==================== tm_input_conditioner
Fig. 1: tm_input_conditioner, gate-type map
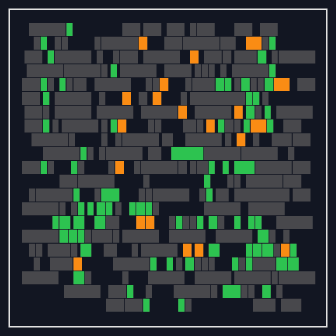
Fig. 2: tm_input_conditioner, clock distribution
The bar under the picture is 20 um long.
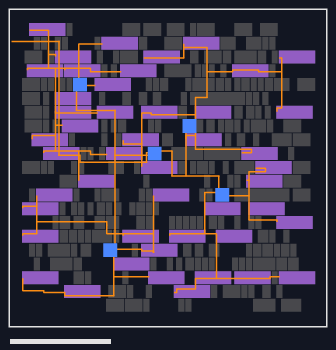
Fig. 3: tm_input_conditioner, cell classes on the final placement
The bar under the picture is 20 um long.
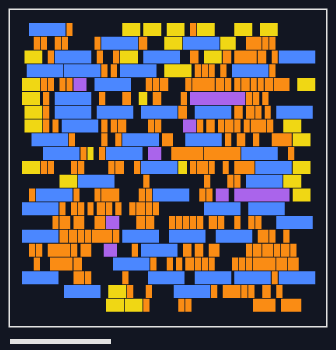
===== src/rtl/tm_input_pkg.sv =====
// Shared types and defaults for the Turing-machine input conditioner.
// Load-session states plus the tape-count width helper.
package tm_input_pkg;

    typedef enum logic [0:0] {
        LOAD,
        FINISHED
    } ld_state_t;

    localparam int unsigned DEFAULT_DATA_W   = 6;
    localparam int unsigned DEFAULT_TAPE_LEN = 64;

    // One extra bit so the count can represent TAPE_LEN itself.
    function automatic int unsigned count_w(input int unsigned len);
        return $clog2(len) + 1;
    endfunction

endpackage


===== src/rtl/tm_debounce.sv =====
// Two-flop synchronizer, stability-counter debouncer and registered rising-edge pulse
// for one active-high push button.
module tm_debounce #(
    parameter int unsigned DEBOUNCE_CYCLES = 16
) (
    input  logic clock,
    input  logic reset,
    input  logic raw,
    output logic level,
    output logic rise
);

    localparam int unsigned CW = $clog2(DEBOUNCE_CYCLES + 1);

    logic          sync1_q, sync2_q;
    logic          level_q, level_d;
    logic          rise_q;
    logic [CW-1:0] cnt_q, cnt_d, cnt_inc;

    // Counter clears whenever input and debounced level agree, so any glitch
    // shorter than DEBOUNCE_CYCLES leaves the level untouched.
    always_comb begin
        cnt_inc = cnt_q + CW'(1);
        level_d = level_q;
        cnt_d   = '0;
        if (sync2_q != level_q) begin
            if (cnt_inc == CW'(DEBOUNCE_CYCLES)) begin
                level_d = ~level_q;
            end else begin
                cnt_d = cnt_inc;
            end
        end
    end

    always_ff @(posedge clock) begin
        if (!reset) begin
            sync1_q <= 1'b0;
            sync2_q <= 1'b0;
            cnt_q   <= '0;
            level_q <= 1'b0;
            rise_q  <= 1'b0;
        end else begin
            sync1_q <= raw;
            sync2_q <= sync1_q;
            cnt_q   <= cnt_d;
            level_q <= level_d;
            rise_q  <= level_d & ~level_q;
        end
    end

    assign level = level_q;
    assign rise  = rise_q;

endmodule


===== src/rtl/tm_input_conditioner.sv =====
// Front end of the Turing-machine core: synchronizes and debounces the Next/Done buttons,
// captures the symbol switches and issues single-cycle Next/Done strobes per load session.
module tm_input_conditioner
    import tm_input_pkg::*;
#(
    parameter int unsigned DATA_W          = DEFAULT_DATA_W,
    parameter int unsigned TAPE_LEN        = DEFAULT_TAPE_LEN,
    parameter int unsigned DEBOUNCE_CYCLES = 16
) (
    input  logic                         clock,
    input  logic                         reset,
    input  logic                         next_raw,
    input  logic                         done_raw,
    input  logic [DATA_W-1:0]            data_raw,
    output logic [DATA_W-1:0]            input_data,
    output logic                         Next,
    output logic                         Done,
    output logic [count_w(TAPE_LEN)-1:0] tape_count,
    output logic                         tape_full,
    output logic                         loading
);

    localparam int unsigned CNT_W = count_w(TAPE_LEN);

    logic              next_level, next_rise, done_level, done_rise;
    logic              next_event, done_event;
    logic [DATA_W-1:0] data_s1_q, data_s2_q;

    ld_state_t         state_q, state_d;
    logic              pending_q, pending_d;
    logic [CNT_W-1:0]  count_q, count_d;
    logic [DATA_W-1:0] data_q, data_d;
    logic              next_q, next_d;
    logic              done_q, done_d;

    tm_debounce #(
        .DEBOUNCE_CYCLES(DEBOUNCE_CYCLES)
    ) u_next_db (
        .clock(clock),
        .reset(reset),
        .raw  (next_raw),
        .level(next_level),
        .rise (next_rise)
    );

    tm_debounce #(
        .DEBOUNCE_CYCLES(DEBOUNCE_CYCLES)
    ) u_done_db (
        .clock(clock),
        .reset(reset),
        .raw  (done_raw),
        .level(done_level),
        .rise (done_rise)
    );

    assign next_event = next_rise & next_level;
    assign done_event = done_rise & done_level;

    always_comb begin
        state_d   = state_q;
        pending_d = pending_q;
        count_d   = count_q;
        data_d    = data_q;
        next_d    = 1'b0;
        done_d    = 1'b0;
        unique case (state_q)
            LOAD: begin
                if (done_q) begin
                    // Leave LOAD only after the Done strobe has been visible for a cycle.
                    state_d = FINISHED;
                end else if (pending_q) begin
                    done_d    = 1'b1;
                    pending_d = 1'b0;
                end else begin
                    if (next_event && (count_q < CNT_W'(TAPE_LEN))) begin
                        next_d  = 1'b1;
                        count_d = count_q + CNT_W'(1);
                        data_d  = data_s2_q;
                    end
                    if (done_event) begin
                        if (next_d) begin
                            pending_d = 1'b1;
                        end else begin
                            done_d = 1'b1;
                        end
                    end
                end
            end
            FINISHED: begin
            end
        endcase
    end

    always_ff @(posedge clock) begin
        if (!reset) begin
            data_s1_q <= '0;
            data_s2_q <= '0;
            state_q   <= LOAD;
            pending_q <= 1'b0;
            count_q   <= '0;
            data_q    <= '0;
            next_q    <= 1'b0;
            done_q    <= 1'b0;
        end else begin
            data_s1_q <= data_raw;
            data_s2_q <= data_s1_q;
            state_q   <= state_d;
            pending_q <= pending_d;
            count_q   <= count_d;
            data_q    <= data_d;
            next_q    <= next_d;
            done_q    <= done_d;
        end
    end

    assign input_data = data_q;
    assign Next       = next_q;
    assign Done       = done_q;
    assign tape_count = count_q;
    assign tape_full  = (count_q == CNT_W'(TAPE_LEN));
    assign loading    = (state_q == LOAD);

endmodule


===== config.mk =====
export PLATFORM = sky130hd
export DESIGN_NAME = tm_input_conditioner
export DESIGN_NICKNAME = d
export VERILOG_FILES = /design/src/rtl/tm_input_pkg.sv /design/src/rtl/tm_debounce.sv /design/src/rtl/tm_input_conditioner.sv
export SDC_FILE = /design/constraint.sdc
export NUM_CORES = 1
export LEC_CHECK = 0
export ABC_AREA = 1
export CORE_MARGIN = 2
export CORE_UTILIZATION = 56
export CTS_CLUSTER_DIAMETER = 80
export DETAILED_ROUTE_END_ITERATION = 16
export GPL_ROUTABILITY_DRIVEN = 1
export GPL_TIMING_DRIVEN = 0
export HOLD_SLACK_MARGIN = 0.15
export PLACE_DENSITY_LB_ADDON = 0.05
export SETUP_SLACK_MARGIN = 0.3
export SLEW_MARGIN = 10
export SYNTH_ARGS = -nofsm -noshare
export SYNTH_HDL_FRONTEND = slang
export SYNTH_HIERARCHICAL = 1
export SYNTH_SLANG_ARGS = --single-unit

===== constraint.sdc =====
create_clock -name clock -period 2.4 [get_ports clock]
set_input_delay 0.36 -clock clock [delete_from_list [all_inputs] [get_ports clock]]
set_output_delay 0.36 -clock clock [all_outputs]
set_load 0.02 [all_outputs]

==> impl_metrics.tcl <==
# collected from the flow reports
set metrics [dict create \
    status "finished, final reports clean" \
    busiest_layer "met2" \
    grt_pass1_wl_mm 5.49 \
    async_reset_ff_share_pct 0 \
    placed_area_mm2 0.00222 \
    r2r-start "u_done_db/cnt_q[0]$_SDFF_PP0_" \
    finalSetupTns_ns 0 \
    postCtsSetupBuffers 0 \
    synth.area.top_cells "dfxtp_1 (49%), nand2_1 (9.3%), inv_1 (8.5%)" \
    critPathLaunchType "register" \
    clk_latency_ns 0.35 \
    seq_power_uw 799 \
    ys_types 24 \
    ys_sh_simple_pct 30.1 \
    syn-num-nets 260 \
]
## Picture notes: Fig. 1
legend:
  green:
    family: nand cells
    cells: 74
  orange:
    family: aoi and oai cells
    cells: 20
Layout Cells excl Fill: 324
combinational share of cell area: 32.7%

## Picture notes: Fig. 2
legend:
  orange:
    item: clock wires
    length: 514 um
  blue:
    item: clock-net drivers
    count: 5
  purple:
    item: flip-flops
    count: 47
flops lie: spread over the die
routed clock nets: 6

## Picture notes: Fig. 3
legend:
  purple:
    class: clock drivers and dummy loads
    cells: 8
  orange:
    class: remaining logic cells
    cells: 193
  blue:
    class: registers
    cells: 47
  yellow:
    class: remaining buffers and delay cells
    cells: 30
Core Area: 0.00331 mm^2
Seq/total area: 40.5%

==> worst min-delay path, stage by stage, from the launching register on <==
cell and delay [ns]:
dfxtp_1 0.32, nand2_1 0.05, inv_1 0.03
==> layout make-up <==
| class | count | share of cell area (%) |
|---|---|---|
| plain buffers | 4 | 1.24 |
| clock inverters | 3 | 2.90 |
| inverters | 46 | 7.53 |
| repair buffers | 26 | 11.1 |
| flip-flops and latches | 47 | 40.5 |
| well taps | 46 | 2.47 |
| multi-input cells | 147 | 32.7 |
| clock buffers | 5 | 1.61 |

==================== neuron_mac_flat
Fig. 4: neuron_mac_flat, clock distribution
The bar under the picture is 50 um long.
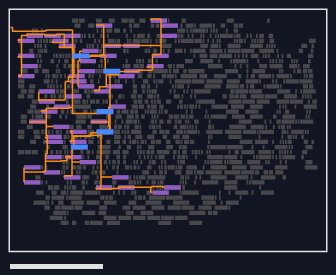
Fig. 5: neuron_mac_flat, metal 2
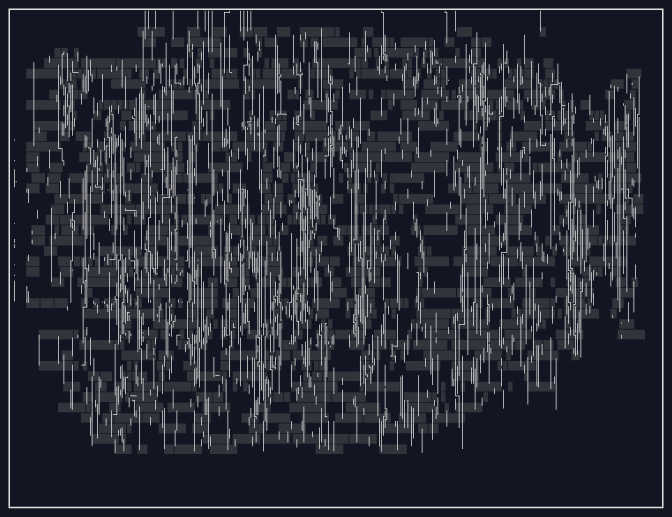
[src/rtl/neuron_mac_if.sv]
`default_nettype none
// ============================================================================
// Module      : neuron_mac_if
// Description : Handshake/data bundle between a neuron_mac core and its
//               producer/consumer. The master modport drives start, bias,
//               operand pairs and clear; the slave modport is the MAC core.
// Revision    : 1.0 - initial release
// ============================================================================
interface neuron_mac_if #(
    parameter int DATA_W = 8
);
    logic                     start;
    logic signed [15:0]       bias;
    logic                     in_valid;
    logic signed [DATA_W-1:0] x;
    logic signed [DATA_W-1:0] w;
    logic                     clear;
    logic                     in_ready;
    logic                     busy;
    logic [15:0]              sum;
    logic                     ready;

    modport master (
        output start, bias, in_valid, x, w, clear,
        input  in_ready, busy, sum, ready
    );

    modport slave (
        input  start, bias, in_valid, x, w, clear,
        output in_ready, busy, sum, ready
    );
endinterface
`default_nettype wire

[src/rtl/neuron_mac.sv]
`default_nettype none
// ============================================================================
// Module      : neuron_mac
// Description : Sequential multiply-accumulate neuron. Loads a signed bias on
//               start, accumulates N_INPUTS signed x*w products (one per
//               accepted pair), then publishes the 16-bit saturated sum with a
//               one-cycle ready strobe.
// Revision    : 1.0 - initial release
// ============================================================================
module neuron_mac #(
    parameter int N_INPUTS = 4,
    parameter int DATA_W   = 8,
    parameter int ACC_W    = 24
) (
    input  logic        clk,
    input  logic        rst_n,
    neuron_mac_if.slave bus
);

    localparam int                      c_prod_w  = 2 * DATA_W;
    localparam int                      c_cnt_w   = 8;
    localparam logic [c_cnt_w-1:0]      c_last    = c_cnt_w'(N_INPUTS - 1);
    localparam logic signed [ACC_W-1:0] c_pos_max = ACC_W'(32767);
    localparam logic signed [ACC_W-1:0] c_neg_min = ACC_W'(-32768);

    typedef enum logic [1:0] {
        S_IDLE = 2'd0,
        S_ACC  = 2'd1,
        S_DONE = 2'd2
    } state_t;

    state_t                    state_q, state_d;
    logic signed [ACC_W-1:0]   acc_q, acc_d;
    logic [c_cnt_w-1:0]        count_q, count_d;
    logic [15:0]               sum_q, sum_d;
    logic                      ready_q, ready_d;
    logic                      in_ready_q, in_ready_d;
    logic                      busy_q, busy_d;

    logic signed [c_prod_w-1:0] w_prod;
    logic signed [ACC_W-1:0]    w_prod_ext;
    logic signed [ACC_W-1:0]    w_acc_next;
    logic signed [ACC_W-1:0]    w_bias_ext;

    // Clamp the wide accumulator into the signed 16-bit output range.
    function automatic logic [15:0] sat16(input logic signed [ACC_W-1:0] a);
        logic [15:0] r;
        if (a > c_pos_max) begin
            r = 16'h7FFF;
        end else if (a < c_neg_min) begin
            r = 16'h8000;
        end else begin
            r = a[15:0];
        end
        return r;
    endfunction

    // Datapath: full-width signed product and the candidate accumulator value.
    always_comb begin
        w_prod     = c_prod_w'(bus.x) * c_prod_w'(bus.w);
        w_prod_ext = {{(ACC_W - c_prod_w){w_prod[c_prod_w-1]}}, w_prod};
        w_acc_next = acc_q + w_prod_ext;
        w_bias_ext = {{(ACC_W - 16){bus.bias[15]}}, bus.bias};
    end

    // Next-state logic; clear outranks both start and pair acceptance.
    always_comb begin
        state_d    = state_q;
        acc_d      = acc_q;
        count_d    = count_q;
        sum_d      = sum_q;
        ready_d    = 1'b0;
        in_ready_d = 1'b0;
        busy_d     = 1'b0;

        if (bus.clear) begin
            state_d = S_IDLE;
            acc_d   = '0;
            count_d = '0;
        end else begin
            case (state_q)
                S_IDLE: begin
                    if (bus.start) begin
                        acc_d   = w_bias_ext;
                        count_d = '0;
                        state_d = S_ACC;
                    end
                end
                S_ACC: begin
                    if (bus.in_valid) begin
                        acc_d   = w_acc_next;
                        count_d = count_q + 1'b1;
                        if (count_q == c_last) begin
                            // Result and strobe are registered together so
                            // sum is already valid while ready is high.
                            sum_d   = sat16(w_acc_next);
                            ready_d = 1'b1;
                            state_d = S_DONE;
                        end
                    end
                end
                S_DONE: begin
                    state_d = S_IDLE;
                end
                default: begin
                    state_d = S_IDLE;
                end
            endcase
        end

        in_ready_d = (state_d == S_ACC);
        busy_d     = (state_d == S_ACC) || (state_d == S_DONE);
    end

    // State and output registers with asynchronous active-low reset.
    always_ff @(posedge clk or negedge rst_n) begin
        if (!rst_n) begin
            state_q    <= S_IDLE;
            acc_q      <= '0;
            count_q    <= '0;
            sum_q      <= 16'h0000;
            ready_q    <= 1'b0;
            in_ready_q <= 1'b0;
            busy_q     <= 1'b0;
        end else begin
            state_q    <= state_d;
            acc_q      <= acc_d;
            count_q    <= count_d;
            sum_q      <= sum_d;
            ready_q    <= ready_d;
            in_ready_q <= in_ready_d;
            busy_q     <= busy_d;
        end
    end

    assign bus.in_ready = in_ready_q;
    assign bus.busy     = busy_q;
    assign bus.sum      = sum_q;
    assign bus.ready    = ready_q;

endmodule
`default_nettype wire

[src/flat_wrapper.sv]
// flat-port wrapper written by rule: the top's interface ports become plain ports
module neuron_mac_flat 
#(
    parameter int N_INPUTS = 4,
    parameter int DATA_W   = 8,
    parameter int ACC_W    = 24
)
  (clk, rst_n, bus_start, bus_bias, bus_in_valid, bus_x, bus_w, bus_clear, bus_in_ready, bus_busy, bus_sum, bus_ready);
  neuron_mac_if #(.DATA_W(DATA_W)) bus_i ();
  input  logic clk;
  input  logic rst_n;
  input wire logic [$bits(bus_i.start)-1:0] bus_start;
  input wire logic [$bits(bus_i.bias)-1:0] bus_bias;
  input wire logic [$bits(bus_i.in_valid)-1:0] bus_in_valid;
  input wire logic [$bits(bus_i.x)-1:0] bus_x;
  input wire logic [$bits(bus_i.w)-1:0] bus_w;
  input wire logic [$bits(bus_i.clear)-1:0] bus_clear;
  output wire logic [$bits(bus_i.in_ready)-1:0] bus_in_ready;
  output wire logic [$bits(bus_i.busy)-1:0] bus_busy;
  output wire logic [$bits(bus_i.sum)-1:0] bus_sum;
  output wire logic [$bits(bus_i.ready)-1:0] bus_ready;
  assign bus_i.start = bus_start;
  assign bus_i.bias = bus_bias;
  assign bus_i.in_valid = bus_in_valid;
  assign bus_i.x = bus_x;
  assign bus_i.w = bus_w;
  assign bus_i.clear = bus_clear;
  assign bus_in_ready = bus_i.in_ready;
  assign bus_busy = bus_i.busy;
  assign bus_sum = bus_i.sum;
  assign bus_ready = bus_i.ready;
  neuron_mac #(.N_INPUTS(N_INPUTS), .DATA_W(DATA_W), .ACC_W(ACC_W)) u_core (.clk(clk), .rst_n(rst_n), .bus(bus_i));
endmodule
[config.mk]
export PLATFORM = sky130hd
export DESIGN_NAME = neuron_mac_flat
export DESIGN_NICKNAME = d
export VERILOG_FILES = /design/src/rtl/neuron_mac_if.sv /design/src/rtl/neuron_mac.sv /design/src/flat_wrapper.sv
export SDC_FILE = /design/constraint.sdc
export NUM_CORES = 1
export LEC_CHECK = 0
export ABC_AREA = 1
export CORE_ASPECT_RATIO = 0.75
export CORE_MARGIN = 4
export CORE_UTILIZATION = 36
export CTS_CLUSTER_SIZE = 8
export DETAILED_ROUTE_END_ITERATION = 8
export PLACE_DENSITY = 0.53
export SYNTH_ARGS = -nofsm -noshare
export SYNTH_HDL_FRONTEND = slang
export SYNTH_SLANG_ARGS = --single-unit
[constraint.sdc]
create_clock -name clk -period 5 [get_ports clk]
set_input_delay 0.5 -clock clk [delete_from_list [all_inputs] [get_ports clk]]
set_output_delay 0.5 -clock clk [all_outputs]
set_load 0.03 [all_outputs]
==> impl_metrics.tcl <==
# collected from the flow reports
set metrics [dict create \
    status "finished, final reports clean" \
    critPathLaunchType "input pin" \
    design_area_mm2 0.00963 \
    end_kind "register" \
    top_cells_by_count "nand2_1 (240), inv_1 (196), fa_1 (104), ha_1 (56), dfrtp_1 (53)" \
    r2r-start "u_core.acc_q[6]$_DFFE_PN0P_" \
    num-multi-input-gates 616 \
    period_used_pct 98.4 \
    timing_worst_setup_path_type "input pin to register" \
    antenna_cells 0 \
    logic_area_mm2 0.00565 \
    warning_count 30 \
    cts_resized 126 \
    portBuffers 55 \
    fp_util_pct 36.6 \
    dr.pass1.iters 4 \
    nClkBuffers 5 \
    grt_usage_pct 17.2 \
    most_common_cell "nand2_1" \
    final_antenna_net_count 0 \
    seq_area_frac_synth_pct 18.7 \
    rsz0062_at_grt "true" \
    synth.area.top_cells "fa_1 (29%), dfrtp_1 (19%), nand2_1 (13%)" \
    largest_class "logic gates" \
    numCtsBuffers 5 \
    finalSetupTns_ns 0 \
    slew_violations 0 \
]
About Fig. 4:
legend:
  purple:
    item: flip-flops
    count: 53
  blue:
    item: clock-net drivers
    count: 5
  orange:
    item: clock wires
    length: 764 um
routed clock nets: 6
clk latency of the worst-skew pair: 0.29 ns
Final Skew: 0.00658 ns

About Fig. 5:
wire length on this layer: 7,510 um
longest straight run: 46.2 um
share of all routed wire: 41%
GR Layer Usage met2: 24.3%
via count: 5,828
DRT Wirelength: 18.3 mm

==> critical path: stages <==
cell and delay (ns):
buf_12 0.12, nand2_4 0.06, clkinvlp_4 0.12, buf_12 0.16, buf_16 0.14, fa_1 0.53
fa_1 0.45, fa_1 0.51, fa_1 0.58, ha_4 0.22, ha_4 0.31, nand2_4 0.07
nor2_4 0.12, inv_2 0.05, nor2_2 0.10, nand2_2 0.07, buf_6 0.12, nand2_4 0.06
nand2_2 0.05, nand2_2 0.07, nand3_2 0.08, nor2_4 0.10, nand4_4 0.17, nand2_4 0.16
nand2_1 0.07, a21oi_1 0.13

==================== cdb_arbiter
Fig. 6: cdb_arbiter, gate-type map
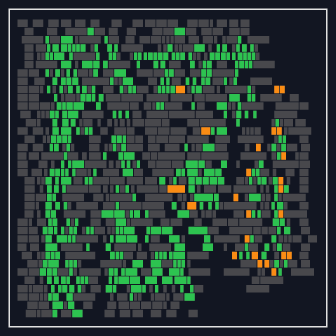
--- src/rtl/cdb_arbiter.sv ---
// Common data bus arbiter: picks one finished functional-unit result per cycle and broadcasts it
// one cycle later. Round-robin by default; define CDB_OLDEST_FIRST_EN for oldest-ROB-tag-first.
module cdb_arbiter #(
    parameter int NUM_REQ    = 3,
    parameter int TAG_BITS   = 5,
    parameter int DATA_WIDTH = 32,
    parameter int CNT_BITS   = 16
) (
    input  logic                           clk,
    input  logic                           rst_n,
    input  logic                           flush,
    input  logic [TAG_BITS-1:0]            rob_head,
    input  logic [NUM_REQ-1:0]             req_valid,
    input  logic [NUM_REQ*TAG_BITS-1:0]    req_tag,
    input  logic [NUM_REQ*DATA_WIDTH-1:0]  req_value,
    output logic [NUM_REQ-1:0]             req_ready,
    output logic                           cdb_valid,
    output logic [TAG_BITS-1:0]            cdb_tag,
    output logic [DATA_WIDTH-1:0]          cdb_value,
    output logic [CNT_BITS-1:0]            conflict_cnt
);

    localparam int PTR_BITS = (NUM_REQ > 1) ? $clog2(NUM_REQ) : 1;
    localparam logic [PTR_BITS:0]   NUM_REQ_W = NUM_REQ[PTR_BITS:0];
    localparam logic [PTR_BITS-1:0] LAST_IDX  = PTR_BITS'(NUM_REQ - 1);

    logic [TAG_BITS-1:0]   tag_arr   [NUM_REQ];
    logic [DATA_WIDTH-1:0] value_arr [NUM_REQ];

    logic [PTR_BITS-1:0]   rr_ptr_q, rr_ptr_d;
    logic                  cdb_valid_q, cdb_valid_d;
    logic [TAG_BITS-1:0]   cdb_tag_q, cdb_tag_d;
    logic [DATA_WIDTH-1:0] cdb_value_q, cdb_value_d;
    logic [CNT_BITS-1:0]   conflict_cnt_q, conflict_cnt_d;

    logic [PTR_BITS-1:0]   grant_idx;
    logic                  grant_found;
    logic                  grant_en;
    logic                  conflict;

    genvar gi;
    generate
        for (gi = 0; gi < NUM_REQ; gi++) begin : g_unpack
            assign tag_arr[gi]   = req_tag[gi*TAG_BITS +: TAG_BITS];
            assign value_arr[gi] = req_value[gi*DATA_WIDTH +: DATA_WIDTH];
        end
    endgenerate

`ifdef CDB_OLDEST_FIRST_EN
    // Age is distance from the ROB head, modulo the tag space; smallest age is oldest.
    logic [TAG_BITS-1:0] age_arr [NUM_REQ];
    logic [TAG_BITS-1:0] best_age;

    generate
        for (gi = 0; gi < NUM_REQ; gi++) begin : g_age
            assign age_arr[gi] = tag_arr[gi] - rob_head;
        end
    endgenerate

    always_comb begin
        grant_idx   = '0;
        grant_found = 1'b0;
        best_age    = '0;
        for (int i = 0; i < NUM_REQ; i++) begin
            if (req_valid[i] && (!grant_found || (age_arr[i] < best_age))) begin
                grant_idx   = PTR_BITS'(i);
                grant_found = 1'b1;
                best_age    = age_arr[i];
            end
        end
    end
`else
    logic unused_rob_head;
    assign unused_rob_head = ^rob_head;

    logic [PTR_BITS:0]   cand;
    logic [PTR_BITS-1:0] cand_idx;

    // Walk from rr_ptr upward, wrapping at NUM_REQ rather than at the pointer's binary range.
    always_comb begin
        grant_idx   = '0;
        grant_found = 1'b0;
        cand        = '0;
        cand_idx    = '0;
        for (int k = 0; k < NUM_REQ; k++) begin
            cand = {1'b0, rr_ptr_q} + (PTR_BITS+1)'(k);
            if (cand >= NUM_REQ_W) begin
                cand = cand - NUM_REQ_W;
            end
            cand_idx = cand[PTR_BITS-1:0];
            if (!grant_found && req_valid[cand_idx]) begin
                grant_idx   = cand_idx;
                grant_found = 1'b1;
            end
        end
    end
`endif

    assign grant_en = rst_n && !flush && grant_found;

    generate
        for (gi = 0; gi < NUM_REQ; gi++) begin : g_ready
            assign req_ready[gi] = grant_en && (grant_idx == PTR_BITS'(gi));
        end
    endgenerate

    assign conflict = ($countones(req_valid) >= 2);

    always_comb begin
        rr_ptr_d       = rr_ptr_q;
        cdb_valid_d    = 1'b0;
        cdb_tag_d      = cdb_tag_q;
        cdb_value_d    = cdb_value_q;
        conflict_cnt_d = conflict_cnt_q;
        if (grant_en) begin
            cdb_valid_d = 1'b1;
            cdb_tag_d   = tag_arr[grant_idx];
            cdb_value_d = value_arr[grant_idx];
            rr_ptr_d    = (grant_idx == LAST_IDX) ? '0 : grant_idx + 1'b1;
        end
        if (conflict && (conflict_cnt_q != {CNT_BITS{1'b1}})) begin
            conflict_cnt_d = conflict_cnt_q + 1'b1;
        end
    end

    always_ff @(posedge clk) begin
        if (!rst_n) begin
            rr_ptr_q       <= '0;
            cdb_valid_q    <= 1'b0;
            cdb_tag_q      <= '0;
            cdb_value_q    <= '0;
            conflict_cnt_q <= '0;
        end else begin
            rr_ptr_q       <= rr_ptr_d;
            cdb_valid_q    <= cdb_valid_d;
            cdb_tag_q      <= cdb_tag_d;
            cdb_value_q    <= cdb_value_d;
            conflict_cnt_q <= conflict_cnt_d;
        end
    end

    assign cdb_valid    = cdb_valid_q;
    assign cdb_tag      = cdb_tag_q;
    assign cdb_value    = cdb_value_q;
    assign conflict_cnt = conflict_cnt_q;

endmodule

--- config.mk ---
export PLATFORM = sky130hd
export DESIGN_NAME = cdb_arbiter
export DESIGN_NICKNAME = d
export VERILOG_FILES = /design/src/rtl/cdb_arbiter.sv
export SDC_FILE = /design/constraint.sdc
export NUM_CORES = 1
export LEC_CHECK = 0
export ABC_AREA = 1
export CAP_MARGIN = 20
export CORE_MARGIN = 2
export CORE_UTILIZATION = 38
export CTS_CLUSTER_DIAMETER = 200
export CTS_CLUSTER_SIZE = 12
export DETAILED_ROUTE_END_ITERATION = 10
export GPL_TIMING_DRIVEN = 0
export PLACE_DENSITY = 0.78
export SLEW_MARGIN = 25
export SYNTH_ARGS = -nofsm -noshare
export SYNTH_HDL_FRONTEND = slang
export SYNTH_SLANG_ARGS = --single-unit
--- constraint.sdc ---
create_clock -name clk -period 1.81 [get_ports clk]
set_input_delay 0.181 -clock clk [delete_from_list [all_inputs] [get_ports clk]]
set_output_delay 0.181 -clock clk [all_outputs]
set_load 0.1 [all_outputs]
==> impl_metrics.tcl <==
# collected from the flow reports
set metrics [dict create \
    p_leak_nw 3.60 \
    final_antenna_net_count 0 \
    fin_worst_skew_ns 0.00828 \
    drc 0 \
    synthCells 659 \
    cts_hold_buf 0 \
    crit_path_top_delay_cell "dfxtp_4" \
    most_common_cell "nand2_1" \
    violations "setup timing" \
    pwr-share-clk_pct 15.2 \
    top_cells_by_count "nand2_1 (222), inv_1 (140), nand3_1 (130), dfxtp_1 (56)" \
    drive_gt1_share_pct 21.7 \
    pg_clk_uw 831 \
    slew_violations 0 \
    muxShareOfSynthArea_pct 0 \
    setup_ws_ns -0.570 \
    postCtsSetupBuffers 10 \
    setup_viol_count_final 41 \
    wl_met3_mm 1.03 \
    clk_latency_ns 0.31 \
    avgSynthCellArea_um2 5.72 \
    mostFrequentLayoutCell "nand2_1" \
    status "finished with violations" \
    period_minus_slack_ns 2.38 \
    htree_levels 2 \
]
Notes on Fig. 6 above:
legend:
  orange:
    family: aoi and oai cells
    cells: 24
  green:
    family: nand cells
    cells: 363
    where: spread over the die

## layout make-up
cell class | count | area [um^2] | area share [%]
Multi-Input combinational cell | 425 | 2370 | 35.4
Timing Repair Buffer | 202 | 2030 | 30.4
Sequential cell | 56 | 1160 | 17.3
Inverter | 144 | 556 | 8.30
Buffer | 32 | 299 | 4.47
Tap cell | 133 | 166 | 2.49
Clock buffer | 6 | 72.6 | 1.08
Clock inverter | 2 | 35.0 | 0.523
## registers in the layout (all words and copies together), names as in the netlist
register	count
cdb_valid	1
conflict_cnt	16
rr_ptr_q	2
cdb_tag	5
cdb_value	32

==================== gl_raster_dispatch
Fig. 7: gl_raster_dispatch, cell classes on the final placement
The bar under the picture is 50 um long.
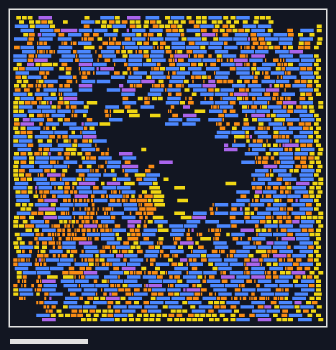
Fig. 8: gl_raster_dispatch, cell outlines without signal wires
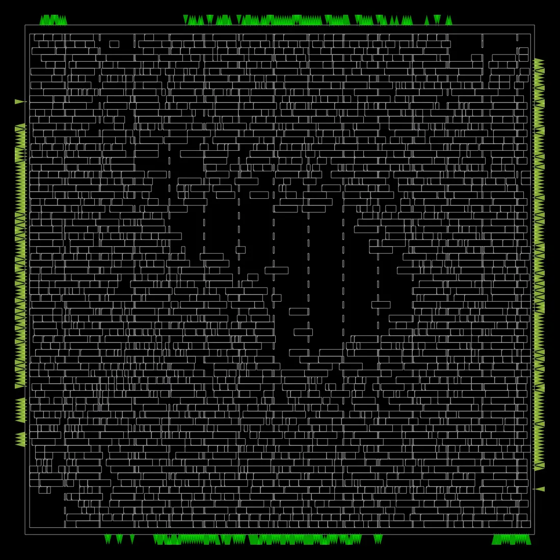
Fig. 9: gl_raster_dispatch, gate-type map
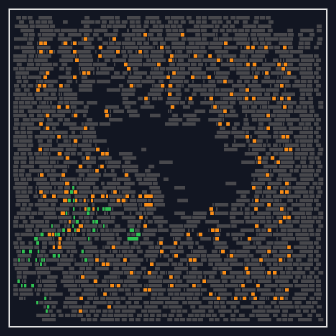
**config.mk**
```make
export PLATFORM = sky130hd
export DESIGN_NAME = gl_raster_dispatch
export DESIGN_NICKNAME = d
export VERILOG_FILES = /design/src/rtl/gl_raster_pkg.sv /design/src/rtl/gl_vertex_slots.sv /design/src/rtl/gl_raster_dispatch.sv
export SDC_FILE = /design/constraint.sdc
export NUM_CORES = 1
export LEC_CHECK = 0
export CAP_MARGIN = 20
export CORE_MARGIN = 1.5
export CORE_UTILIZATION = 51
export DETAILED_ROUTE_END_ITERATION = 10
export PLACE_DENSITY = 0.79
export SYNTH_ARGS = -nofsm -noshare
export SYNTH_HDL_FRONTEND = slang
export SYNTH_SLANG_ARGS = --single-unit
```
**constraint.sdc**
```tcl
create_clock -name clk -period 2.9 [get_ports clk]
set_clock_uncertainty 0.15 [all_clocks]
set_input_delay 0.87 -clock clk [delete_from_list [all_inputs] [get_ports clk]]
set_output_delay 0.87 -clock clk [all_outputs]
set_load 0.005 [all_outputs]
```
**src/rtl/gl_raster_pkg.sv**
```systemverilog
// Shared definitions for the raster dispatch slice: vertex word layout,
// dispatch FSM states and the default completion timeout.
package gl_raster_pkg;

  localparam int VERTEX_TYPE_SIZE = 96;

  // IEEE-754 single-precision x/y fields inside a vertex word
  localparam int VTX_X_MSB = 95;
  localparam int VTX_X_LSB = 64;
  localparam int VTX_Y_MSB = 63;
  localparam int VTX_Y_LSB = 32;

  // Completion timeout; the WAIT counter is 20 bits wide
  localparam int TIMEOUT_CYCLES_DEFAULT = 1048575;
  localparam int TMO_W                  = 20;

  typedef enum logic [1:0] {
    ST_COLLECT = 2'd0,
    ST_ISSUE   = 2'd1,
    ST_WAIT    = 2'd2
  } dispatch_state_e;

endpackage

```
**src/rtl/gl_vertex_slots.sv**
```systemverilog
// Three-entry vertex register file: write at the current fill index,
// shift down by one (strip reuse), or clear. Clear wins over shift,
// shift wins over write.
module gl_vertex_slots
  import gl_raster_pkg::*;
(
  input  logic                        clk,
  input  logic                        rst_n,
  input  logic                        wr_en,
  input  logic [1:0]                  wr_idx,
  input  logic [VERTEX_TYPE_SIZE-1:0] wr_data,
  input  logic                        shift,
  input  logic                        clear,
  output logic [VERTEX_TYPE_SIZE-1:0] slot0,
  output logic [VERTEX_TYPE_SIZE-1:0] slot1
);

  logic [VERTEX_TYPE_SIZE-1:0] slot_q [3];

  // Slot storage: clear / shift / indexed write
  always_ff @(posedge clk or negedge rst_n) begin
    if (!rst_n) begin
      slot_q[0] <= '0;
      slot_q[1] <= '0;
      slot_q[2] <= '0;
    end else if (clear) begin
      slot_q[0] <= '0;
      slot_q[1] <= '0;
      slot_q[2] <= '0;
    end else if (shift) begin
      slot_q[0] <= slot_q[1];
      slot_q[1] <= slot_q[2];
      slot_q[2] <= '0;
    end else if (wr_en && (wr_idx < 2'd3)) begin
      slot_q[wr_idx] <= wr_data;
    end
  end

  // The third vertex is forwarded straight from the input by the parent,
  // so only the two oldest slots are visible outside.
  assign slot0 = slot_q[0];
  assign slot1 = slot_q[1];

endmodule

```
**src/rtl/gl_raster_dispatch.sv**
```systemverilog
// Triangle dispatcher for gl_rasterizer: assembles vertices into
// triangles, issues a one-cycle start strobe, waits for the rising edge
// of the rasterizer's done signal (or a timeout) and counts completions.
// Optional build macro GL_RASTER_STRIP_EN enables triangle-strip mode
// (slot shift on completion, winding-preserving parity swap).
module gl_raster_dispatch
  import gl_raster_pkg::*;
#(
  parameter int TIMEOUT_CYCLES = TIMEOUT_CYCLES_DEFAULT
)
(
  input  logic                        clk,
  input  logic                        rst_n,
  input  logic                        vtx_valid,
  input  logic [VERTEX_TYPE_SIZE-1:0] vtx_data,
  input  logic                        vtx_last,
  output logic                        vtx_ready,
  output logic                        rast_start,
  output logic [VERTEX_TYPE_SIZE-1:0] rast_v1,
  output logic [VERTEX_TYPE_SIZE-1:0] rast_v2,
  output logic [VERTEX_TYPE_SIZE-1:0] rast_v3,
  input  logic                        rast_done,
  output logic                        busy,
  output logic [15:0]                 tri_count,
  output logic                        timeout_err
);

  localparam logic [TMO_W-1:0] TMO_LAST = TMO_W'(TIMEOUT_CYCLES - 1);

  dispatch_state_e             state_q, state_d;
  logic [1:0]                  cnt_q;
  logic                        run_q;
  logic                        done_prev_q;
  logic [TMO_W-1:0]            tmo_cnt_q;

  logic                        accept, complete, discard;
  logic                        done_edge, wait_done, wait_tmo, wait_exit;
  logic                        keep_strip;
  logic                        slot_shift, slot_clear;
  logic [VERTEX_TYPE_SIZE-1:0] slot0, slot1;

  assign accept    = vtx_valid & vtx_ready;
  assign complete  = accept & (cnt_q == 2'd2);
  assign discard   = accept & vtx_last & (cnt_q < 2'd2);
  assign done_edge = rast_done & ~done_prev_q;
  assign wait_done = (state_q == ST_WAIT) & done_edge;
  // A done edge in the same cycle as the limit still counts as completion
  assign wait_tmo  = (state_q == ST_WAIT) & ~done_edge & (tmo_cnt_q == TMO_LAST);
  assign wait_exit = wait_done | wait_tmo;

  // run_q keeps vtx_ready low while reset is asserted and releases it one
  // cycle after reset deassertion.
  assign vtx_ready = run_q & (state_q == ST_COLLECT) & (cnt_q != 2'd3);

`ifdef GL_RASTER_STRIP_EN
  logic last_q;
  logic parity_q;

  // A strip continues only after a real completion of a non-final triangle
  assign keep_strip = wait_done & ~last_q;

  // Strip bookkeeping: vtx_last of the issued triangle and winding parity
  always_ff @(posedge clk or negedge rst_n) begin
    if (!rst_n) begin
      last_q   <= 1'b0;
      parity_q <= 1'b0;
    end else if (complete) begin
      last_q   <= vtx_last;
      parity_q <= ~parity_q;
    end else if (wait_exit && !keep_strip) begin
      parity_q <= 1'b0;
    end
  end
`else
  assign keep_strip = 1'b0;
`endif

  assign slot_shift = keep_strip;
  assign slot_clear = discard | (wait_exit & ~keep_strip);

  gl_vertex_slots u_slots (
    .clk     (clk),
    .rst_n   (rst_n),
    .wr_en   (accept),
    .wr_idx  (cnt_q),
    .wr_data (vtx_data),
    .shift   (slot_shift),
    .clear   (slot_clear),
    .slot0   (slot0),
    .slot1   (slot1)
  );

  // FSM state register
  always_ff @(posedge clk or negedge rst_n) begin
    if (!rst_n) state_q <= ST_COLLECT;
    else        state_q <= state_d;
  end

  // FSM next state and strobe/busy outputs
  always_comb begin
    state_d    = state_q;
    rast_start = 1'b0;
    busy       = 1'b0;
    unique case (state_q)
      ST_COLLECT: if (complete) state_d = ST_ISSUE;
      ST_ISSUE: begin
        rast_start = 1'b1;
        busy       = 1'b1;
        state_d    = ST_WAIT;
      end
      ST_WAIT: begin
        busy = 1'b1;
        if (wait_exit) state_d = ST_COLLECT;
      end
      default: state_d = ST_COLLECT;
    endcase
  end

  // Slot fill count: discard, accept, or post-WAIT reload (2 when a strip continues)
  always_ff @(posedge clk or negedge rst_n) begin
    if (!rst_n)         cnt_q <= 2'd0;
    else if (discard)   cnt_q <= 2'd0;
    else if (accept)    cnt_q <= cnt_q + 2'd1;
    else if (wait_exit) cnt_q <= keep_strip ? 2'd2 : 2'd0;
  end

  // Rasterizer vertex outputs, loaded as the triangle completes in COLLECT
  always_ff @(posedge clk or negedge rst_n) begin
    if (!rst_n) begin
      rast_v1 <= '0;
      rast_v2 <= '0;
      rast_v3 <= '0;
    end else if (complete) begin
`ifdef GL_RASTER_STRIP_EN
      if (parity_q) begin
        rast_v1 <= slot1;
        rast_v2 <= slot0;
      end else begin
        rast_v1 <= slot0;
        rast_v2 <= slot1;
      end
`else
      rast_v1 <= slot0;
      rast_v2 <= slot1;
`endif
      rast_v3 <= vtx_data;
    end
  end

  // Done edge history, WAIT timeout counter and run enable
  always_ff @(posedge clk or negedge rst_n) begin
    if (!rst_n) begin
      done_prev_q <= 1'b0;
      tmo_cnt_q   <= '0;
      run_q       <= 1'b0;
    end else begin
      done_prev_q <= rast_done;
      run_q       <= 1'b1;
      if (state_q == ST_ISSUE)     tmo_cnt_q <= '0;
      else if (state_q == ST_WAIT) tmo_cnt_q <= tmo_cnt_q + 1'b1;
    end
  end

  // Completion counter and sticky timeout flag
  always_ff @(posedge clk or negedge rst_n) begin
    if (!rst_n) begin
      tri_count   <= 16'd0;
      timeout_err <= 1'b0;
    end else begin
      if (wait_done) tri_count   <= tri_count + 16'd1;
      if (wait_tmo)  timeout_err <= 1'b1;
    end
  end

endmodule

```
==> impl_metrics.tcl <==
# collected from the flow reports
set metrics [dict create \
    logic_area_mm2 0.00660 \
    finalSetupTns_ns 0 \
    nonClkBufAreaFrac_pct 18.3 \
    slew_violations 0 \
    dp_hpwl_mm 35.0 \
    grt_max_degree 75 \
    globalplace.congestion 0.831 \
    drc 0 \
    path_cells "inv_2, ha_4, clkdlybuf4s50_1" \
    grt_usage_pct 25.7 \
    dieWidth_um 202 \
    die-area_mm2 0.0409 \
    r2r-end "u_slots.slot1[63]$_DFFE_PN0P_" \
    max_slew_margin_pct 46.0 \
    fp_util_pct 52.0 \
    cts_resized 4 \
    crit_family "buffers and inverters" \
    io_pins 409 \
    critPathLaunchType "register" \
    crit_buf_inv 2 \
    async_reset_ff_share_pct 100 \
    mostFrequentLayoutCell "dfrtp_1" \
    seq_cells 523 \
    setup_viol_count_final 0 \
    antenna_cells 1 \
    vias 13900 \
    clk_share_pct 6.45 \
    ys.flops 523 \
    status "finished, final reports clean" \
]
Notes on Fig. 7 above:
legend:
  blue:
    class: registers
    cells: 523
  purple:
    class: clock drivers and dummy loads
    cells: 93
  orange:
    class: remaining logic cells
    cells: 843
  yellow:
    class: remaining buffers and delay cells
    cells: 473
Rows: 72
final core area utilization: 69.6%
Seq/total area: 48.3%

Notes on Fig. 8 above:
fillers: 2,739
well tap count: 518
Core Area: 0.0389 mm^2
Layout Cells excl Fill: 2,451

Notes on Fig. 9 above:
legend:
  green:
    family: nand cells
    cells: 51
  orange:
    family: aoi and oai cells
    cells: 219
    where: spread over the die

[metrics by stage]
step	setup slack (ns)	instance area (um^2)	power, mW	util, %	hold slack, ns
after floorplan	0.571	20200	7.44	-	0.316
after global placement	-0.0487	25300	7.82	65.0	0.307
after detailed placement	-0.0968	25300	7.83	65.0	0.326
after CTS	-0.105	27000	14.6	69.5	0.0547
after global routing	0.00348	27100	15.0	69.6	0.0739
final	0.0684	27100	14.5	69.6	0.0633
[layer usage]
metal  share of wire, %  track usage (%)  wire [um]
met4                3.1             9.66       1650
met1                 41             33.6      21400
met3                7.0             5.27       3690
met5                  0                0          0
met2                 49             42.7      25700

==================== hazard_ctrl
$ cat config.mk
export PLATFORM = sky130hd
export DESIGN_NAME = hazard_ctrl
export DESIGN_NICKNAME = d
export VERILOG_FILES = /design/src/rtl/hazard_pkg.sv /design/src/rtl/hazard_src_match.sv /design/src/rtl/hazard_ctrl.sv
export SDC_FILE = /design/constraint.sdc
export NUM_CORES = 1
export LEC_CHECK = 0
export CORE_AREA = 8 8 97 99
export DETAILED_ROUTE_END_ITERATION = 7
export DIE_AREA = 0 0 105 107
export GPL_ROUTABILITY_DRIVEN = 0
export PLACE_DENSITY = 0.83
export REMOVE_ABC_BUFFERS = 1
export SYNTH_ARGS = -nofsm -noshare
export SYNTH_HDL_FRONTEND = slang
export SYNTH_HIERARCHICAL = 1
export SYNTH_SLANG_ARGS = --single-unit
$ cat constraint.sdc
create_clock -name clk -period 6.8 [get_ports clk]
set_clock_uncertainty 0.05 [all_clocks]
set_input_delay 0.68 -clock clk [delete_from_list [all_inputs] [get_ports clk]]
set_output_delay 0.68 -clock clk [all_outputs]
set_load 0.03 [all_outputs]
$ cat src/rtl/hazard_pkg.sv
// Shared definitions for the pipeline hazard controller: forwarding-select
// encodings, controller FSM states and the opcode constants used by the decoder.
package hazard_pkg;

  localparam int FWD_RF  = 0;
  localparam int FWD_EX  = 1;
  localparam int FWD_MEM = 2;
  localparam int FWD_WB  = 3;
  localparam int FWD_X   = 4;

  typedef enum logic {
    ST_RUN   = 1'b0,
    ST_STALL = 1'b1
  } hz_state_e;

  // Major opcodes shared with the decoder (RV32I encoding).
  localparam logic [6:0] OPC_LOAD   = 7'b0000011;
  localparam logic [6:0] OPC_STORE  = 7'b0100011;
  localparam logic [6:0] OPC_BRANCH = 7'b1100011;
  localparam logic [6:0] OPC_JAL    = 7'b1101111;
  localparam logic [6:0] OPC_JALR   = 7'b1100111;
  localparam logic [6:0] OPC_OP     = 7'b0110011;
  localparam logic [6:0] OPC_OP_IMM = 7'b0010011;

endpackage

$ cat src/rtl/hazard_src_match.sv
// Per-source hazard detector: picks the youngest matching producer stage and
// reports either a forwarding select or the number of stall cycles needed.
module hazard_src_match
  import hazard_pkg::*;
#(
  parameter int REG_AW     = 5,
  parameter int FWD_STAGES = 3,
  parameter int LOAD_LAT   = 1,
  localparam int SEL_W     = $clog2(FWD_STAGES + 1),
  localparam int NEED_W    = $clog2(FWD_STAGES) + 1
) (
  input  logic [REG_AW-1:0]            rs,
  input  logic                         rs_used,
  input  logic                         id_valid,
  input  logic [FWD_STAGES-1:0]        st_we,
  input  logic [FWD_STAGES*REG_AW-1:0] st_waddr,
  input  logic [FWD_STAGES-1:0]        st_load,
  output logic [SEL_W-1:0]             sel,
  output logic [NEED_W-1:0]            need
);

  logic [FWD_STAGES-1:0] hit;

  generate
    for (genvar gi = 0; gi < FWD_STAGES; gi++) begin : g_hit
      assign hit[gi] = st_we[gi] && (st_waddr[gi*REG_AW +: REG_AW] == rs) &&
                       (rs != '0) && rs_used && id_valid;
    end
  endgenerate

  // Walk oldest to youngest so the lowest-index match is the one that sticks.
  always_comb begin
    sel  = SEL_W'(FWD_RF);
    need = '0;
    for (int i = FWD_STAGES - 1; i >= 0; i--) begin
      if (hit[i]) begin
        if (st_load[i] && (i < LOAD_LAT)) begin
          sel  = SEL_W'(FWD_RF);
          need = NEED_W'(LOAD_LAT - i);
        end else begin
          sel  = SEL_W'(i + 1);
          need = '0;
        end
      end
    end
  end

endmodule

$ cat src/rtl/hazard_ctrl.sv
// Pipeline hazard controller: operand forwarding selects, load-use stall FSM,
// EX redirect flushes and saturating stall/flush performance counters.
module hazard_ctrl
  import hazard_pkg::*;
#(
  parameter int REG_AW     = 5,
  parameter int FWD_STAGES = 3,
  parameter int LOAD_LAT   = 1,
  parameter int CNT_W      = 32,
  localparam int SEL_W     = $clog2(FWD_STAGES + 1)
) (
  input  logic                         clk,
  input  logic                         rst,
  input  logic [REG_AW-1:0]            rs1,
  input  logic [REG_AW-1:0]            rs2,
  input  logic                         rs1_used,
  input  logic                         rs2_used,
  input  logic                         id_valid,
  input  logic [FWD_STAGES-1:0]        st_we,
  input  logic [FWD_STAGES*REG_AW-1:0] st_waddr,
  input  logic [FWD_STAGES-1:0]        st_load,
  input  logic                         ex_redirect,
  input  logic                         perf_clr,
  output logic [SEL_W-1:0]             fwd_sel1,
  output logic [SEL_W-1:0]             fwd_sel2,
  output logic                         stall_pc,
  output logic                         flush_if_id,
  output logic                         flush_id_ex,
  output logic [CNT_W-1:0]             stall_cycles,
  output logic [CNT_W-1:0]             flush_count
);

  localparam int NEED_W = $clog2(FWD_STAGES) + 1;

  logic [SEL_W-1:0]  sel1, sel2;
  logic [NEED_W-1:0] need1, need2, need;

  hz_state_e         state_reg;
  logic [NEED_W-1:0] scnt_reg;
  logic [CNT_W-1:0]  stall_cnt_reg, flush_cnt_reg;

  hazard_src_match #(.REG_AW(REG_AW), .FWD_STAGES(FWD_STAGES), .LOAD_LAT(LOAD_LAT)) u_rs1 (
    .rs(rs1), .rs_used(rs1_used), .id_valid(id_valid), .st_we(st_we),
    .st_waddr(st_waddr), .st_load(st_load), .sel(sel1), .need(need1)
  );

  hazard_src_match #(.REG_AW(REG_AW), .FWD_STAGES(FWD_STAGES), .LOAD_LAT(LOAD_LAT)) u_rs2 (
    .rs(rs2), .rs_used(rs2_used), .id_valid(id_valid), .st_we(st_we),
    .st_waddr(st_waddr), .st_load(st_load), .sel(sel2), .need(need2)
  );

  assign need = (need1 > need2) ? need1 : need2;

  // Control outputs react in the same cycle; reset masks everything, then redirect wins.
  always_comb begin
    fwd_sel1    = sel1;
    fwd_sel2    = sel2;
    stall_pc    = 1'b0;
    flush_if_id = 1'b0;
    flush_id_ex = 1'b0;
    if (rst) begin
      fwd_sel1 = SEL_W'(FWD_RF);
      fwd_sel2 = SEL_W'(FWD_RF);
    end else if (ex_redirect) begin
      flush_if_id = 1'b1;
      flush_id_ex = 1'b1;
    end else if ((state_reg == ST_STALL) || (need != '0)) begin
      stall_pc    = 1'b1;
      flush_id_ex = 1'b1;
    end
  end

  always_ff @(posedge clk) begin
    if (rst) begin
      state_reg     <= ST_RUN;
      scnt_reg      <= '0;
      stall_cnt_reg <= '0;
      flush_cnt_reg <= '0;
    end else begin
      if (ex_redirect) begin
        state_reg <= ST_RUN;
        scnt_reg  <= '0;
      end else if (state_reg == ST_STALL) begin
        scnt_reg <= scnt_reg - NEED_W'(1);
        if (scnt_reg == NEED_W'(1)) state_reg <= ST_RUN;
      end else if (need != '0) begin
        scnt_reg  <= need - NEED_W'(1);
        state_reg <= (need > NEED_W'(1)) ? ST_STALL : ST_RUN;
      end

      if (perf_clr) begin
        stall_cnt_reg <= '0;
        flush_cnt_reg <= '0;
      end else begin
        if (stall_pc && (stall_cnt_reg != '1)) stall_cnt_reg <= stall_cnt_reg + CNT_W'(1);
        if (ex_redirect && (flush_cnt_reg != '1)) flush_cnt_reg <= flush_cnt_reg + CNT_W'(1);
      end
    end
  end

  assign stall_cycles = stall_cnt_reg;
  assign flush_count  = flush_cnt_reg;

endmodule

Fig. 10: hazard_ctrl, gate-type map
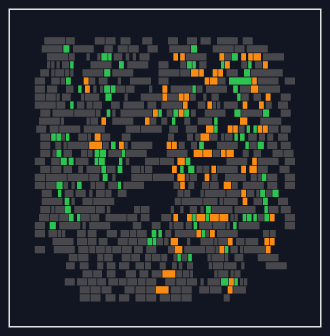
legend:
  green:
    family: nand cells
    cells: 91
  orange:
    family: aoi and oai cells
    cells: 78
combinational share of cell area: 46.7%
most frequent logic cell in the layout: clkdlybuf4s50_1

cell usage after synthesis, types with 7 or more instances:
library cell	number
o21ai_0	20
and3_1	14
clkbuf_1	11
nor2b_1	7
a21oi_1	35
inv_1	13
nor4_1	12
nor3_1	10
o31ai_1	11
xor2_1	47
nand4_1	18
or4_1	13
nand2_1	40
or3_1	21
dfxtp_1	68
ha_1	9
nand3_1	30
xnor2_1	15
nor2_1	49
power by group:
group | total (mW) | internal (mW) | switching [mW]
registers | 0.404 | 0.401 | 0.00302
logic | 0.100 | 0.0448 | 0.0553
clock network | 0.371 | 0.216 | 0.155
==> impl_metrics.tcl <==
# collected from the flow reports
set metrics [dict create \
    async_reset_ff_share_pct 0 \
    dp_hpwl_mm 8.26 \
    holdPathStages 2 \
    cts_resized 0 \
    timing_worst_setup_path_type "input pin to primary output" \
    r2r-end "stall_cycles[12]$_SDFFE_PP0P_" \
    status "finished, final reports clean" \
    overflow 0 \
    synthToLayoutAreaGrowth_pct 31.8 \
    holdPathEnd "scnt_reg[1]$_SDFFE_PP0P_" \
    nNetsFinal 646 \
    clock_path_buffers 2 \
    cpPeakStageDelay_ns 0.71 \
    cp-endpoint "flush_id_ex" \
    ys_types 55 \
    place_ws_ns 1.29 \
    cts_tree "done" \
    cap_violations 0 \
    final_util_pct 67.3 \
    design_area_mm2 0.00534 \
]

==================== rr_grant_8
Fig. 11: rr_grant_8, gate-type map
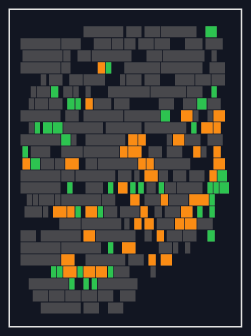
Fig. 12: rr_grant_8, metal 2
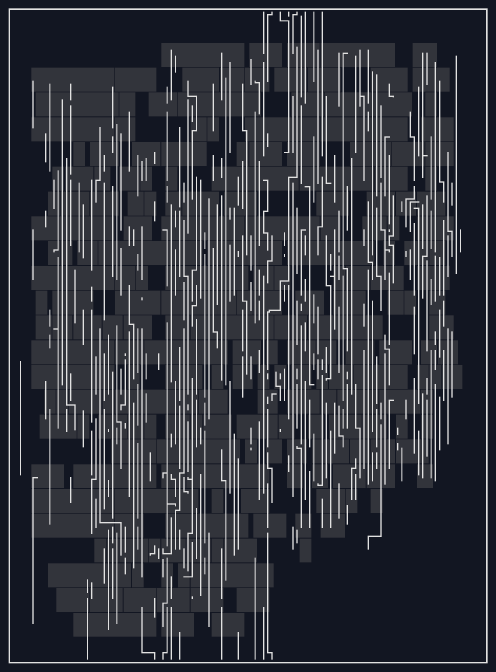
Fig. 13: rr_grant_8, clock distribution
The bar under the picture is 20 um long.
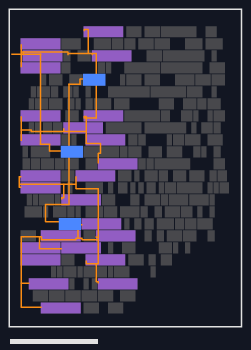
## src/rtl/rr_grant_8.sv

```systemverilog
// rr_grant_8: eight-way round-robin arbiter driving a one-hot D[7:0]
// with a registered grant, hold limit and a one-cycle gap between grants.
module rr_grant_8 #(
    parameter int unsigned MAX_HOLD = 16
) (
    input  logic       clk,
    input  logic       rst_n,
    input  logic [7:0] req,
    input  logic       done,
    output logic [7:0] D,
    output logic       grant_valid,
    output logic       timeout
);

    localparam logic [0:0] IDLE  = 1'b0;
    localparam logic [0:0] GRANT = 1'b1;

    localparam logic [7:0] HOLD_LAST = 8'(MAX_HOLD - 1);

    logic [0:0] state_q, state_d;
    logic [2:0] ptr_q, ptr_d;
    logic [2:0] idx_q, idx_d;
    logic [7:0] hold_q, hold_d;
    logic [7:0] grant_q, grant_d;
    logic       gv_q, gv_d;
    logic       to_q, to_d;

    logic [2:0] pick;
    logic       found;
    logic       hit_max;
    logic       rel;

    // Rotating scan: first requester at or after ptr wins
    always_comb begin
        logic [2:0] j;
        pick  = ptr_q;
        found = 1'b0;
        j     = ptr_q;
        for (int i = 0; i < 8; i++) begin
            j = ptr_q + 3'(i);
            if (!found && req[j]) begin
                found = 1'b1;
                pick  = j;
            end
        end
    end

    assign hit_max = (hold_q == HOLD_LAST);
    assign rel     = done || !req[idx_q] || hit_max;

    // Next-state logic for grant issue, hold and release
    always_comb begin
        state_d = state_q;
        ptr_d   = ptr_q;
        idx_d   = idx_q;
        hold_d  = hold_q;
        grant_d = grant_q;
        gv_d    = gv_q;
        to_d    = 1'b0;
        case (state_q)
            IDLE: begin
                if (found) begin
                    idx_d   = pick;
                    grant_d = 8'd1 << pick;
                    gv_d    = 1'b1;
                    hold_d  = 8'd0;
                    state_d = GRANT;
                end
            end
            GRANT: begin
                if (rel) begin
                    grant_d = 8'd0;
                    gv_d    = 1'b0;
                    ptr_d   = idx_q + 3'd1;
                    state_d = IDLE;
                    to_d    = hit_max && !done && req[idx_q];
                end else begin
                    hold_d = hold_q + 8'd1;
                end
            end
            default: begin
                state_d = IDLE;
                grant_d = 8'd0;
                gv_d    = 1'b0;
            end
        endcase
    end

    // State and output registers, cleared asynchronously
    always_ff @(posedge clk or negedge rst_n) begin
        if (!rst_n) begin
            state_q <= IDLE;
            ptr_q   <= 3'd0;
            idx_q   <= 3'd0;
            hold_q  <= 8'd0;
            grant_q <= 8'd0;
            gv_q    <= 1'b0;
            to_q    <= 1'b0;
        end else begin
            state_q <= state_d;
            ptr_q   <= ptr_d;
            idx_q   <= idx_d;
            hold_q  <= hold_d;
            grant_q <= grant_d;
            gv_q    <= gv_d;
            to_q    <= to_d;
        end
    end

    assign D           = grant_q;
    assign grant_valid = gv_q;
    assign timeout     = to_q;

endmodule
```

## config.mk

```make
export PLATFORM = sky130hd
export DESIGN_NAME = rr_grant_8
export DESIGN_NICKNAME = d
export VERILOG_FILES = /design/src/rtl/rr_grant_8.sv
export SDC_FILE = /design/constraint.sdc
export NUM_CORES = 1
export LEC_CHECK = 0
export CORE_ASPECT_RATIO = 1.4
export CORE_MARGIN = 2
export CORE_UTILIZATION = 60
export CTS_BUF_LIST = sky130_fd_sc_hd__clkbuf_8
export DETAILED_ROUTE_END_ITERATION = 16
export PLACE_DENSITY = 0.9
export SKIP_CTS_REPAIR_TIMING = 1
export SYNTH_ARGS = -nofsm -noshare
export SYNTH_HDL_FRONTEND = slang
export SYNTH_SLANG_ARGS = --single-unit
```

## constraint.sdc

```tcl
create_clock -name clk -period 5.4 [get_ports clk]
set_clock_uncertainty 0.15 [all_clocks]
set_input_delay 0.81 -clock clk [delete_from_list [all_inputs] [get_ports clk]]
set_output_delay 0.81 -clock clk [all_outputs]
set_load 0.01 [all_outputs]
```

==> impl_metrics.tcl <==
# collected from the flow reports
set metrics [dict create \
    top_cells_by_count "nand2_1 (26), dfrtp_1 (25), nor2_1 (14), a21oi_1 (12)" \
    hold_path.startpoint "D[2]$_DFFE_PN0P_" \
    ys_types 48 \
    nClkBuffers 3 \
    wirelength_mm 4.67 \
    yosysTopAreaCellShare_pct 32.0 \
    seq_cells 25 \
    antenna_cells 0 \
    design_area_mm2 0.00223 \
    synth.comb.largest_family "multiplexers" \
    ys_sh_xor_pct 5.37 \
    holdPathStages 2 \
    yosys.area_share.aoi_pct 18.0 \
    ys_sh_simple_pct 17.2 \
    worst-endpoint-required_ns 5.40 \
    status "finished, final reports clean" \
    path_cells "clkdlybuf4s50_1, mux4_1, mux2i_1, a22oi_1, and4bb_2, a31oi_1, inv_1, o41ai_1" \
]
About Fig. 11:
legend:
  orange:
    family: aoi and oai cells
    cells: 42
  green:
    family: nand cells
    cells: 38

About Fig. 12:
nets with wire on the layer: 203
main direction: vertical
wire length on this layer: 2,570 um
longest straight run: 34.3 um
share of all routed wire: 55%

About Fig. 13:
legend:
  orange:
    item: clock wires
    length: 272 um
  purple:
    item: flip-flops
    count: 25
  blue:
    item: clock-net drivers
    count: 3
routed clock nets: 4
clk latency of the worst-skew pair: 0.27 ns

## routing by layer
layer	GRT usage, %	vias to the layer above	wire length (um)
li1	-	803	-
met1	32.5	843	1840
met2	49.2	39	2570
met3	2.29	13	101
met4	12.5	0	159
met5	0	-	0

==================== mem_arbiter_flat
Fig. 14: mem_arbiter_flat, cell outlines without signal wires
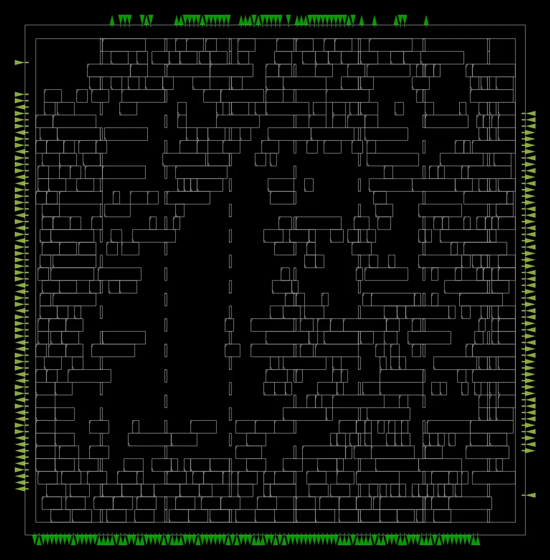
Fig. 15: mem_arbiter_flat, cell classes on the final placement
The bar under the picture is 20 um long.
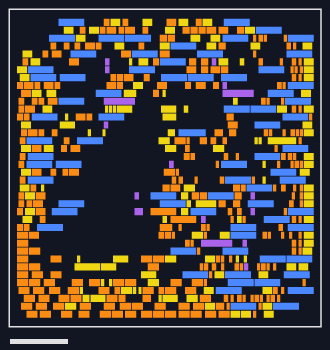
<file path="src/rtl/mem_arbiter_if.sv">
// Signal bundle between the split I/D front end, the arbiter and the single memory port.
// The slave modport is the arbiter's view; master is the surrounding CPU plus memory.
interface mem_arbiter_if #(
    parameter int WIDTH = 32
);
    logic             i_read;
    logic [WIDTH-1:0] i_address;
    logic [WIDTH-1:0] i_rdata;
    logic             i_resp;

    logic             d_read;
    logic             d_write;
    logic [3:0]       d_byte_enable;
    logic [WIDTH-1:0] d_address;
    logic [WIDTH-1:0] d_wdata;
    logic [WIDTH-1:0] d_rdata;
    logic             d_resp;

    logic             mem_read;
    logic             mem_write;
    logic [3:0]       mem_byte_enable;
    logic [WIDTH-1:0] mem_address;
    logic [WIDTH-1:0] mem_wdata;
    logic             mem_resp;
    logic [WIDTH-1:0] mem_rdata;

    modport slave (
        input  i_read, i_address,
        output i_rdata, i_resp,
        input  d_read, d_write, d_byte_enable, d_address, d_wdata,
        output d_rdata, d_resp,
        output mem_read, mem_write, mem_byte_enable, mem_address, mem_wdata,
        input  mem_resp, mem_rdata
    );

    modport master (
        output i_read, i_address,
        input  i_rdata, i_resp,
        output d_read, d_write, d_byte_enable, d_address, d_wdata,
        input  d_rdata, d_resp,
        input  mem_read, mem_write, mem_byte_enable, mem_address, mem_wdata,
        output mem_resp, mem_rdata
    );
endinterface

</file>
<file path="src/rtl/mem_arbiter.sv">
// Round-robin arbiter sharing one registered mp2-style memory port between an
// instruction-fetch requester and a data requester, one transaction at a time.
module mem_arbiter #(
    parameter int WIDTH = 32
) (
    input  logic          clk,
    input  logic          rst_n,
    mem_arbiter_if.slave  bus
);

    typedef enum logic [1:0] {
        IDLE   = 2'd0,
        BUSY_I = 2'd1,
        BUSY_D = 2'd2
    } state_t;

    state_t           state_q, state_d;
    logic             last_grant_q, last_grant_d;   // 0 = I, 1 = D
    logic             mem_read_q, mem_read_d;
    logic             mem_write_q, mem_write_d;
    logic [3:0]       mem_be_q, mem_be_d;
    logic [WIDTH-1:0] mem_addr_q, mem_addr_d;
    logic [WIDTH-1:0] mem_wdata_q, mem_wdata_d;

    logic req_i, req_d, grant_i, grant_d;

    assign req_i   = bus.i_read;
    assign req_d   = bus.d_read | bus.d_write;
    // On contention the side that was not served last wins.
    assign grant_i = req_i & (~req_d | last_grant_q);
    assign grant_d = req_d & ~grant_i;

    // NOTE: sequential state uses non-blocking assignments so every register
    // samples the pre-edge value of every other register.
    always_ff @(posedge clk or negedge rst_n) begin
        if (!rst_n) begin
            state_q      <= IDLE;
            last_grant_q <= 1'b1;
            mem_read_q   <= 1'b0;
            mem_write_q  <= 1'b0;
            mem_be_q     <= '0;
            mem_addr_q   <= '0;
            mem_wdata_q  <= '0;
        end else begin
            state_q      <= state_d;
            last_grant_q <= last_grant_d;
            mem_read_q   <= mem_read_d;
            mem_write_q  <= mem_write_d;
            mem_be_q     <= mem_be_d;
            mem_addr_q   <= mem_addr_d;
            mem_wdata_q  <= mem_wdata_d;
        end
    end

    // NOTE: every signal gets a default at the top of the block, so no path
    // through the case statement can leave one unassigned and infer a latch.
    always_comb begin
        state_d      = state_q;
        last_grant_d = last_grant_q;
        mem_read_d   = mem_read_q;
        mem_write_d  = mem_write_q;
        mem_be_d     = mem_be_q;
        mem_addr_d   = mem_addr_q;
        mem_wdata_d  = mem_wdata_q;

        unique case (state_q)
            IDLE: begin
                mem_read_d  = 1'b0;
                mem_write_d = 1'b0;
                mem_be_d    = '0;
                mem_addr_d  = '0;
                mem_wdata_d = '0;
                if (grant_i) begin
                    state_d      = BUSY_I;
                    last_grant_d = 1'b0;
                    mem_read_d   = 1'b1;
                    mem_be_d     = 4'b1111;
                    mem_addr_d   = bus.i_address;
                end else if (grant_d) begin
                    // A simultaneous read and write is resolved as a write.
                    state_d      = BUSY_D;
                    last_grant_d = 1'b1;
                    mem_write_d  = bus.d_write;
                    mem_read_d   = ~bus.d_write;
                    mem_be_d     = bus.d_byte_enable;
                    mem_addr_d   = bus.d_address;
                    mem_wdata_d  = bus.d_wdata;
                end
            end
            BUSY_I, BUSY_D: begin
                if (bus.mem_resp) begin
                    state_d     = IDLE;
                    mem_read_d  = 1'b0;
                    mem_write_d = 1'b0;
                    mem_be_d    = '0;
                    mem_addr_d  = '0;
                    mem_wdata_d = '0;
                end
            end
            default: begin
                state_d     = IDLE;
                mem_read_d  = 1'b0;
                mem_write_d = 1'b0;
                mem_be_d    = '0;
                mem_addr_d  = '0;
                mem_wdata_d = '0;
            end
        endcase
    end

    // Completion is routed combinationally so the requester sees zero added latency.
    always_comb begin
        bus.i_resp  = (state_q == BUSY_I) && bus.mem_resp;
        bus.d_resp  = (state_q == BUSY_D) && bus.mem_resp;
        bus.i_rdata = bus.i_resp ? bus.mem_rdata : '0;
        bus.d_rdata = bus.d_resp ? bus.mem_rdata : '0;
    end

    assign bus.mem_read        = mem_read_q;
    assign bus.mem_write       = mem_write_q;
    assign bus.mem_byte_enable = mem_be_q;
    assign bus.mem_address     = mem_addr_q;
    assign bus.mem_wdata       = mem_wdata_q;

endmodule

</file>
<file path="src/flat_wrapper.sv">
// flat-port wrapper written by rule: the top's interface ports become plain ports
module mem_arbiter_flat 
#(
    parameter int WIDTH = 32
)
  (clk, rst_n, bus_i_read, bus_i_address, bus_i_rdata, bus_i_resp, bus_d_read, bus_d_write, bus_d_byte_enable, bus_d_address, bus_d_wdata, bus_d_rdata, bus_d_resp, bus_mem_read, bus_mem_write, bus_mem_byte_enable, bus_mem_address, bus_mem_wdata, bus_mem_resp, bus_mem_rdata);
  mem_arbiter_if #(.WIDTH(WIDTH)) bus_i ();
  input  logic clk;
  input  logic rst_n;
  input wire logic [$bits(bus_i.i_read)-1:0] bus_i_read;
  input wire logic [$bits(bus_i.i_address)-1:0] bus_i_address;
  output wire logic [$bits(bus_i.i_rdata)-1:0] bus_i_rdata;
  output wire logic [$bits(bus_i.i_resp)-1:0] bus_i_resp;
  input wire logic [$bits(bus_i.d_read)-1:0] bus_d_read;
  input wire logic [$bits(bus_i.d_write)-1:0] bus_d_write;
  input wire logic [$bits(bus_i.d_byte_enable)-1:0] bus_d_byte_enable;
  input wire logic [$bits(bus_i.d_address)-1:0] bus_d_address;
  input wire logic [$bits(bus_i.d_wdata)-1:0] bus_d_wdata;
  output wire logic [$bits(bus_i.d_rdata)-1:0] bus_d_rdata;
  output wire logic [$bits(bus_i.d_resp)-1:0] bus_d_resp;
  output wire logic [$bits(bus_i.mem_read)-1:0] bus_mem_read;
  output wire logic [$bits(bus_i.mem_write)-1:0] bus_mem_write;
  output wire logic [$bits(bus_i.mem_byte_enable)-1:0] bus_mem_byte_enable;
  output wire logic [$bits(bus_i.mem_address)-1:0] bus_mem_address;
  output wire logic [$bits(bus_i.mem_wdata)-1:0] bus_mem_wdata;
  input wire logic [$bits(bus_i.mem_resp)-1:0] bus_mem_resp;
  input wire logic [$bits(bus_i.mem_rdata)-1:0] bus_mem_rdata;
  assign bus_i.i_read = bus_i_read;
  assign bus_i.i_address = bus_i_address;
  assign bus_i_rdata = bus_i.i_rdata;
  assign bus_i_resp = bus_i.i_resp;
  assign bus_i.d_read = bus_d_read;
  assign bus_i.d_write = bus_d_write;
  assign bus_i.d_byte_enable = bus_d_byte_enable;
  assign bus_i.d_address = bus_d_address;
  assign bus_i.d_wdata = bus_d_wdata;
  assign bus_d_rdata = bus_i.d_rdata;
  assign bus_d_resp = bus_i.d_resp;
  assign bus_mem_read = bus_i.mem_read;
  assign bus_mem_write = bus_i.mem_write;
  assign bus_mem_byte_enable = bus_i.mem_byte_enable;
  assign bus_mem_address = bus_i.mem_address;
  assign bus_mem_wdata = bus_i.mem_wdata;
  assign bus_i.mem_resp = bus_mem_resp;
  assign bus_i.mem_rdata = bus_mem_rdata;
  mem_arbiter #(.WIDTH(WIDTH)) u_core (.clk(clk), .rst_n(rst_n), .bus(bus_i));
endmodule
</file>
<file path="config.mk">
export PLATFORM = sky130hd
export DESIGN_NAME = mem_arbiter_flat
export DESIGN_NICKNAME = d
export VERILOG_FILES = /design/src/rtl/mem_arbiter_if.sv /design/src/rtl/mem_arbiter.sv /design/src/flat_wrapper.sv
export SDC_FILE = /design/constraint.sdc
export NUM_CORES = 1
export LEC_CHECK = 0
export CORE_AREA = 2 2 105 107
export CTS_BUF_LIST = sky130_fd_sc_hd__clkbuf_2
export CTS_CLUSTER_SIZE = 20
export DETAILED_ROUTE_END_ITERATION = 7
export DIE_AREA = 0 0 107 109
export DONT_BUFFER_PORTS = 1
export GPL_TIMING_DRIVEN = 0
export PLACE_DENSITY = 0.51
export SLEW_MARGIN = 20
export SYNTH_ARGS = -nofsm -noshare
export SYNTH_HDL_FRONTEND = slang
export SYNTH_SLANG_ARGS = --single-unit
</file>
<file path="constraint.sdc">
create_clock -name clk -period 2.1 [get_ports clk]
set_input_delay 0.42 -clock clk [delete_from_list [all_inputs] [get_ports clk]]
set_output_delay 0.42 -clock clk [all_outputs]
set_load 0.02 [all_outputs]
</file>
==> impl_metrics.tcl <==
# collected from the flow reports
set metrics [dict create \
    status "finished with violations" \
    violations "setup timing" \
    clock-root-buffer "clkbuf_2" \
    crit_family "flip-flops" \
    setup_ws_ns -0.0216 \
    holdPathEnd "u_core.bus.mem_byte_enable[1]$_DFFE_PN0P_" \
    max_slew_margin_pct 67.5 \
    setup_viol_count_final 6 \
    worst-endpoint-required_ns 1.68 \
    portBuffers 0 \
    rows 38 \
    placed_area_mm2 0.00406 \
    yosysTopAreaCellShare_pct 46.3 \
    grt_util_met3_pct 7.47 \
    synthCells 415 \
    pwr-share-comb_pct 45.0 \
    use_met1_pct 27.2 \
    internal_power_mw 4.09 \
    cp_max_fo 5 \
    largest_class "logic gates" \
]
## Picture notes: Fig. 14
Seq/total area: 33.7%
Core Area: 0.0106 mm^2
final core area utilization: 51.2%
fillers: 987

## Picture notes: Fig. 15
legend:
  purple:
    class: clock drivers and dummy loads
    cells: 16
  yellow:
    class: remaining buffers and delay cells
    cells: 120
  orange:
    class: remaining logic cells
    cells: 298
  blue:
    class: registers
    cells: 73

==> power by group through the flow <==
stage          Sequential (mW)  Clock (mW)  Combinational (mW)
6_report                  3.17        1.05                3.45
5_1_grt                   3.25        1.14                3.74
4_1_cts                   3.18        1.07                3.11
3_5_place_dp              3.20           0                2.68
3_3_place_gp              3.21           0                2.62
2_1_floorplan             3.03           0                2.10
==> registers in the layout, indices dropped and copies added (netlist names) <==
name,count
u_core.bus.mem_wdata,32
u_core.state_q,2
u_core.bus.mem_read,1
u_core.bus.mem_address,32
u_core.bus.mem_byte_enable,4
u_core.last_grant_q,1
u_core.bus.mem_write,1

==================== instr_decode_issue
$ cat config.mk
export PLATFORM = sky130hd
export DESIGN_NAME = instr_decode_issue
export DESIGN_NICKNAME = d
export VERILOG_FILES = /design/src/rtl/instr_decode_issue.sv
export SDC_FILE = /design/constraint.sdc
export NUM_CORES = 1
export LEC_CHECK = 0
export CAP_MARGIN = 20
export CORE_MARGIN = 2
export CORE_UTILIZATION = 25
export CTS_CLUSTER_DIAMETER = 100
export DETAILED_ROUTE_END_ITERATION = 10
export PLACE_DENSITY = 0.56
export SETUP_SLACK_MARGIN = 0.3
export SLEW_MARGIN = 20
export SYNTH_ARGS = -nofsm -noshare
export SYNTH_HDL_FRONTEND = slang
export SYNTH_SLANG_ARGS = --single-unit
$ cat constraint.sdc
create_clock -name clk -period 2.2 [get_ports clk]
set_input_delay 0.33 -clock clk [delete_from_list [all_inputs] [get_ports clk]]
set_output_delay 0.33 -clock clk [all_outputs]
set_load 0.02 [all_outputs]
$ cat src/rtl/instr_decode_issue.sv
// Decode/issue stage: one registered issue slot, RAW/WAW scoreboard, HALT drain FSM.
// Optional feature: define DEC_ILLEGAL_TRAP_EN to trap illegal opcodes instead of issuing them as NOP.
module instr_decode_issue #(
    parameter int INSTR_W = 16,
    parameter int NREGS   = 16
) (
    input  logic               clk,
    input  logic               rst_n,
    input  logic               if_valid,
    input  logic [INSTR_W-1:0] if_instr,
    output logic               if_ready,
    output logic               ex_valid,
    input  logic               ex_ready,
    output logic [3:0]         ex_op,
    output logic [3:0]         ex_rd,
    output logic [7:0]         ex_imm,
    output logic               ex_reg_write,
    output logic [3:0]         read_reg1,
    output logic [3:0]         read_reg2,
    output logic               reg_enable,
    input  logic               wb_valid,
    input  logic [3:0]         wb_rd,
    output logic               halted,
    output logic               illegal_op
);

    typedef enum logic [1:0] {RUN, DRAIN, HALTED} state_t;

    state_t             state, state_next;
    logic [NREGS-1:0]   scoreboard, sb_eff, sb_next, wb_mask, set_mask;
    logic [3:0]         op_in, rd_in, rs1_in, rs2_in, op_issue;
    logic               is_legal, writes_in, uses_rs1, uses_rs2;
    logic               hazard, slot_free, accept, trap_illegal, issue;

    always_comb begin
        op_in     = if_instr[15:12];
        rd_in     = if_instr[11:8];
        rs1_in    = if_instr[7:4];
        rs2_in    = if_instr[3:0];
        is_legal  = (op_in <= 4'd6) || (op_in == 4'hF);
        writes_in = (op_in >= 4'd1) && (op_in <= 4'd6);
        uses_rs1  = ((op_in >= 4'd1) && (op_in <= 4'd4)) || (op_in == 4'd6);
        uses_rs2  = (op_in >= 4'd1) && (op_in <= 4'd4);
        op_issue  = is_legal ? op_in : 4'd0;

        // A writeback this cycle releases its register before the hazard check.
        wb_mask   = wb_valid ? (NREGS'(1) << wb_rd) : '0;
        sb_eff    = scoreboard & ~wb_mask;
        hazard    = (writes_in & sb_eff[rd_in]) |
                    (uses_rs1  & sb_eff[rs1_in]) |
                    (uses_rs2  & sb_eff[rs2_in]);

        slot_free = ~ex_valid | ex_ready;
        if_ready  = (state == RUN) & slot_free & ~hazard;
        accept    = if_valid & if_ready;
`ifdef DEC_ILLEGAL_TRAP_EN
        trap_illegal = accept & ~is_legal;
`else
        trap_illegal = 1'b0;
`endif
        issue     = accept & ~trap_illegal;
        set_mask  = (accept & writes_in) ? (NREGS'(1) << rd_in) : '0;
        sb_next   = sb_eff | set_mask;
    end

    always_comb begin
        state_next = state;
        case (state)
            RUN: begin
                if (trap_illegal)
                    state_next = HALTED;
                else if (accept && (op_in == 4'hF))
                    state_next = DRAIN;
            end
            DRAIN: begin
                if (slot_free && (sb_eff == '0))
                    state_next = HALTED;
            end
            HALTED:  state_next = HALTED;
            default: state_next = RUN;
        endcase
    end

    always_ff @(posedge clk or negedge rst_n) begin
        if (!rst_n) begin
            state        <= RUN;
            scoreboard   <= '0;
            ex_valid     <= 1'b0;
            ex_op        <= 4'd0;
            ex_rd        <= 4'd0;
            ex_imm       <= 8'd0;
            ex_reg_write <= 1'b0;
            read_reg1    <= 4'd0;
            read_reg2    <= 4'd0;
        end else begin
            state      <= state_next;
            scoreboard <= sb_next;
            if (issue) begin
                ex_valid     <= 1'b1;
                ex_op        <= op_issue;
                ex_rd        <= rd_in;
                ex_imm       <= if_instr[7:0];
                ex_reg_write <= writes_in;
                read_reg1    <= rs1_in;
                read_reg2    <= rs2_in;
            end else if (ex_ready || (state_next == HALTED)) begin
                ex_valid <= 1'b0;
            end
        end
    end

`ifdef DEC_ILLEGAL_TRAP_EN
    always_ff @(posedge clk or negedge rst_n) begin
        if (!rst_n)
            illegal_op <= 1'b0;
        else if (trap_illegal)
            illegal_op <= 1'b1;
    end
`else
    assign illegal_op = 1'b0;
`endif

    assign reg_enable = ex_valid;
    assign halted     = (state == HALTED);

endmodule

Fig. 16: instr_decode_issue, metal 2
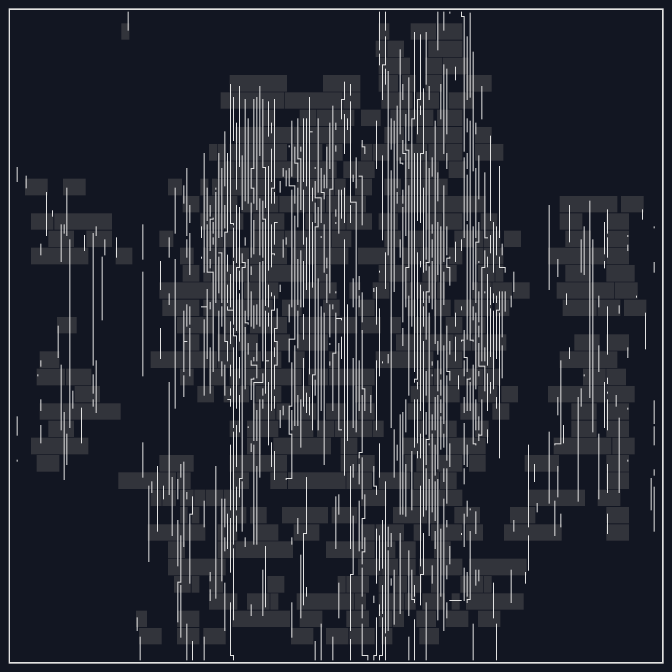
nets with wire on the layer: 375
main direction: vertical

==> impl_metrics.tcl <==
# collected from the flow reports
set metrics [dict create \
    status "finished with violations" \
    violations "setup timing" \
    dr.first_iter.drc_count 135 \
    portBuffers 53 \
    ys_cells 256 \
    crit_family "AND-OR/OR-AND gates" \
    seq_power_uw 895 \
    regArea_um2 901 \
    htree_levels 2 \
    fin_worst_skew_ns 0.0104 \
    setup_viol_count_final 25 \
    avgSynthCellArea_um2 9.51 \
    reg2reg_depth 9 \
    critPathLaunchType "input pin" \
    synthToLayoutAreaGrowth_pct 68.5 \
    rrSetupSlack_ns -0.08 \
    antenna_cells 0 \
    setup_ws_ns -0.157 \
    p_seq_share_pct 33.6 \
    n_all_buffers 146 \
    cap_violations 0 \
    flop_cell "dfrtp_1" \
    final_util_pct 42.7 \
    internal_power_mw 1.70 \
    drc 0 \
    hold_viol_final 0 \
    globalplace.congestion 0.869 \
    startpoint "wb_rd[3]" \
    ys_warn_count 0 \
    end_kind "register" \
]
==> routing by layer <==
| layer | GRT usage [%] | up-vias | share of wire, % | wire length (um) |
|---|---|---|---|---|
| met5 | 0 | - | 0 | 0 |
| met4 | 7.69 | 0 | 3.3 | 299 |
| met3 | 2.64 | 21 | 5.3 | 474 |
| met2 | 28.8 | 100 | 48 | 4330 |
| met1 | 21.6 | 1303 | 43 | 3870 |
| li1 | - | 1233 | - | - |
==> registers in the layout, summed over array words and instances (netlist names) <==
register	count
ex_imm	8
ex_op	4
ex_rd	4
ex_reg_write	1
ex_valid	1
scoreboard	16
state	2

==================== sync_fifo_flat
--- src/rtl/fifo_pkg.sv ---
// Shared types and helpers for the parametrised single-clock FIFO.
// Holds the read-mode enum, the count-width function and the wrapping pointer increment.
package fifo_pkg;

    typedef enum logic {
        STD  = 1'b0,
        FWFT = 1'b1
    } read_mode_e;

    // Count must represent 0..DEPTH inclusive, so it needs one more code than the pointers.
    function automatic int cw_of(input int depth);
        return $clog2(depth + 1);
    endfunction

    // Explicit wrap at depth-1 so non-power-of-two depths work.
    function automatic int ptr_inc(input int ptr, input int depth);
        return (ptr == depth - 1) ? 0 : ptr + 1;
    endfunction

endpackage

--- src/rtl/sync_fifo_if.sv ---
// Producer/consumer bundle for sync_fifo: handshake, data, fill count and status flags.
interface sync_fifo_if import fifo_pkg::*; #(
    parameter int WIDTH = 4,
    parameter int DEPTH = 4
);
    localparam int CW = cw_of(DEPTH);

    logic             push;
    logic             pop;
    logic [WIDTH-1:0] din;
    logic             clr_err;
    logic [WIDTH-1:0] dout;
    logic [CW-1:0]    count;
    logic             full;
    logic             empty;
    logic             almost_full;
    logic             almost_empty;
    logic             overflow;
    logic             underflow;

    modport master (
        output push, pop, din, clr_err,
        input  dout, count, full, empty, almost_full, almost_empty, overflow, underflow
    );

    modport slave (
        input  push, pop, din, clr_err,
        output dout, count, full, empty, almost_full, almost_empty, overflow, underflow
    );

endinterface

--- src/rtl/fifo_mem.sv ---
// DEPTH x WIDTH storage array: one synchronous write port, one asynchronous read port.
module fifo_mem #(
    parameter int WIDTH = 4,
    parameter int DEPTH = 4,
    parameter int PW    = $clog2(DEPTH)
) (
    input  logic             clk,
    input  logic             we,
    input  logic [PW-1:0]    waddr,
    input  logic [WIDTH-1:0] wdata,
    input  logic [PW-1:0]    raddr,
    output logic [WIDTH-1:0] rdata
);
    logic [WIDTH-1:0] mem [DEPTH];

    always_ff @(posedge clk) begin
        if (we) begin
            mem[waddr] <= wdata;
        end
    end

    assign rdata = mem[raddr];

endmodule

--- src/rtl/sync_fifo.sv ---
// Single-clock FIFO with any depth, standard or first-word-fall-through read,
// fill count, programmable almost thresholds and sticky overflow/underflow flags.
module sync_fifo #(
    parameter int WIDTH    = 4,
    parameter int DEPTH    = 4,
    parameter int FWFT     = 0,
    parameter int AF_LEVEL = DEPTH - 1,
    parameter int AE_LEVEL = 1
) (
    input  logic        clk,
    input  logic        rst,
    sync_fifo_if.slave  bus
);
    localparam int CW = fifo_pkg::cw_of(DEPTH);
    localparam int PW = $clog2(DEPTH);
    localparam fifo_pkg::read_mode_e MODE = (FWFT != 0) ? fifo_pkg::FWFT : fifo_pkg::STD;

    logic [PW-1:0]    wr_ptr_reg, wr_ptr_next;
    logic [PW-1:0]    rd_ptr_reg, rd_ptr_next;
    logic [CW-1:0]    count_reg, count_next;
    logic             overflow_reg, overflow_next;
    logic             underflow_reg, underflow_next;
    logic [WIDTH-1:0] dout_reg, dout_next;
    logic [WIDTH-1:0] rd_data;
    logic             full, empty, wr, rd;

    assign full  = (count_reg == CW'(DEPTH));
    assign empty = (count_reg == '0);

    // A full FIFO still accepts a push when a pop frees the head slot in the same cycle.
    assign wr = bus.push & (~full | bus.pop);
    assign rd = bus.pop & ~empty;

    fifo_mem #(
        .WIDTH (WIDTH),
        .DEPTH (DEPTH),
        .PW    (PW)
    ) u_mem (
        .clk   (clk),
        .we    (wr),
        .waddr (wr_ptr_reg),
        .wdata (bus.din),
        .raddr (rd_ptr_reg),
        .rdata (rd_data)
    );

    always_comb begin
        wr_ptr_next    = wr_ptr_reg;
        rd_ptr_next    = rd_ptr_reg;
        count_next     = count_reg;
        dout_next      = dout_reg;
        overflow_next  = overflow_reg & ~bus.clr_err;
        underflow_next = underflow_reg & ~bus.clr_err;

        if (wr) begin
            wr_ptr_next = PW'(fifo_pkg::ptr_inc(int'(wr_ptr_reg), DEPTH));
        end
        if (rd) begin
            rd_ptr_next = PW'(fifo_pkg::ptr_inc(int'(rd_ptr_reg), DEPTH));
            dout_next   = rd_data;
        end

        unique case ({wr, rd})
            2'b10:   count_next = count_reg + CW'(1);
            2'b01:   count_next = count_reg - CW'(1);
            default: count_next = count_reg;
        endcase

        // A new error in the clearing cycle takes priority over clr_err.
        if (bus.push & full & ~bus.pop) begin
            overflow_next = 1'b1;
        end
        if (bus.pop & empty) begin
            underflow_next = 1'b1;
        end
    end

    always_ff @(posedge clk) begin
        if (rst) begin
            wr_ptr_reg    <= '0;
            rd_ptr_reg    <= '0;
            count_reg     <= '0;
            overflow_reg  <= 1'b0;
            underflow_reg <= 1'b0;
            dout_reg      <= '0;
        end else begin
            wr_ptr_reg    <= wr_ptr_next;
            rd_ptr_reg    <= rd_ptr_next;
            count_reg     <= count_next;
            overflow_reg  <= overflow_next;
            underflow_reg <= underflow_next;
            dout_reg      <= dout_next;
        end
    end

    assign bus.dout         = (MODE == fifo_pkg::FWFT) ? rd_data : dout_reg;
    assign bus.count        = count_reg;
    assign bus.full         = full;
    assign bus.empty        = empty;
    assign bus.almost_full  = (int'(count_reg) >= AF_LEVEL);
    assign bus.almost_empty = (int'(count_reg) <= AE_LEVEL);
    assign bus.overflow     = overflow_reg;
    assign bus.underflow    = underflow_reg;

endmodule

--- src/flat_wrapper.sv ---
// flat-port wrapper written by rule: the top's interface ports become plain ports
module sync_fifo_flat 
#(
    parameter int WIDTH    = 4,
    parameter int DEPTH    = 4,
    parameter int FWFT     = 0,
    parameter int AF_LEVEL = DEPTH - 1,
    parameter int AE_LEVEL = 1
)
  (clk, rst, bus_push, bus_pop, bus_din, bus_clr_err, bus_dout, bus_count, bus_full, bus_empty, bus_almost_full, bus_almost_empty, bus_overflow, bus_underflow);
  sync_fifo_if #(.WIDTH(WIDTH), .DEPTH(DEPTH)) bus_i ();
  input  logic clk;
  input  logic rst;
  input wire logic [$bits(bus_i.push)-1:0] bus_push;
  input wire logic [$bits(bus_i.pop)-1:0] bus_pop;
  input wire logic [$bits(bus_i.din)-1:0] bus_din;
  input wire logic [$bits(bus_i.clr_err)-1:0] bus_clr_err;
  output wire logic [$bits(bus_i.dout)-1:0] bus_dout;
  output wire logic [$bits(bus_i.count)-1:0] bus_count;
  output wire logic [$bits(bus_i.full)-1:0] bus_full;
  output wire logic [$bits(bus_i.empty)-1:0] bus_empty;
  output wire logic [$bits(bus_i.almost_full)-1:0] bus_almost_full;
  output wire logic [$bits(bus_i.almost_empty)-1:0] bus_almost_empty;
  output wire logic [$bits(bus_i.overflow)-1:0] bus_overflow;
  output wire logic [$bits(bus_i.underflow)-1:0] bus_underflow;
  assign bus_i.push = bus_push;
  assign bus_i.pop = bus_pop;
  assign bus_i.din = bus_din;
  assign bus_i.clr_err = bus_clr_err;
  assign bus_dout = bus_i.dout;
  assign bus_count = bus_i.count;
  assign bus_full = bus_i.full;
  assign bus_empty = bus_i.empty;
  assign bus_almost_full = bus_i.almost_full;
  assign bus_almost_empty = bus_i.almost_empty;
  assign bus_overflow = bus_i.overflow;
  assign bus_underflow = bus_i.underflow;
  sync_fifo #(.WIDTH(WIDTH), .DEPTH(DEPTH), .FWFT(FWFT), .AF_LEVEL(AF_LEVEL), .AE_LEVEL(AE_LEVEL)) u_core (.clk(clk), .rst(rst), .bus(bus_i));
endmodule
--- config.mk ---
export PLATFORM = sky130hd
export DESIGN_NAME = sync_fifo_flat
export DESIGN_NICKNAME = d
export VERILOG_FILES = /design/src/rtl/fifo_pkg.sv /design/src/rtl/sync_fifo_if.sv /design/src/rtl/fifo_mem.sv /design/src/rtl/sync_fifo.sv /design/src/flat_wrapper.sv
export SDC_FILE = /design/constraint.sdc
export NUM_CORES = 1
export LEC_CHECK = 0
export ABC_AREA = 1
export CORE_ASPECT_RATIO = 1.4
export CORE_MARGIN = 2
export CORE_UTILIZATION = 52
export CTS_BUF_LIST = sky130_fd_sc_hd__clkbuf_4 sky130_fd_sc_hd__clkbuf_8 sky130_fd_sc_hd__clkbuf_16
export DETAILED_ROUTE_END_ITERATION = 16
export PLACE_DENSITY = 0.82
export SLEW_MARGIN = 20
export SYNTH_ARGS = -nofsm -noshare
export SYNTH_HDL_FRONTEND = slang
export SYNTH_SLANG_ARGS = --single-unit
--- constraint.sdc ---
create_clock -name clk -period 1.8 [get_ports clk]
set_input_delay 0.18 -clock clk [delete_from_list [all_inputs] [get_ports clk]]
set_output_delay 0.18 -clock clk [all_outputs]
set_load 0.1 [all_outputs]
==> impl_metrics.tcl <==
# collected from the flow reports
set metrics [dict create \
    yosys.area_share.aoi_pct 7.59 \
    crit_family "adder cells" \
    holdPathEnd "u_core.bus.underflow$_SDFF_PP0_" \
    dieWidth_um 47.6 \
    hold_viol_final 0 \
    syn-num-nets 169 \
    yosysTopAreaCellShare_pct 34.7 \
    clock.fmax_ghz 0.620 \
    period_minus_slack_ns 1.61 \
    worst_slew_pin_slew_ns 0.390 \
    finalSetupTns_ns 0 \
    antenna_cells 0 \
    status "finished, final reports clean" \
    clk_share_pct 2.84 \
    top_layer_used "met4" \
    edf_count 16 \
    cts_tree "done" \
    num-multi-input-gates 95 \
    grt_max_degree 13 \
    n_tap_cell 36 \
    avgSynthCellArea_um2 9.23 \
    dr.first_iter.drc_count 26 \
    worstSetupPathDepth 5 \
    synth.comb.largest_family "simple AND/OR/NAND/NOR gates" \
    grt_util_met3_pct 5.29 \
    rows 22 \
    grt_pass1_wl_mm 4.57 \
    timing_worst_setup_path_type "register to primary output" \
]
-- cell usage in the layout (no fill, tap or decap), drive strengths merged --
cell type	count
a21oi	12
edfxtp	16
inv	23
buf	13
o21ai	6
xor2	1
dfxtp	13
clkbuf	5
nand2	40
ha	10
clkinv	5
clkdlybuf4s50	8
nand3	12
nor2	14
-- per-stage QoR --
stage	area (um^2)	util (%)
6_report	1760	68.0
3_5_place_dp	1710	66.1
3_3_place_gp	1710	66.1
4_1_cts	1760	68.0
2_1_floorplan	1450	-
5_1_grt	1760	68.0
Fig. 17: sync_fifo_flat, metal 2
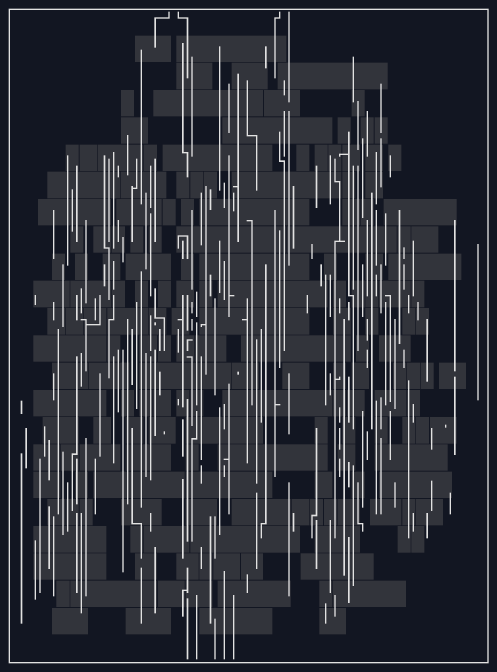
nets with wire on the layer: 157
longest straight run: 29.6 um
wire length on this layer: 1,560 um
main direction: vertical
share of all routed wire: 59%

Fig. 18: sync_fifo_flat, gate-type map
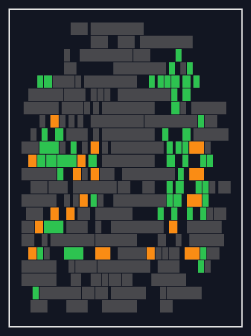
legend:
  orange:
    family: aoi and oai cells
    cells: 18
  green:
    family: nand cells
    cells: 52
Layout Cells excl Fill: 214
most frequent logic cell in the layout: nand2_1
combinational share of cell area: 32.3%


==================== pc_unit_flat
Fig. 19: pc_unit_flat, gate-type map
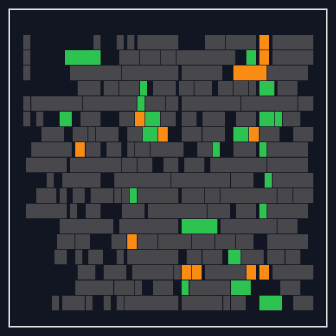
Fig. 20: pc_unit_flat, cell outlines without signal wires
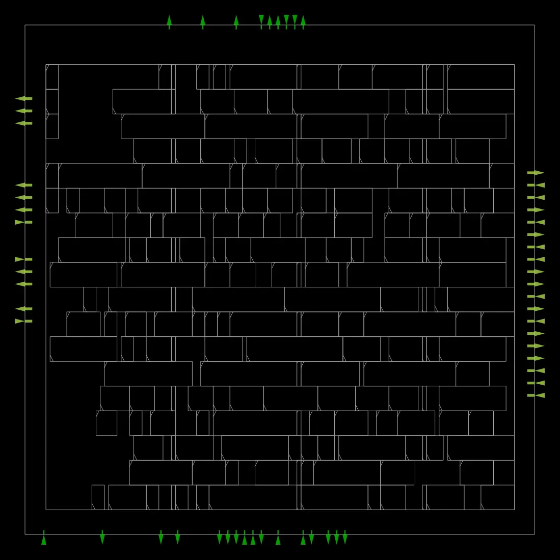
==> src/rtl/pc_pkg.sv <==
// rtl/pc_pkg.sv - shared types and constants for the program counter unit
package pc_pkg;

    localparam int PC_W = 8;

    localparam logic [PC_W-1:0] VEC_RESET = 8'h00;
    localparam logic [PC_W-1:0] VEC_INT   = 8'h01;

    // One-hot encoding so any corrupted pattern is caught by the default arm
    typedef enum logic [2:0] {
        S_VEC_RST = 3'b001,
        S_RUN     = 3'b010,
        S_VEC_INT = 3'b100
    } pc_state_t;

endpackage

==> src/rtl/pc_unit_if.sv <==
// rtl/pc_unit_if.sv - fetch-control bus between pipeline/memory and pc_unit
interface pc_unit_if;
    import pc_pkg::*;

    logic            b_take;
    logic [PC_W-1:0] b_target;
    logic            stall;
    logic            int_req;
    logic [PC_W-1:0] mem_data;
    logic [PC_W-1:0] pc;
    logic [PC_W-1:0] pc_plus1;
    logic            vec_rd;
    logic [PC_W-1:0] vec_addr;
    logic            flush;
    logic            int_ack;
    logic [PC_W-1:0] ret_pc;

    modport master (
        output b_take, b_target, stall, int_req, mem_data,
        input  pc, pc_plus1, vec_rd, vec_addr, flush, int_ack, ret_pc
    );

    modport slave (
        input  b_take, b_target, stall, int_req, mem_data,
        output pc, pc_plus1, vec_rd, vec_addr, flush, int_ack, ret_pc
    );

endinterface

==> src/rtl/pc_vec_fsm.sv <==
// rtl/pc_vec_fsm.sv - vector-load sequencer: state register and fetch-control decode
module pc_vec_fsm
    import pc_pkg::*;
(
    input  logic            clk,
    input  logic            rst,
    input  logic            b_take,
    input  logic            int_accept,
    output logic            in_run,
    output logic            vec_rd,
    output logic [PC_W-1:0] vec_addr,
    output logic            flush,
    output logic            int_ack
);

    pc_state_t state_q;
    pc_state_t state_d;

    // State register; reset always restarts the reset-vector fetch
    always_ff @(posedge clk or posedge rst) begin
        if (rst) begin
            state_q <= S_VEC_RST;
        end else begin
            state_q <= state_d;
        end
    end

    // Next state and per-state decode; illegal encodings behave like reset
    always_comb begin
        state_d  = state_q;
        in_run   = 1'b0;
        vec_rd   = 1'b0;
        vec_addr = VEC_RESET;
        flush    = 1'b0;
        int_ack  = 1'b0;
        case (state_q)
            S_VEC_RST: begin
                vec_rd  = 1'b1;
                flush   = 1'b1;
                state_d = S_RUN;
            end
            S_RUN: begin
                in_run = 1'b1;
                flush  = b_take;
                if (int_accept) begin
                    state_d = S_VEC_INT;
                end
            end
            S_VEC_INT: begin
                vec_rd   = 1'b1;
                vec_addr = VEC_INT;
                flush    = 1'b1;
                int_ack  = 1'b1;
                state_d  = S_RUN;
            end
            default: begin
                vec_rd  = 1'b1;
                flush   = 1'b1;
                state_d = S_VEC_RST;
            end
        endcase
    end

endmodule

==> src/rtl/pc_unit.sv <==
// rtl/pc_unit.sv - program counter with branch, stall, reset vector and optional interrupt vector (PC_UNIT_INT_EN)
module pc_unit
    import pc_pkg::*;
(
    input  logic     clk,
    input  logic     rst,
    pc_unit_if.slave bus
);

    logic [PC_W-1:0] pc_q;
    logic [PC_W-1:0] pc_d;
    logic [PC_W-1:0] pc_inc;
    logic            in_run;
    logic            vec_rd;
    logic [PC_W-1:0] vec_addr;
    logic            flush;
    logic            int_ack;
    logic            int_accept;

    assign pc_inc = pc_q + 8'd1;

    pc_vec_fsm u_fsm (
        .clk        (clk),
        .rst        (rst),
        .b_take     (bus.b_take),
        .int_accept (int_accept),
        .in_run     (in_run),
        .vec_rd     (vec_rd),
        .vec_addr   (vec_addr),
        .flush      (flush),
        .int_ack    (int_ack)
    );

`ifdef PC_UNIT_INT_EN
    logic            int_pend_q;
    logic [PC_W-1:0] ret_pc_q;

    // A pending interrupt is taken only on a cycle that would otherwise increment
    assign int_accept = in_run & int_pend_q & ~bus.b_take & ~bus.stall;

    // Latch the request level while running; only acceptance clears it
    always_ff @(posedge clk or posedge rst) begin
        if (rst) begin
            int_pend_q <= 1'b0;
        end else if (int_accept) begin
            int_pend_q <= 1'b0;
        end else if (in_run && bus.int_req) begin
            int_pend_q <= 1'b1;
        end
    end

    // Return address is the instruction after the one interrupted
    always_ff @(posedge clk or posedge rst) begin
        if (rst) begin
            ret_pc_q <= VEC_RESET;
        end else if (int_accept) begin
            ret_pc_q <= pc_inc;
        end
    end

    assign bus.ret_pc  = ret_pc_q;
    assign bus.int_ack = int_ack;
`else
    logic unused_int_req;

    assign unused_int_req = bus.int_req | int_ack;
    assign int_accept     = 1'b0;
    assign bus.ret_pc     = VEC_RESET;
    assign bus.int_ack    = 1'b0;
`endif

    // Next fetch address: vector load, then branch > accept-hold > stall-hold > increment
    always_comb begin
        pc_d = pc_q;
        if (vec_rd) begin
            pc_d = bus.mem_data;
        end else if (bus.b_take) begin
            pc_d = bus.b_target;
        end else if (int_accept || bus.stall) begin
            pc_d = pc_q;
        end else begin
            pc_d = pc_inc;
        end
    end

    // Fetch address register
    always_ff @(posedge clk or posedge rst) begin
        if (rst) begin
            pc_q <= VEC_RESET;
        end else begin
            pc_q <= pc_d;
        end
    end

    assign bus.pc       = pc_q;
    assign bus.pc_plus1 = pc_inc;
    assign bus.vec_rd   = vec_rd;
    assign bus.vec_addr = vec_addr;
    assign bus.flush    = flush;

endmodule

==> src/flat_wrapper.sv <==
// flat-port wrapper written by rule: the top's interface ports become plain ports
module pc_unit_flat import pc_pkg::*;
  (clk, rst, bus_b_take, bus_b_target, bus_stall, bus_int_req, bus_mem_data, bus_pc, bus_pc_plus1, bus_vec_rd, bus_vec_addr, bus_flush, bus_int_ack, bus_ret_pc);
  pc_unit_if bus_i ();
  input  logic clk;
  input  logic rst;
  input wire logic [$bits(bus_i.b_take)-1:0] bus_b_take;
  input wire logic [$bits(bus_i.b_target)-1:0] bus_b_target;
  input wire logic [$bits(bus_i.stall)-1:0] bus_stall;
  input wire logic [$bits(bus_i.int_req)-1:0] bus_int_req;
  input wire logic [$bits(bus_i.mem_data)-1:0] bus_mem_data;
  output wire logic [$bits(bus_i.pc)-1:0] bus_pc;
  output wire logic [$bits(bus_i.pc_plus1)-1:0] bus_pc_plus1;
  output wire logic [$bits(bus_i.vec_rd)-1:0] bus_vec_rd;
  output wire logic [$bits(bus_i.vec_addr)-1:0] bus_vec_addr;
  output wire logic [$bits(bus_i.flush)-1:0] bus_flush;
  output wire logic [$bits(bus_i.int_ack)-1:0] bus_int_ack;
  output wire logic [$bits(bus_i.ret_pc)-1:0] bus_ret_pc;
  assign bus_i.b_take = bus_b_take;
  assign bus_i.b_target = bus_b_target;
  assign bus_i.stall = bus_stall;
  assign bus_i.int_req = bus_int_req;
  assign bus_i.mem_data = bus_mem_data;
  assign bus_pc = bus_i.pc;
  assign bus_pc_plus1 = bus_i.pc_plus1;
  assign bus_vec_rd = bus_i.vec_rd;
  assign bus_vec_addr = bus_i.vec_addr;
  assign bus_flush = bus_i.flush;
  assign bus_int_ack = bus_i.int_ack;
  assign bus_ret_pc = bus_i.ret_pc;
  pc_unit u_core (.clk(clk), .rst(rst), .bus(bus_i));
endmodule
==> config.mk <==
export PLATFORM = sky130hd
export DESIGN_NAME = pc_unit_flat
export DESIGN_NICKNAME = d
export VERILOG_FILES = /design/src/rtl/pc_pkg.sv /design/src/rtl/pc_unit_if.sv /design/src/rtl/pc_vec_fsm.sv /design/src/rtl/pc_unit.sv /design/src/flat_wrapper.sv
export SDC_FILE = /design/constraint.sdc
export NUM_CORES = 1
export LEC_CHECK = 0
export CAP_MARGIN = 10
export CORE_MARGIN = 2
export CORE_UTILIZATION = 33
export CTS_CLUSTER_SIZE = 25
export DETAILED_ROUTE_END_ITERATION = 8
export PLACE_DENSITY = 0.82
export SLEW_MARGIN = 20
export SYNTH_ARGS = -nofsm -noshare
export SYNTH_HDL_FRONTEND = slang
export SYNTH_HIERARCHICAL = 1
export SYNTH_SLANG_ARGS = --single-unit
export TNS_END_PERCENT = 50
==> constraint.sdc <==
create_clock -name clk -period 1.5 [get_ports clk]
set_input_delay 0.45 -clock clk [delete_from_list [all_inputs] [get_ports clk]]
set_output_delay 0.45 -clock clk [all_outputs]
set_load 0.05 [all_outputs]
==> impl_metrics.tcl <==
# collected from the flow reports
set metrics [dict create \
    vias 1006 \
    worstSetupPathDepth 4 \
    status "finished with violations" \
    portBuffers 38 \
    setup_ws_ns -0.391 \
    die-area_mm2 0.00314 \
    ys_types 32 \
    setup_viol_count_final 21 \
    cts_tree "done" \
    regArea_um2 298 \
    clock-sinks 11 \
    r2r-start "u_core/u_fsm/state_q[2]$_DFFE_PP0P_" \
    end_kind "primary output" \
    violations "setup timing" \
    top_cells_by_count "buf_4 (17), dfrtp_1 (10), nand2_1 (10), a21oi_1 (8), inv_1 (6)" \
    final_cells 206 \
]
Notes on Fig. 19 above:
legend:
  green:
    family: nand cells
    cells: 21
  orange:
    family: aoi and oai cells
    cells: 12

Notes on Fig. 20 above:
Rows: 18
final core area utilization: 78.9%
Core Area: 0.00252 mm^2
flip-flops: 11
Seq/total area: 15.0%

routing by layer:
layer  global-route usage [%]  up-vias  wire length [um]
li1                         -      461                 -
met5                        0        -                 0
met2                     41.2       58              1830
met1                     22.5      477              1230
met3                     2.79       10               208
met4                     7.82        0               104
layout make-up:
type | instances | share of cell area (%)
Sequential cell | 11 | 15.0
Multi-Input combinational cell | 81 | 35.8
Clock buffer | 4 | 1.32
Tap cell | 30 | 1.89
Timing Repair Buffer | 74 | 44.8
Inverter | 6 | 1.26
sequential cells by signal, summed over array words and instances (netlist names):
signal / count
u_core/bus.pc: 8
u_core/u_fsm/state_q: 3

==================== psk_frame_sched
Fig. 21: psk_frame_sched, clock distribution
The bar under the picture is 20 um long.
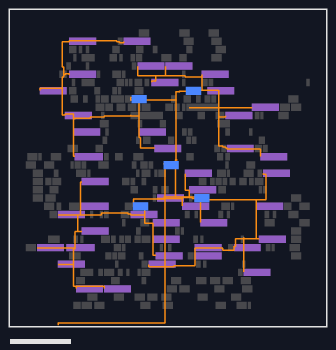
Fig. 22: psk_frame_sched, cell outlines without signal wires
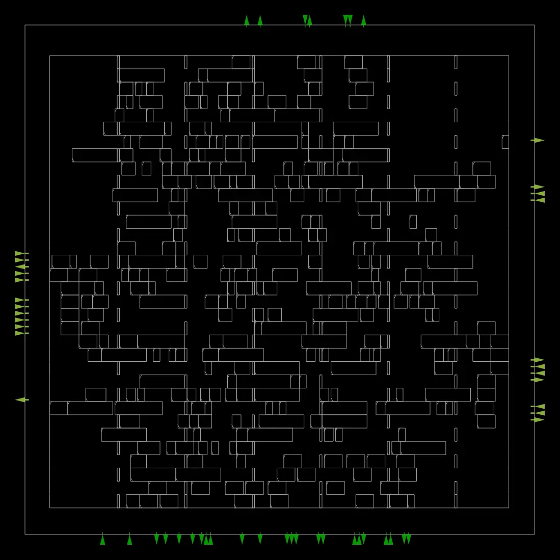
Fig. 23: psk_frame_sched, cell classes on the final placement
The bar under the picture is 20 um long.
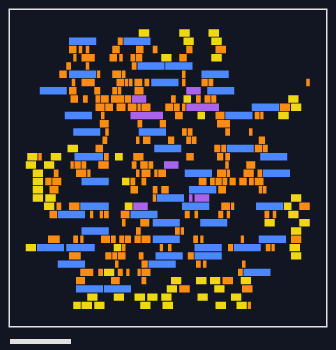
<file path="src/rtl/psk_frame_sched_pkg.sv">
// Shared definitions for the PSK frame scheduler.
// Holds the one-hot mode constants (also used by the Tx/Rx benches), the
// default header tag, the scheduler state encoding and the helper that
// maps the requested mode plus the granted port to the per-frame mode.
package psk_frame_sched_pkg;

    localparam logic [3:0] MODE_BPSK       = 4'b0001;
    localparam logic [3:0] MODE_QPSK       = 4'b0010;
    localparam logic [3:0] MODE_MIX        = 4'b0100;
    localparam logic [3:0] HDR_TAG_DEFAULT = 4'hA;

    typedef enum logic [2:0] {
        ST_IDLE,
        ST_HDR,
        ST_PAYLOAD,
        ST_DRAIN,
        ST_GAP
    } sched_state_t;

    // MIX splits the ports: control frames go out BPSK, payload frames QPSK.
    // Any value that is not a legal one-hot request falls back to BPSK.
    function automatic logic [3:0] frame_mode(input logic [3:0] cfg, input logic port);
        logic [3:0] m;
        m = MODE_BPSK;
        if (cfg == MODE_MIX) begin
            m = port ? MODE_QPSK : MODE_BPSK;
        end else if (cfg == MODE_QPSK) begin
            m = MODE_QPSK;
        end
        return m;
    endfunction

endpackage

</file>
<file path="src/rtl/psk_rr_arb2.sv">
// Two-way alternating-priority arbiter.
// Ports:
//   clk, rst_n : clock and asynchronous active-low reset
//   req[1:0]   : request vector, bit N from requester N
//   take       : commit the current winner as the last grant
//   winner     : index of the requester that would be granted now
// The last-grant register resets to 1 so that port 0 wins the first tie.
module psk_rr_arb2 (
    input  logic       clk,
    input  logic       rst_n,
    input  logic [1:0] req,
    input  logic       take,
    output logic       winner
);

    logic last_grant;

    // On a tie, favour the port that was not granted last time.
    always_comb begin
        winner = 1'b0;
        case (req)
            2'b01:   winner = 1'b0;
            2'b10:   winner = 1'b1;
            2'b11:   winner = ~last_grant;
            default: winner = 1'b0;
        endcase
    end

    always_ff @(posedge clk or negedge rst_n) begin
        if (!rst_n) begin
            last_grant <= 1'b1;
        end else if (take) begin
            last_grant <= winner;
        end
    end

endmodule

</file>
<file path="src/rtl/psk_frame_sched.sv">
// Frame scheduler in front of the Tx byte interface (clk_1M024 domain).
// Shares the Tx byte stream between a control requester (s0) and a payload
// requester (s1). Each frame gets a header byte {HDR_TAG, mode}, then the
// granted requester's bytes, truncated at MAX_LEN, followed by an IFG_CYCLES
// idle gap.
// Ports:
//   clk_1M024, rst_n_1M024       : clock, async active-low reset
//   mode_cfg                     : requested one-hot mode, sampled at grant
//   s0_* / s1_*                  : control / payload requester streams
//   m_tdata/tvalid/tlast/tuser   : registered Tx byte stream (tuser = header)
//   m_tready                     : Tx accepts the current beat
//   MODE_CTRL                    : one-hot mode of the frame in flight
//   busy                         : scheduler is not idle
//   ovf_cnt                      : saturating count of truncated frames
module psk_frame_sched
    import psk_frame_sched_pkg::*;
#(
    parameter int unsigned MAX_LEN    = 64,
    parameter int unsigned IFG_CYCLES = 16,
    parameter logic [3:0]  HDR_TAG    = HDR_TAG_DEFAULT
) (
    input  logic       clk_1M024,
    input  logic       rst_n_1M024,
    input  logic [3:0] mode_cfg,
    input  logic [7:0] s0_tdata,
    input  logic       s0_tvalid,
    input  logic       s0_tlast,
    output logic       s0_tready,
    input  logic [7:0] s1_tdata,
    input  logic       s1_tvalid,
    input  logic       s1_tlast,
    output logic       s1_tready,
    output logic [7:0] m_tdata,
    output logic       m_tvalid,
    output logic       m_tlast,
    output logic       m_tuser,
    input  logic       m_tready,
    output logic [3:0] MODE_CTRL,
    output logic       busy,
    output logic [7:0] ovf_cnt
);

    localparam logic [7:0] MAX_LEN_B = 8'(MAX_LEN);
    localparam logic [7:0] IFG_B     = 8'(IFG_CYCLES);

    sched_state_t state, state_nx;
    logic         grant, grant_nx;
    logic [3:0]   fmode, fmode_nx;
    logic [7:0]   byte_cnt, byte_cnt_nx;
    logic [7:0]   gap_cnt, gap_cnt_nx;
    logic [7:0]   ovf_nx;
    logic [3:0]   mode_nx;
    logic [7:0]   td_nx;
    logic         tv_nx, tl_nx, tu_nx;

    logic         arb_winner, arb_take;
    logic         load_ok, src_valid, src_last, src_ready, accept;
    logic [7:0]   src_data;

    psk_rr_arb2 u_arb (
        .clk    (clk_1M024),
        .rst_n  (rst_n_1M024),
        .req    ({s1_tvalid, s0_tvalid}),
        .take   (arb_take),
        .winner (arb_winner)
    );

    assign load_ok   = !m_tvalid || m_tready;
    assign src_valid = grant ? s1_tvalid : s0_tvalid;
    assign src_last  = grant ? s1_tlast  : s0_tlast;
    assign src_data  = grant ? s1_tdata  : s0_tdata;
    assign busy      = (state != ST_IDLE);

    // Forwarding needs room in the output register; draining just discards.
    always_comb begin
        src_ready = 1'b0;
        if (state == ST_PAYLOAD) begin
            src_ready = load_ok;
        end else if (state == ST_DRAIN) begin
            src_ready = 1'b1;
        end
    end

    assign s0_tready = src_ready && !grant;
    assign s1_tready = src_ready &&  grant;
    assign accept    = src_valid && src_ready;

    // Next-state and output-register logic. The output register only clears
    // m_tvalid when its beat is taken and nothing new is loaded.
    always_comb begin
        state_nx    = state;
        grant_nx    = grant;
        fmode_nx    = fmode;
        byte_cnt_nx = byte_cnt;
        gap_cnt_nx  = gap_cnt;
        ovf_nx      = ovf_cnt;
        mode_nx     = MODE_CTRL;
        td_nx       = m_tdata;
        tv_nx       = m_tvalid && !m_tready;
        tl_nx       = m_tlast;
        tu_nx       = m_tuser;
        arb_take    = 1'b0;

        case (state)
            ST_IDLE: begin
                if (s0_tvalid || s1_tvalid) begin
                    arb_take = 1'b1;
                    grant_nx = arb_winner;
                    fmode_nx = frame_mode(mode_cfg, arb_winner);
                    state_nx = ST_HDR;
                end
            end
            ST_HDR: begin
                if (load_ok) begin
                    td_nx       = {HDR_TAG, fmode};
                    tv_nx       = 1'b1;
                    tu_nx       = 1'b1;
                    tl_nx       = 1'b0;
                    mode_nx     = fmode;
                    byte_cnt_nx = 8'd0;
                    state_nx    = ST_PAYLOAD;
                end
            end
            ST_PAYLOAD: begin
                if (accept) begin
                    td_nx       = src_data;
                    tv_nx       = 1'b1;
                    tu_nx       = 1'b0;
                    tl_nx       = 1'b0;
                    byte_cnt_nx = byte_cnt + 8'd1;
                    // A source tlast on byte MAX_LEN ends the frame normally.
                    if (src_last) begin
                        tl_nx      = 1'b1;
                        gap_cnt_nx = 8'd0;
                        state_nx   = ST_GAP;
                    end else if (byte_cnt + 8'd1 == MAX_LEN_B) begin
                        tl_nx    = 1'b1;
                        state_nx = ST_DRAIN;
                        if (ovf_cnt != 8'hFF) begin
                            ovf_nx = ovf_cnt + 8'd1;
                        end
                    end
                end
            end
            ST_DRAIN: begin
                if (accept && src_last) begin
                    gap_cnt_nx = 8'd0;
                    state_nx   = ST_GAP;
                end
            end
            ST_GAP: begin
                // The gap only starts counting once the final beat has left.
                if (!(m_tvalid && !m_tready)) begin
                    if (gap_cnt == IFG_B) begin
                        state_nx = ST_IDLE;
                    end else begin
                        gap_cnt_nx = gap_cnt + 8'd1;
                    end
                end
            end
            default: state_nx = ST_IDLE;
        endcase
    end

    always_ff @(posedge clk_1M024 or negedge rst_n_1M024) begin
        if (!rst_n_1M024) begin
            state     <= ST_IDLE;
            grant     <= 1'b0;
            fmode     <= MODE_BPSK;
            byte_cnt  <= 8'd0;
            gap_cnt   <= 8'd0;
            ovf_cnt   <= 8'd0;
            MODE_CTRL <= MODE_BPSK;
            m_tdata   <= 8'd0;
            m_tvalid  <= 1'b0;
            m_tlast   <= 1'b0;
            m_tuser   <= 1'b0;
        end else begin
            state     <= state_nx;
            grant     <= grant_nx;
            fmode     <= fmode_nx;
            byte_cnt  <= byte_cnt_nx;
            gap_cnt   <= gap_cnt_nx;
            ovf_cnt   <= ovf_nx;
            MODE_CTRL <= mode_nx;
            m_tdata   <= td_nx;
            m_tvalid  <= tv_nx;
            m_tlast   <= tl_nx;
            m_tuser   <= tu_nx;
        end
    end

endmodule

</file>
<file path="config.mk">
export PLATFORM = sky130hd
export DESIGN_NAME = psk_frame_sched
export DESIGN_NICKNAME = d
export VERILOG_FILES = /design/src/rtl/psk_frame_sched_pkg.sv /design/src/rtl/psk_rr_arb2.sv /design/src/rtl/psk_frame_sched.sv
export SDC_FILE = /design/constraint.sdc
export NUM_CORES = 1
export LEC_CHECK = 0
export CAP_MARGIN = 20
export CORE_MARGIN = 5
export CORE_UTILIZATION = 27
export CTS_CLUSTER_SIZE = 20
export DETAILED_ROUTE_END_ITERATION = 7
export PLACE_DENSITY = 0.44
export SKIP_CTS_REPAIR_TIMING = 1
export SLEW_MARGIN = 20
export SYNTH_ARGS = -nofsm -noshare
export SYNTH_HDL_FRONTEND = slang
export SYNTH_SLANG_ARGS = --single-unit
</file>
<file path="constraint.sdc">
create_clock -name clk_1M024 -period 3.4 [get_ports clk_1M024]
set_clock_uncertainty 0.2 [all_clocks]
set_input_delay 0.68 -clock clk_1M024 [delete_from_list [all_inputs] [get_ports clk_1M024]]
set_output_delay 0.68 -clock clk_1M024 [all_outputs]
set_load 0.03 [all_outputs]
</file>
==> impl_metrics.tcl <==
# collected from the flow reports
set metrics [dict create \
    status "finished, final reports clean" \
    final_antenna_net_count 0 \
    cts_tree "done" \
    viasPerCell 4.88 \
    ys_sh_simple_pct 21.3 \
    dp_hpwl_mm 4.44 \
    met2_length_mm 2.81 \
    ys_cells 255 \
    syn-cell-area_mm2 0.00239 \
    yosys.area_share.aoi_pct 16.5 \
    swShare_pct 39.2 \
    cts.clk_slew.worst_paths_ns 0.08 \
    flop_cell "dfrtp_1" \
    cap_violations 0 \
    fin_hold_ws_ns 0.172 \
    fp_util_pct 27.6 \
    final_cells 414 \
    drive_gt1_share_pct 7.52 \
    n_all_buffers 57 \
    timing_worst_setup_path_type "input pin to primary output" \
    inv_count 7 \
    clock.fmax_ghz 0.310 \
    final_layout_top_logic_cells "clkdlybuf4s50_1 (49), dfrtp_1 (41), nand2_1 (30)" \
    wirelength_met1_mm 2.95 \
    cp_max_fo 5 \
    placed_area_mm2 0.00300 \
    period_minus_slack_ns 3.22 \
    seq-cell-share_pct 35.3 \
]
## Picture notes: Fig. 21
legend:
  orange:
    item: clock wires
    length: 643 um
  purple:
    item: flip-flops
    count: 44
  blue:
    item: clock-net drivers
    count: 5
routed clock nets: 6

## Picture notes: Fig. 22
Core Area: 0.00868 mm^2
well tap count: 108

## Picture notes: Fig. 23
legend:
  purple:
    class: clock drivers and dummy loads
    cells: 8
  blue:
    class: registers
    cells: 44
  orange:
    class: remaining logic cells
    cells: 197
  yellow:
    class: remaining buffers and delay cells
    cells: 57

-- synthesized netlist by cell type, types with 3 or more instances --
cell,number
a21oi_1,11
a31oi_1,4
nor3_1,6
nand3_1,14
nand4_1,4
nor2_1,13
nand2b_1,4
o31ai_1,5
xnor2_1,6
dfstp_2,3
or4_1,4
dfrtp_1,41
or3_1,3
clkbuf_1,7
and3_1,3
inv_1,7
nor3b_1,5
a21o_1,4
o211ai_1,4
ha_1,4
buf_4,3
o21ai_0,24
xor2_1,4
nand2_1,30
mux2i_1,11

==================== cook_timer
===== src/rtl/cook_timer.sv =====
// -----------------------------------------------------------------------------
// cook_timer
//   Kitchen-oven countdown timer. The user sets a cook time with +10 s / +1 min
//   buttons. The timer asks the oven controller to start, and counts down once
//   per second while the oven reports that it is heating. When the time runs
//   out it raises finish.
//
// Parameters
//   TICK_DIV   clk cycles per countdown second (>= 2)
//
// Ports
//   clk        system clock, rising edge
//   nrst       asynchronous active-low reset
//   heat       oven is heating; the countdown advances only while 1
//   add_sec10  one-cycle pulse, add 10 s
//   add_min    one-cycle pulse, add 60 s
//   clr        one-cycle pulse, clear time
//   start_btn  one-cycle pulse, start request
//   start      registered one-cycle pulse to the oven controller
//   finish     registered level, 1 exactly while the timer is expired
//   disp       registered BCD time {min_tens, min_units, sec_tens, sec_units}
// -----------------------------------------------------------------------------
module cook_timer #(
  parameter int unsigned TICK_DIV = 50_000_000
) (
  input  logic        clk,
  input  logic        nrst,
  input  logic        heat,
  input  logic        add_sec10,
  input  logic        add_min,
  input  logic        clr,
  input  logic        start_btn,
  output logic        start,
  output logic        finish,
  output logic [15:0] disp
);

  localparam int unsigned PW = (TICK_DIV > 2) ? $clog2(TICK_DIV) : 1;
  localparam logic [PW-1:0] PRE_MAX = PW'(TICK_DIV - 1);

  typedef enum logic [1:0] {ST_IDLE, ST_SET, ST_RUN, ST_DONE} state_t;

  state_t        state_q, state_d;
  logic [15:0]   time_q, time_d;
  logic [PW-1:0] pre_q, pre_d;
  logic          start_q, start_d;
  logic          finish_q;

  logic [15:0]   add_time_s, dec_time_s, dec_add_time_s;
  logic          add_s, tick_s;

  // Subtract one second with BCD borrow. Only used when the time is non-zero.
  function automatic logic [15:0] bcd_dec(input logic [15:0] t);
    logic [15:0] r;
    r = t;
    if (t[3:0] != 4'd0) begin
      r[3:0] = t[3:0] - 4'd1;
    end else begin
      r[3:0] = 4'd9;
      if (t[7:4] != 4'd0) begin
        r[7:4] = t[7:4] - 4'd1;
      end else begin
        r[7:4] = 4'd5;
        if (t[11:8] != 4'd0) begin
          r[11:8] = t[11:8] - 4'd1;
        end else begin
          r[11:8]  = 4'd9;
          r[15:12] = t[15:12] - 4'd1;
        end
      end
    end
    return r;
  endfunction

  // Add 60 s (is_min=1) or 10 s (is_min=0) with BCD carry; saturates at 99:59.
  function automatic logic [15:0] bcd_add(input logic [15:0] t, input logic is_min);
    logic [15:0] r;
    logic        carry;
    r = t;
    if (is_min) begin
      carry = 1'b1;
    end else if (t[7:4] == 4'd5) begin
      r[7:4] = 4'd0;
      carry  = 1'b1;
    end else begin
      r[7:4] = t[7:4] + 4'd1;
      carry  = 1'b0;
    end
    if (carry) begin
      if (t[11:8] != 4'd9) begin
        r[11:8] = t[11:8] + 4'd1;
      end else if (t[15:12] != 4'd9) begin
        r[11:8]  = 4'd0;
        r[15:12] = t[15:12] + 4'd1;
      end else begin
        r = 16'h9959;
      end
    end else begin
      r[15:8] = t[15:8];
    end
    return r;
  endfunction

  // add_min outranks add_sec10; clr outranks both inside the state logic.
  assign add_s          = add_min | add_sec10;
  assign tick_s         = heat & (pre_q == PRE_MAX);
  assign add_time_s     = bcd_add(time_q, add_min);
  assign dec_time_s     = bcd_dec(time_q);
  assign dec_add_time_s = bcd_add(dec_time_s, add_min);

  // Next-state, time and prescaler computation.
  always_comb begin
    state_d = state_q;
    time_d  = time_q;
    pre_d   = pre_q;
    start_d = 1'b0;
    case (state_q)
      ST_IDLE: begin
        if (clr) begin
          time_d = 16'h0000;
          pre_d  = '0;
        end else if (add_s) begin
          time_d  = add_time_s;
          pre_d   = '0;
          state_d = ST_SET;
        end else begin
          time_d = 16'h0000;
        end
      end
      ST_SET: begin
        if (clr) begin
          time_d  = 16'h0000;
          pre_d   = '0;
          state_d = ST_IDLE;
        end else begin
          if (add_s) begin
            time_d = add_time_s;
            pre_d  = '0;
          end else begin
            time_d = time_q;
          end
          // Heating moves to RUN without decrementing in this cycle; a start
          // request only makes sense while the oven is not yet heating.
          if (heat) begin
            state_d = ST_RUN;
          end else begin
            start_d = start_btn & ~start_q;
          end
        end
      end
      ST_RUN: begin
        if (clr) begin
          // Expire immediately so finish tells the controller to stop heating.
          time_d  = 16'h0000;
          pre_d   = '0;
          state_d = ST_DONE;
        end else if (!heat) begin
          // Pause: prescaler keeps its count for the resume.
          state_d = ST_SET;
          time_d  = add_s ? add_time_s : time_q;
        end else if (tick_s) begin
          pre_d = '0;
          if (add_s) begin
            time_d = dec_add_time_s;
          end else begin
            time_d = dec_time_s;
            if (dec_time_s == 16'h0000) begin
              state_d = ST_DONE;
            end else begin
              state_d = ST_RUN;
            end
          end
        end else begin
          pre_d  = pre_q + PW'(1);
          time_d = add_s ? add_time_s : time_q;
        end
      end
      ST_DONE: begin
        pre_d = '0;
        if (clr) begin
          time_d  = 16'h0000;
          state_d = ST_IDLE;
        end else if (add_s) begin
          time_d  = add_time_s;
          state_d = ST_SET;
        end else begin
          time_d = 16'h0000;
        end
      end
      default: begin
        time_d  = 16'h0000;
        pre_d   = '0;
        state_d = ST_IDLE;
      end
    endcase
  end

  // State, time, prescaler and registered outputs.
  always_ff @(posedge clk or negedge nrst) begin
    if (!nrst) begin
      state_q  <= ST_IDLE;
      time_q   <= 16'h0000;
      pre_q    <= '0;
      start_q  <= 1'b0;
      finish_q <= 1'b0;
    end else begin
      state_q  <= state_d;
      time_q   <= time_d;
      pre_q    <= pre_d;
      start_q  <= start_d;
      finish_q <= (state_d == ST_DONE);
    end
  end

  assign disp   = time_q;
  assign start  = start_q;
  assign finish = finish_q;

endmodule


===== config.mk =====
export PLATFORM = sky130hd
export DESIGN_NAME = cook_timer
export DESIGN_NICKNAME = d
export VERILOG_FILES = /design/src/rtl/cook_timer.sv
export SDC_FILE = /design/constraint.sdc
export NUM_CORES = 1
export LEC_CHECK = 0
export ABC_AREA = 1
export CORE_MARGIN = 2
export CORE_UTILIZATION = 38
export DETAILED_ROUTE_END_ITERATION = 6
export SLEW_MARGIN = 20
export SYNTH_ARGS = -nofsm -noshare
export SYNTH_HDL_FRONTEND = slang
export SYNTH_SLANG_ARGS = --single-unit

===== constraint.sdc =====
create_clock -name clk -period 6.02 [get_ports clk]
set_clock_uncertainty 0.05 [all_clocks]
set_input_delay 0.903 -clock clk [delete_from_list [all_inputs] [get_ports clk]]
set_output_delay 0.903 -clock clk [all_outputs]
set_load 0.005 [all_outputs]

Fig. 24: cook_timer, gate-type map
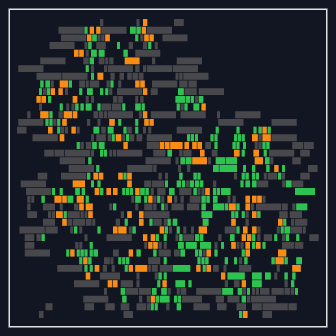
legend:
  green:
    family: nand cells
    cells: 248
  orange:
    family: aoi and oai cells
    cells: 118
most frequent logic cell in the layout: nand2_1
combinational share of cell area: 58.1%

Fig. 25: cook_timer, metal 2
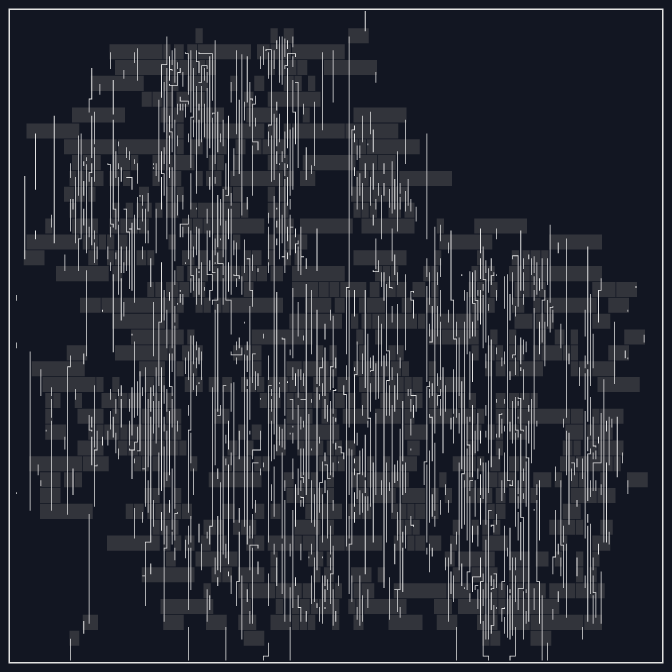
share of all routed wire: 44%
main direction: vertical

==> impl_metrics.tcl <==
# collected from the flow reports
set metrics [dict create \
    status "finished, final reports clean" \
    synth.comb.largest_family "simple AND/OR/NAND/NOR gates" \
    cts_resized 0 \
    hold_class "register to register" \
    synthAdderAreaFrac_pct 6.79 \
    cp-endpoint "pre_q[22]$_DFFE_PN0P_" \
    syn-num-nets 685 \
    rows 39 \
    grt_max_degree 47 \
    crit_path_top_delay_cell "clkdlybuf4s50_1" \
    seq_cells 46 \
    logic_area_mm2 0.00288 \
    crit_family "simple AND/OR/NAND/NOR gates" \
    cap_violations 0 \
    yosysChipArea_mm2 0.00442 \
    swShare_pct 51.7 \
    clk_share_pct 2.91 \
    seq_power_uw 363 \
    final_layout_top_logic_cells "nand2_1 (174), inv_1 (75), nor2_1 (60)" \
    largest_reg_flops 26 \
    dieWidth_um 112 \
    fin_hold_ws_ns 0.388 \
    nClkBuffers 5 \
    overflow 0 \
    cts.clk_slew.worst_paths_ns 0.07 \
]
-- cell usage after synthesis, drive strengths merged --
library cell and count:
a2bb2oi 1, a211oi 2, nor3 22, buf 5, o211ai 3, nand2 189, or2 4, a221oi 1
xnor2 3, o21ai 54, xor2 9, and3 1, nand3 43, o21bai 1, a41oi 1, o21a 1
nor3b 1, a21boi 1, nand4 16, clkinv 3, dfrtp 46, o22ai 1, a22oi 1, clkbuf 1
a21oi 46, o311a 1, inv 87, a31oi 5, o221ai 1, nor2 75, nor4 5, ha 24


==> layout pictures side by side <==
Cell outlines without signal wires.
picture 1
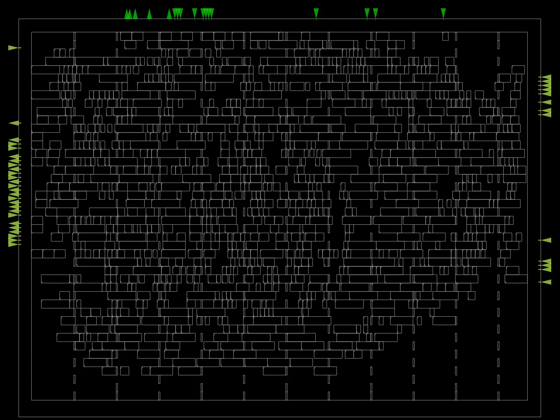
picture 2
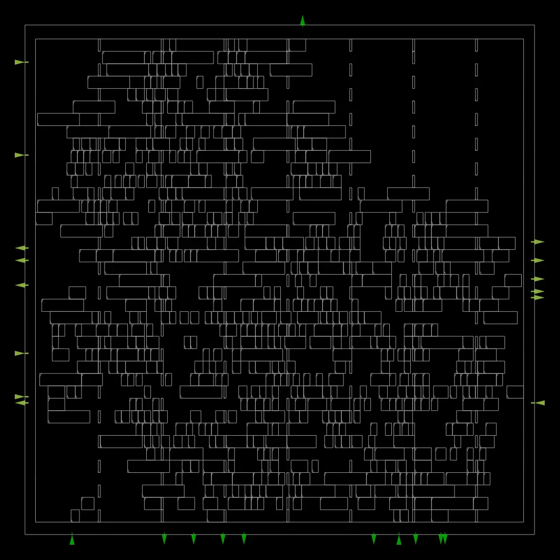
picture 3
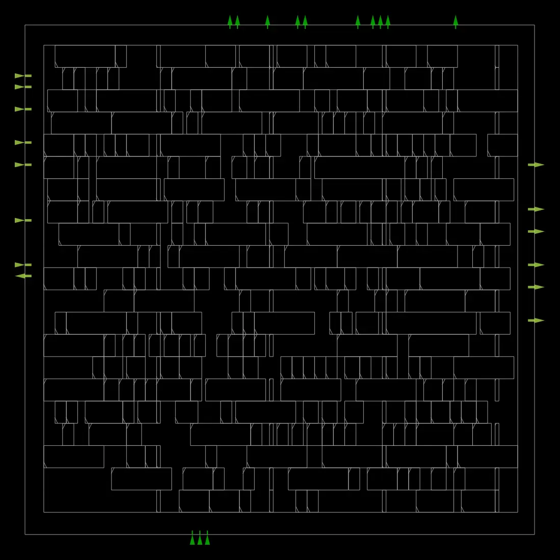
picture 4
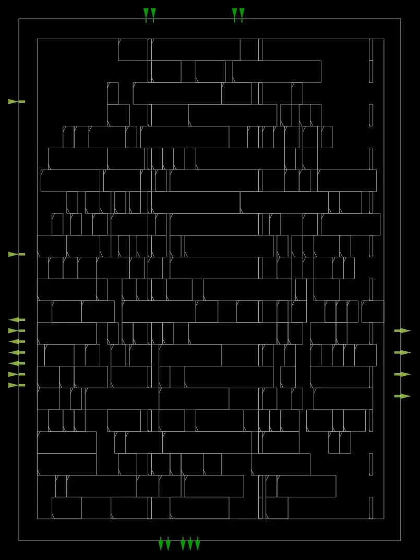
picture 5
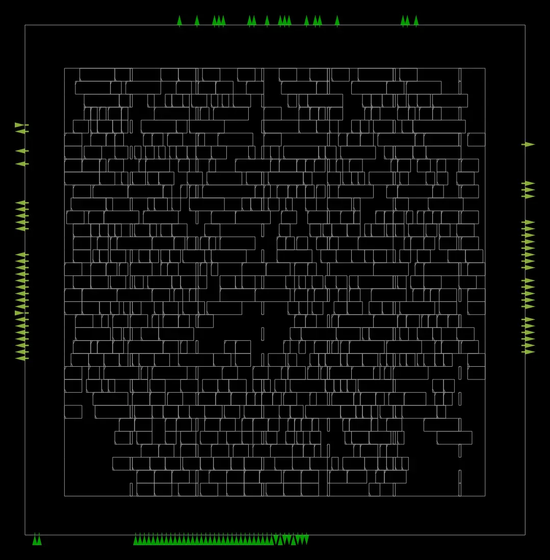
picture 6
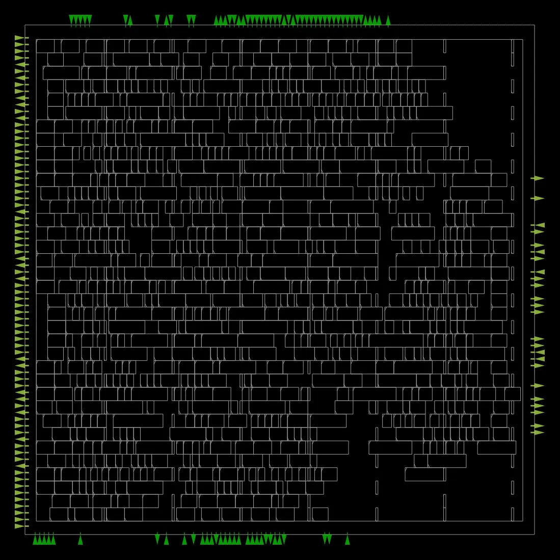
tm_input_conditioner: picture 3
sync_fifo_flat: picture 4
hazard_ctrl: picture 5
neuron_mac_flat: picture 1
cdb_arbiter: picture 6
cook_timer: picture 2


## Gallery

Metal 2.
(a)
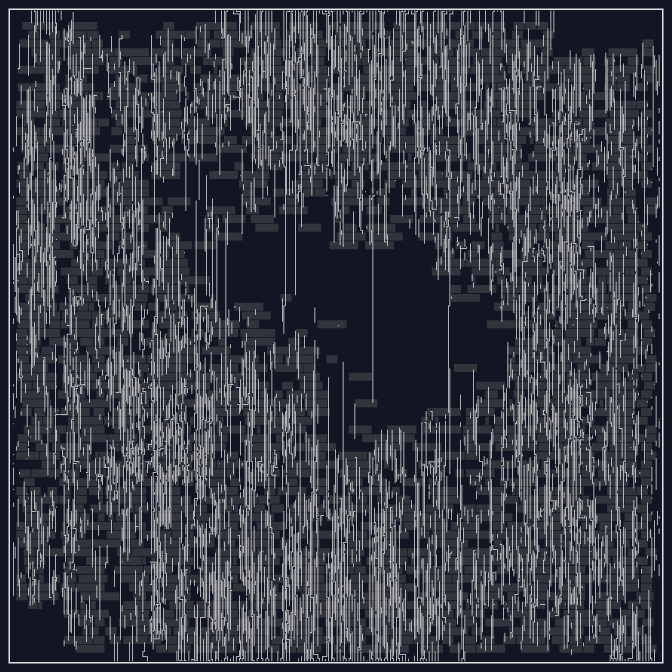
(b)
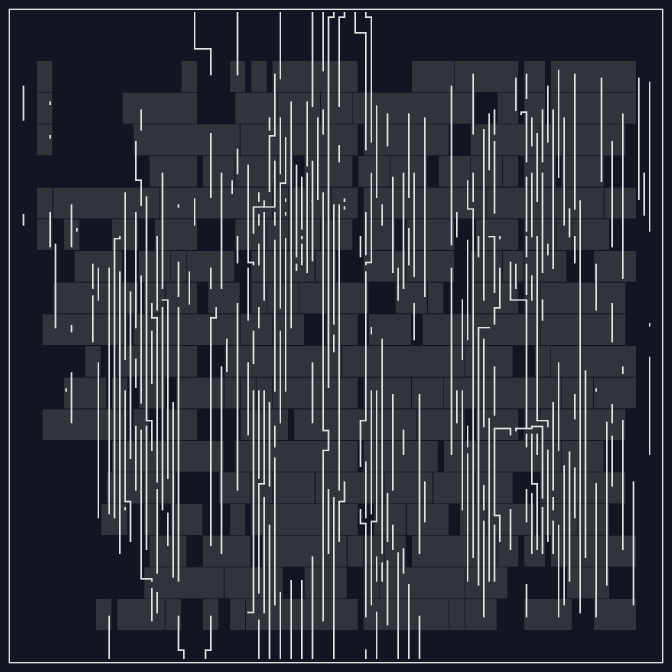
(c)
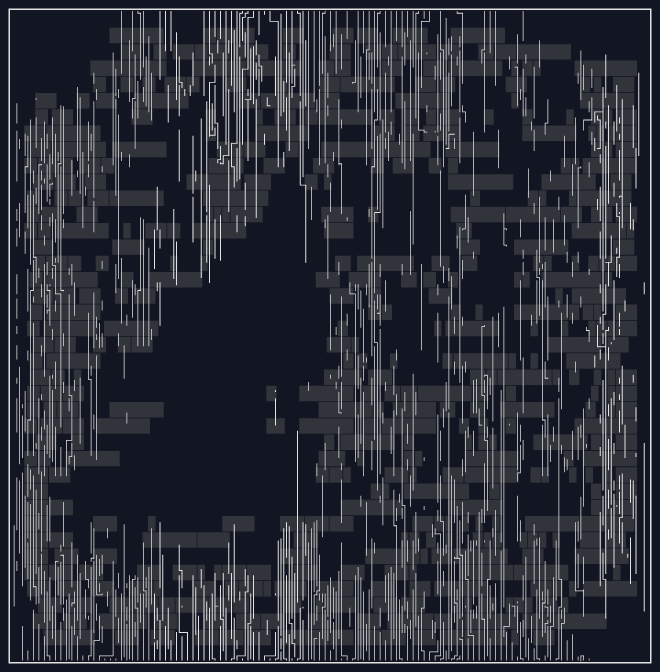
(d)
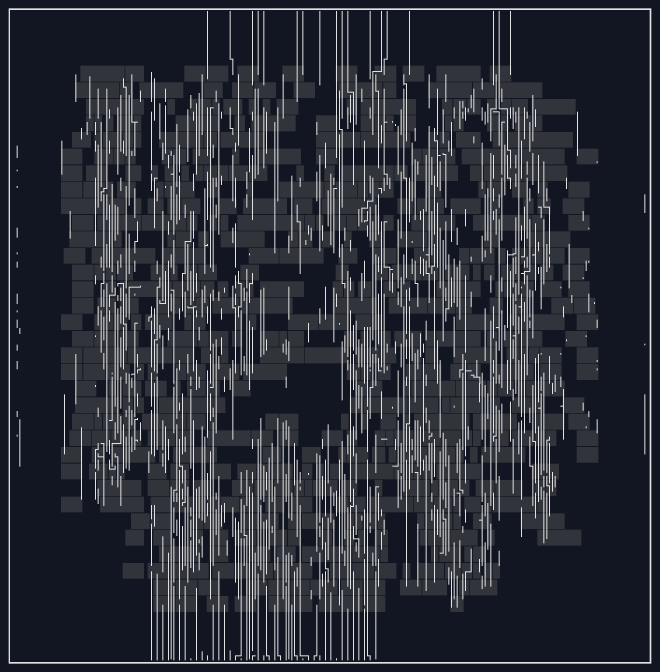
| from | picture |
|---|---|
| mem_arbiter_flat | (c) |
| pc_unit_flat | (b) |
| gl_raster_dispatch | (a) |
| hazard_ctrl | (d) |

Power and IR drop assume default switching activity.
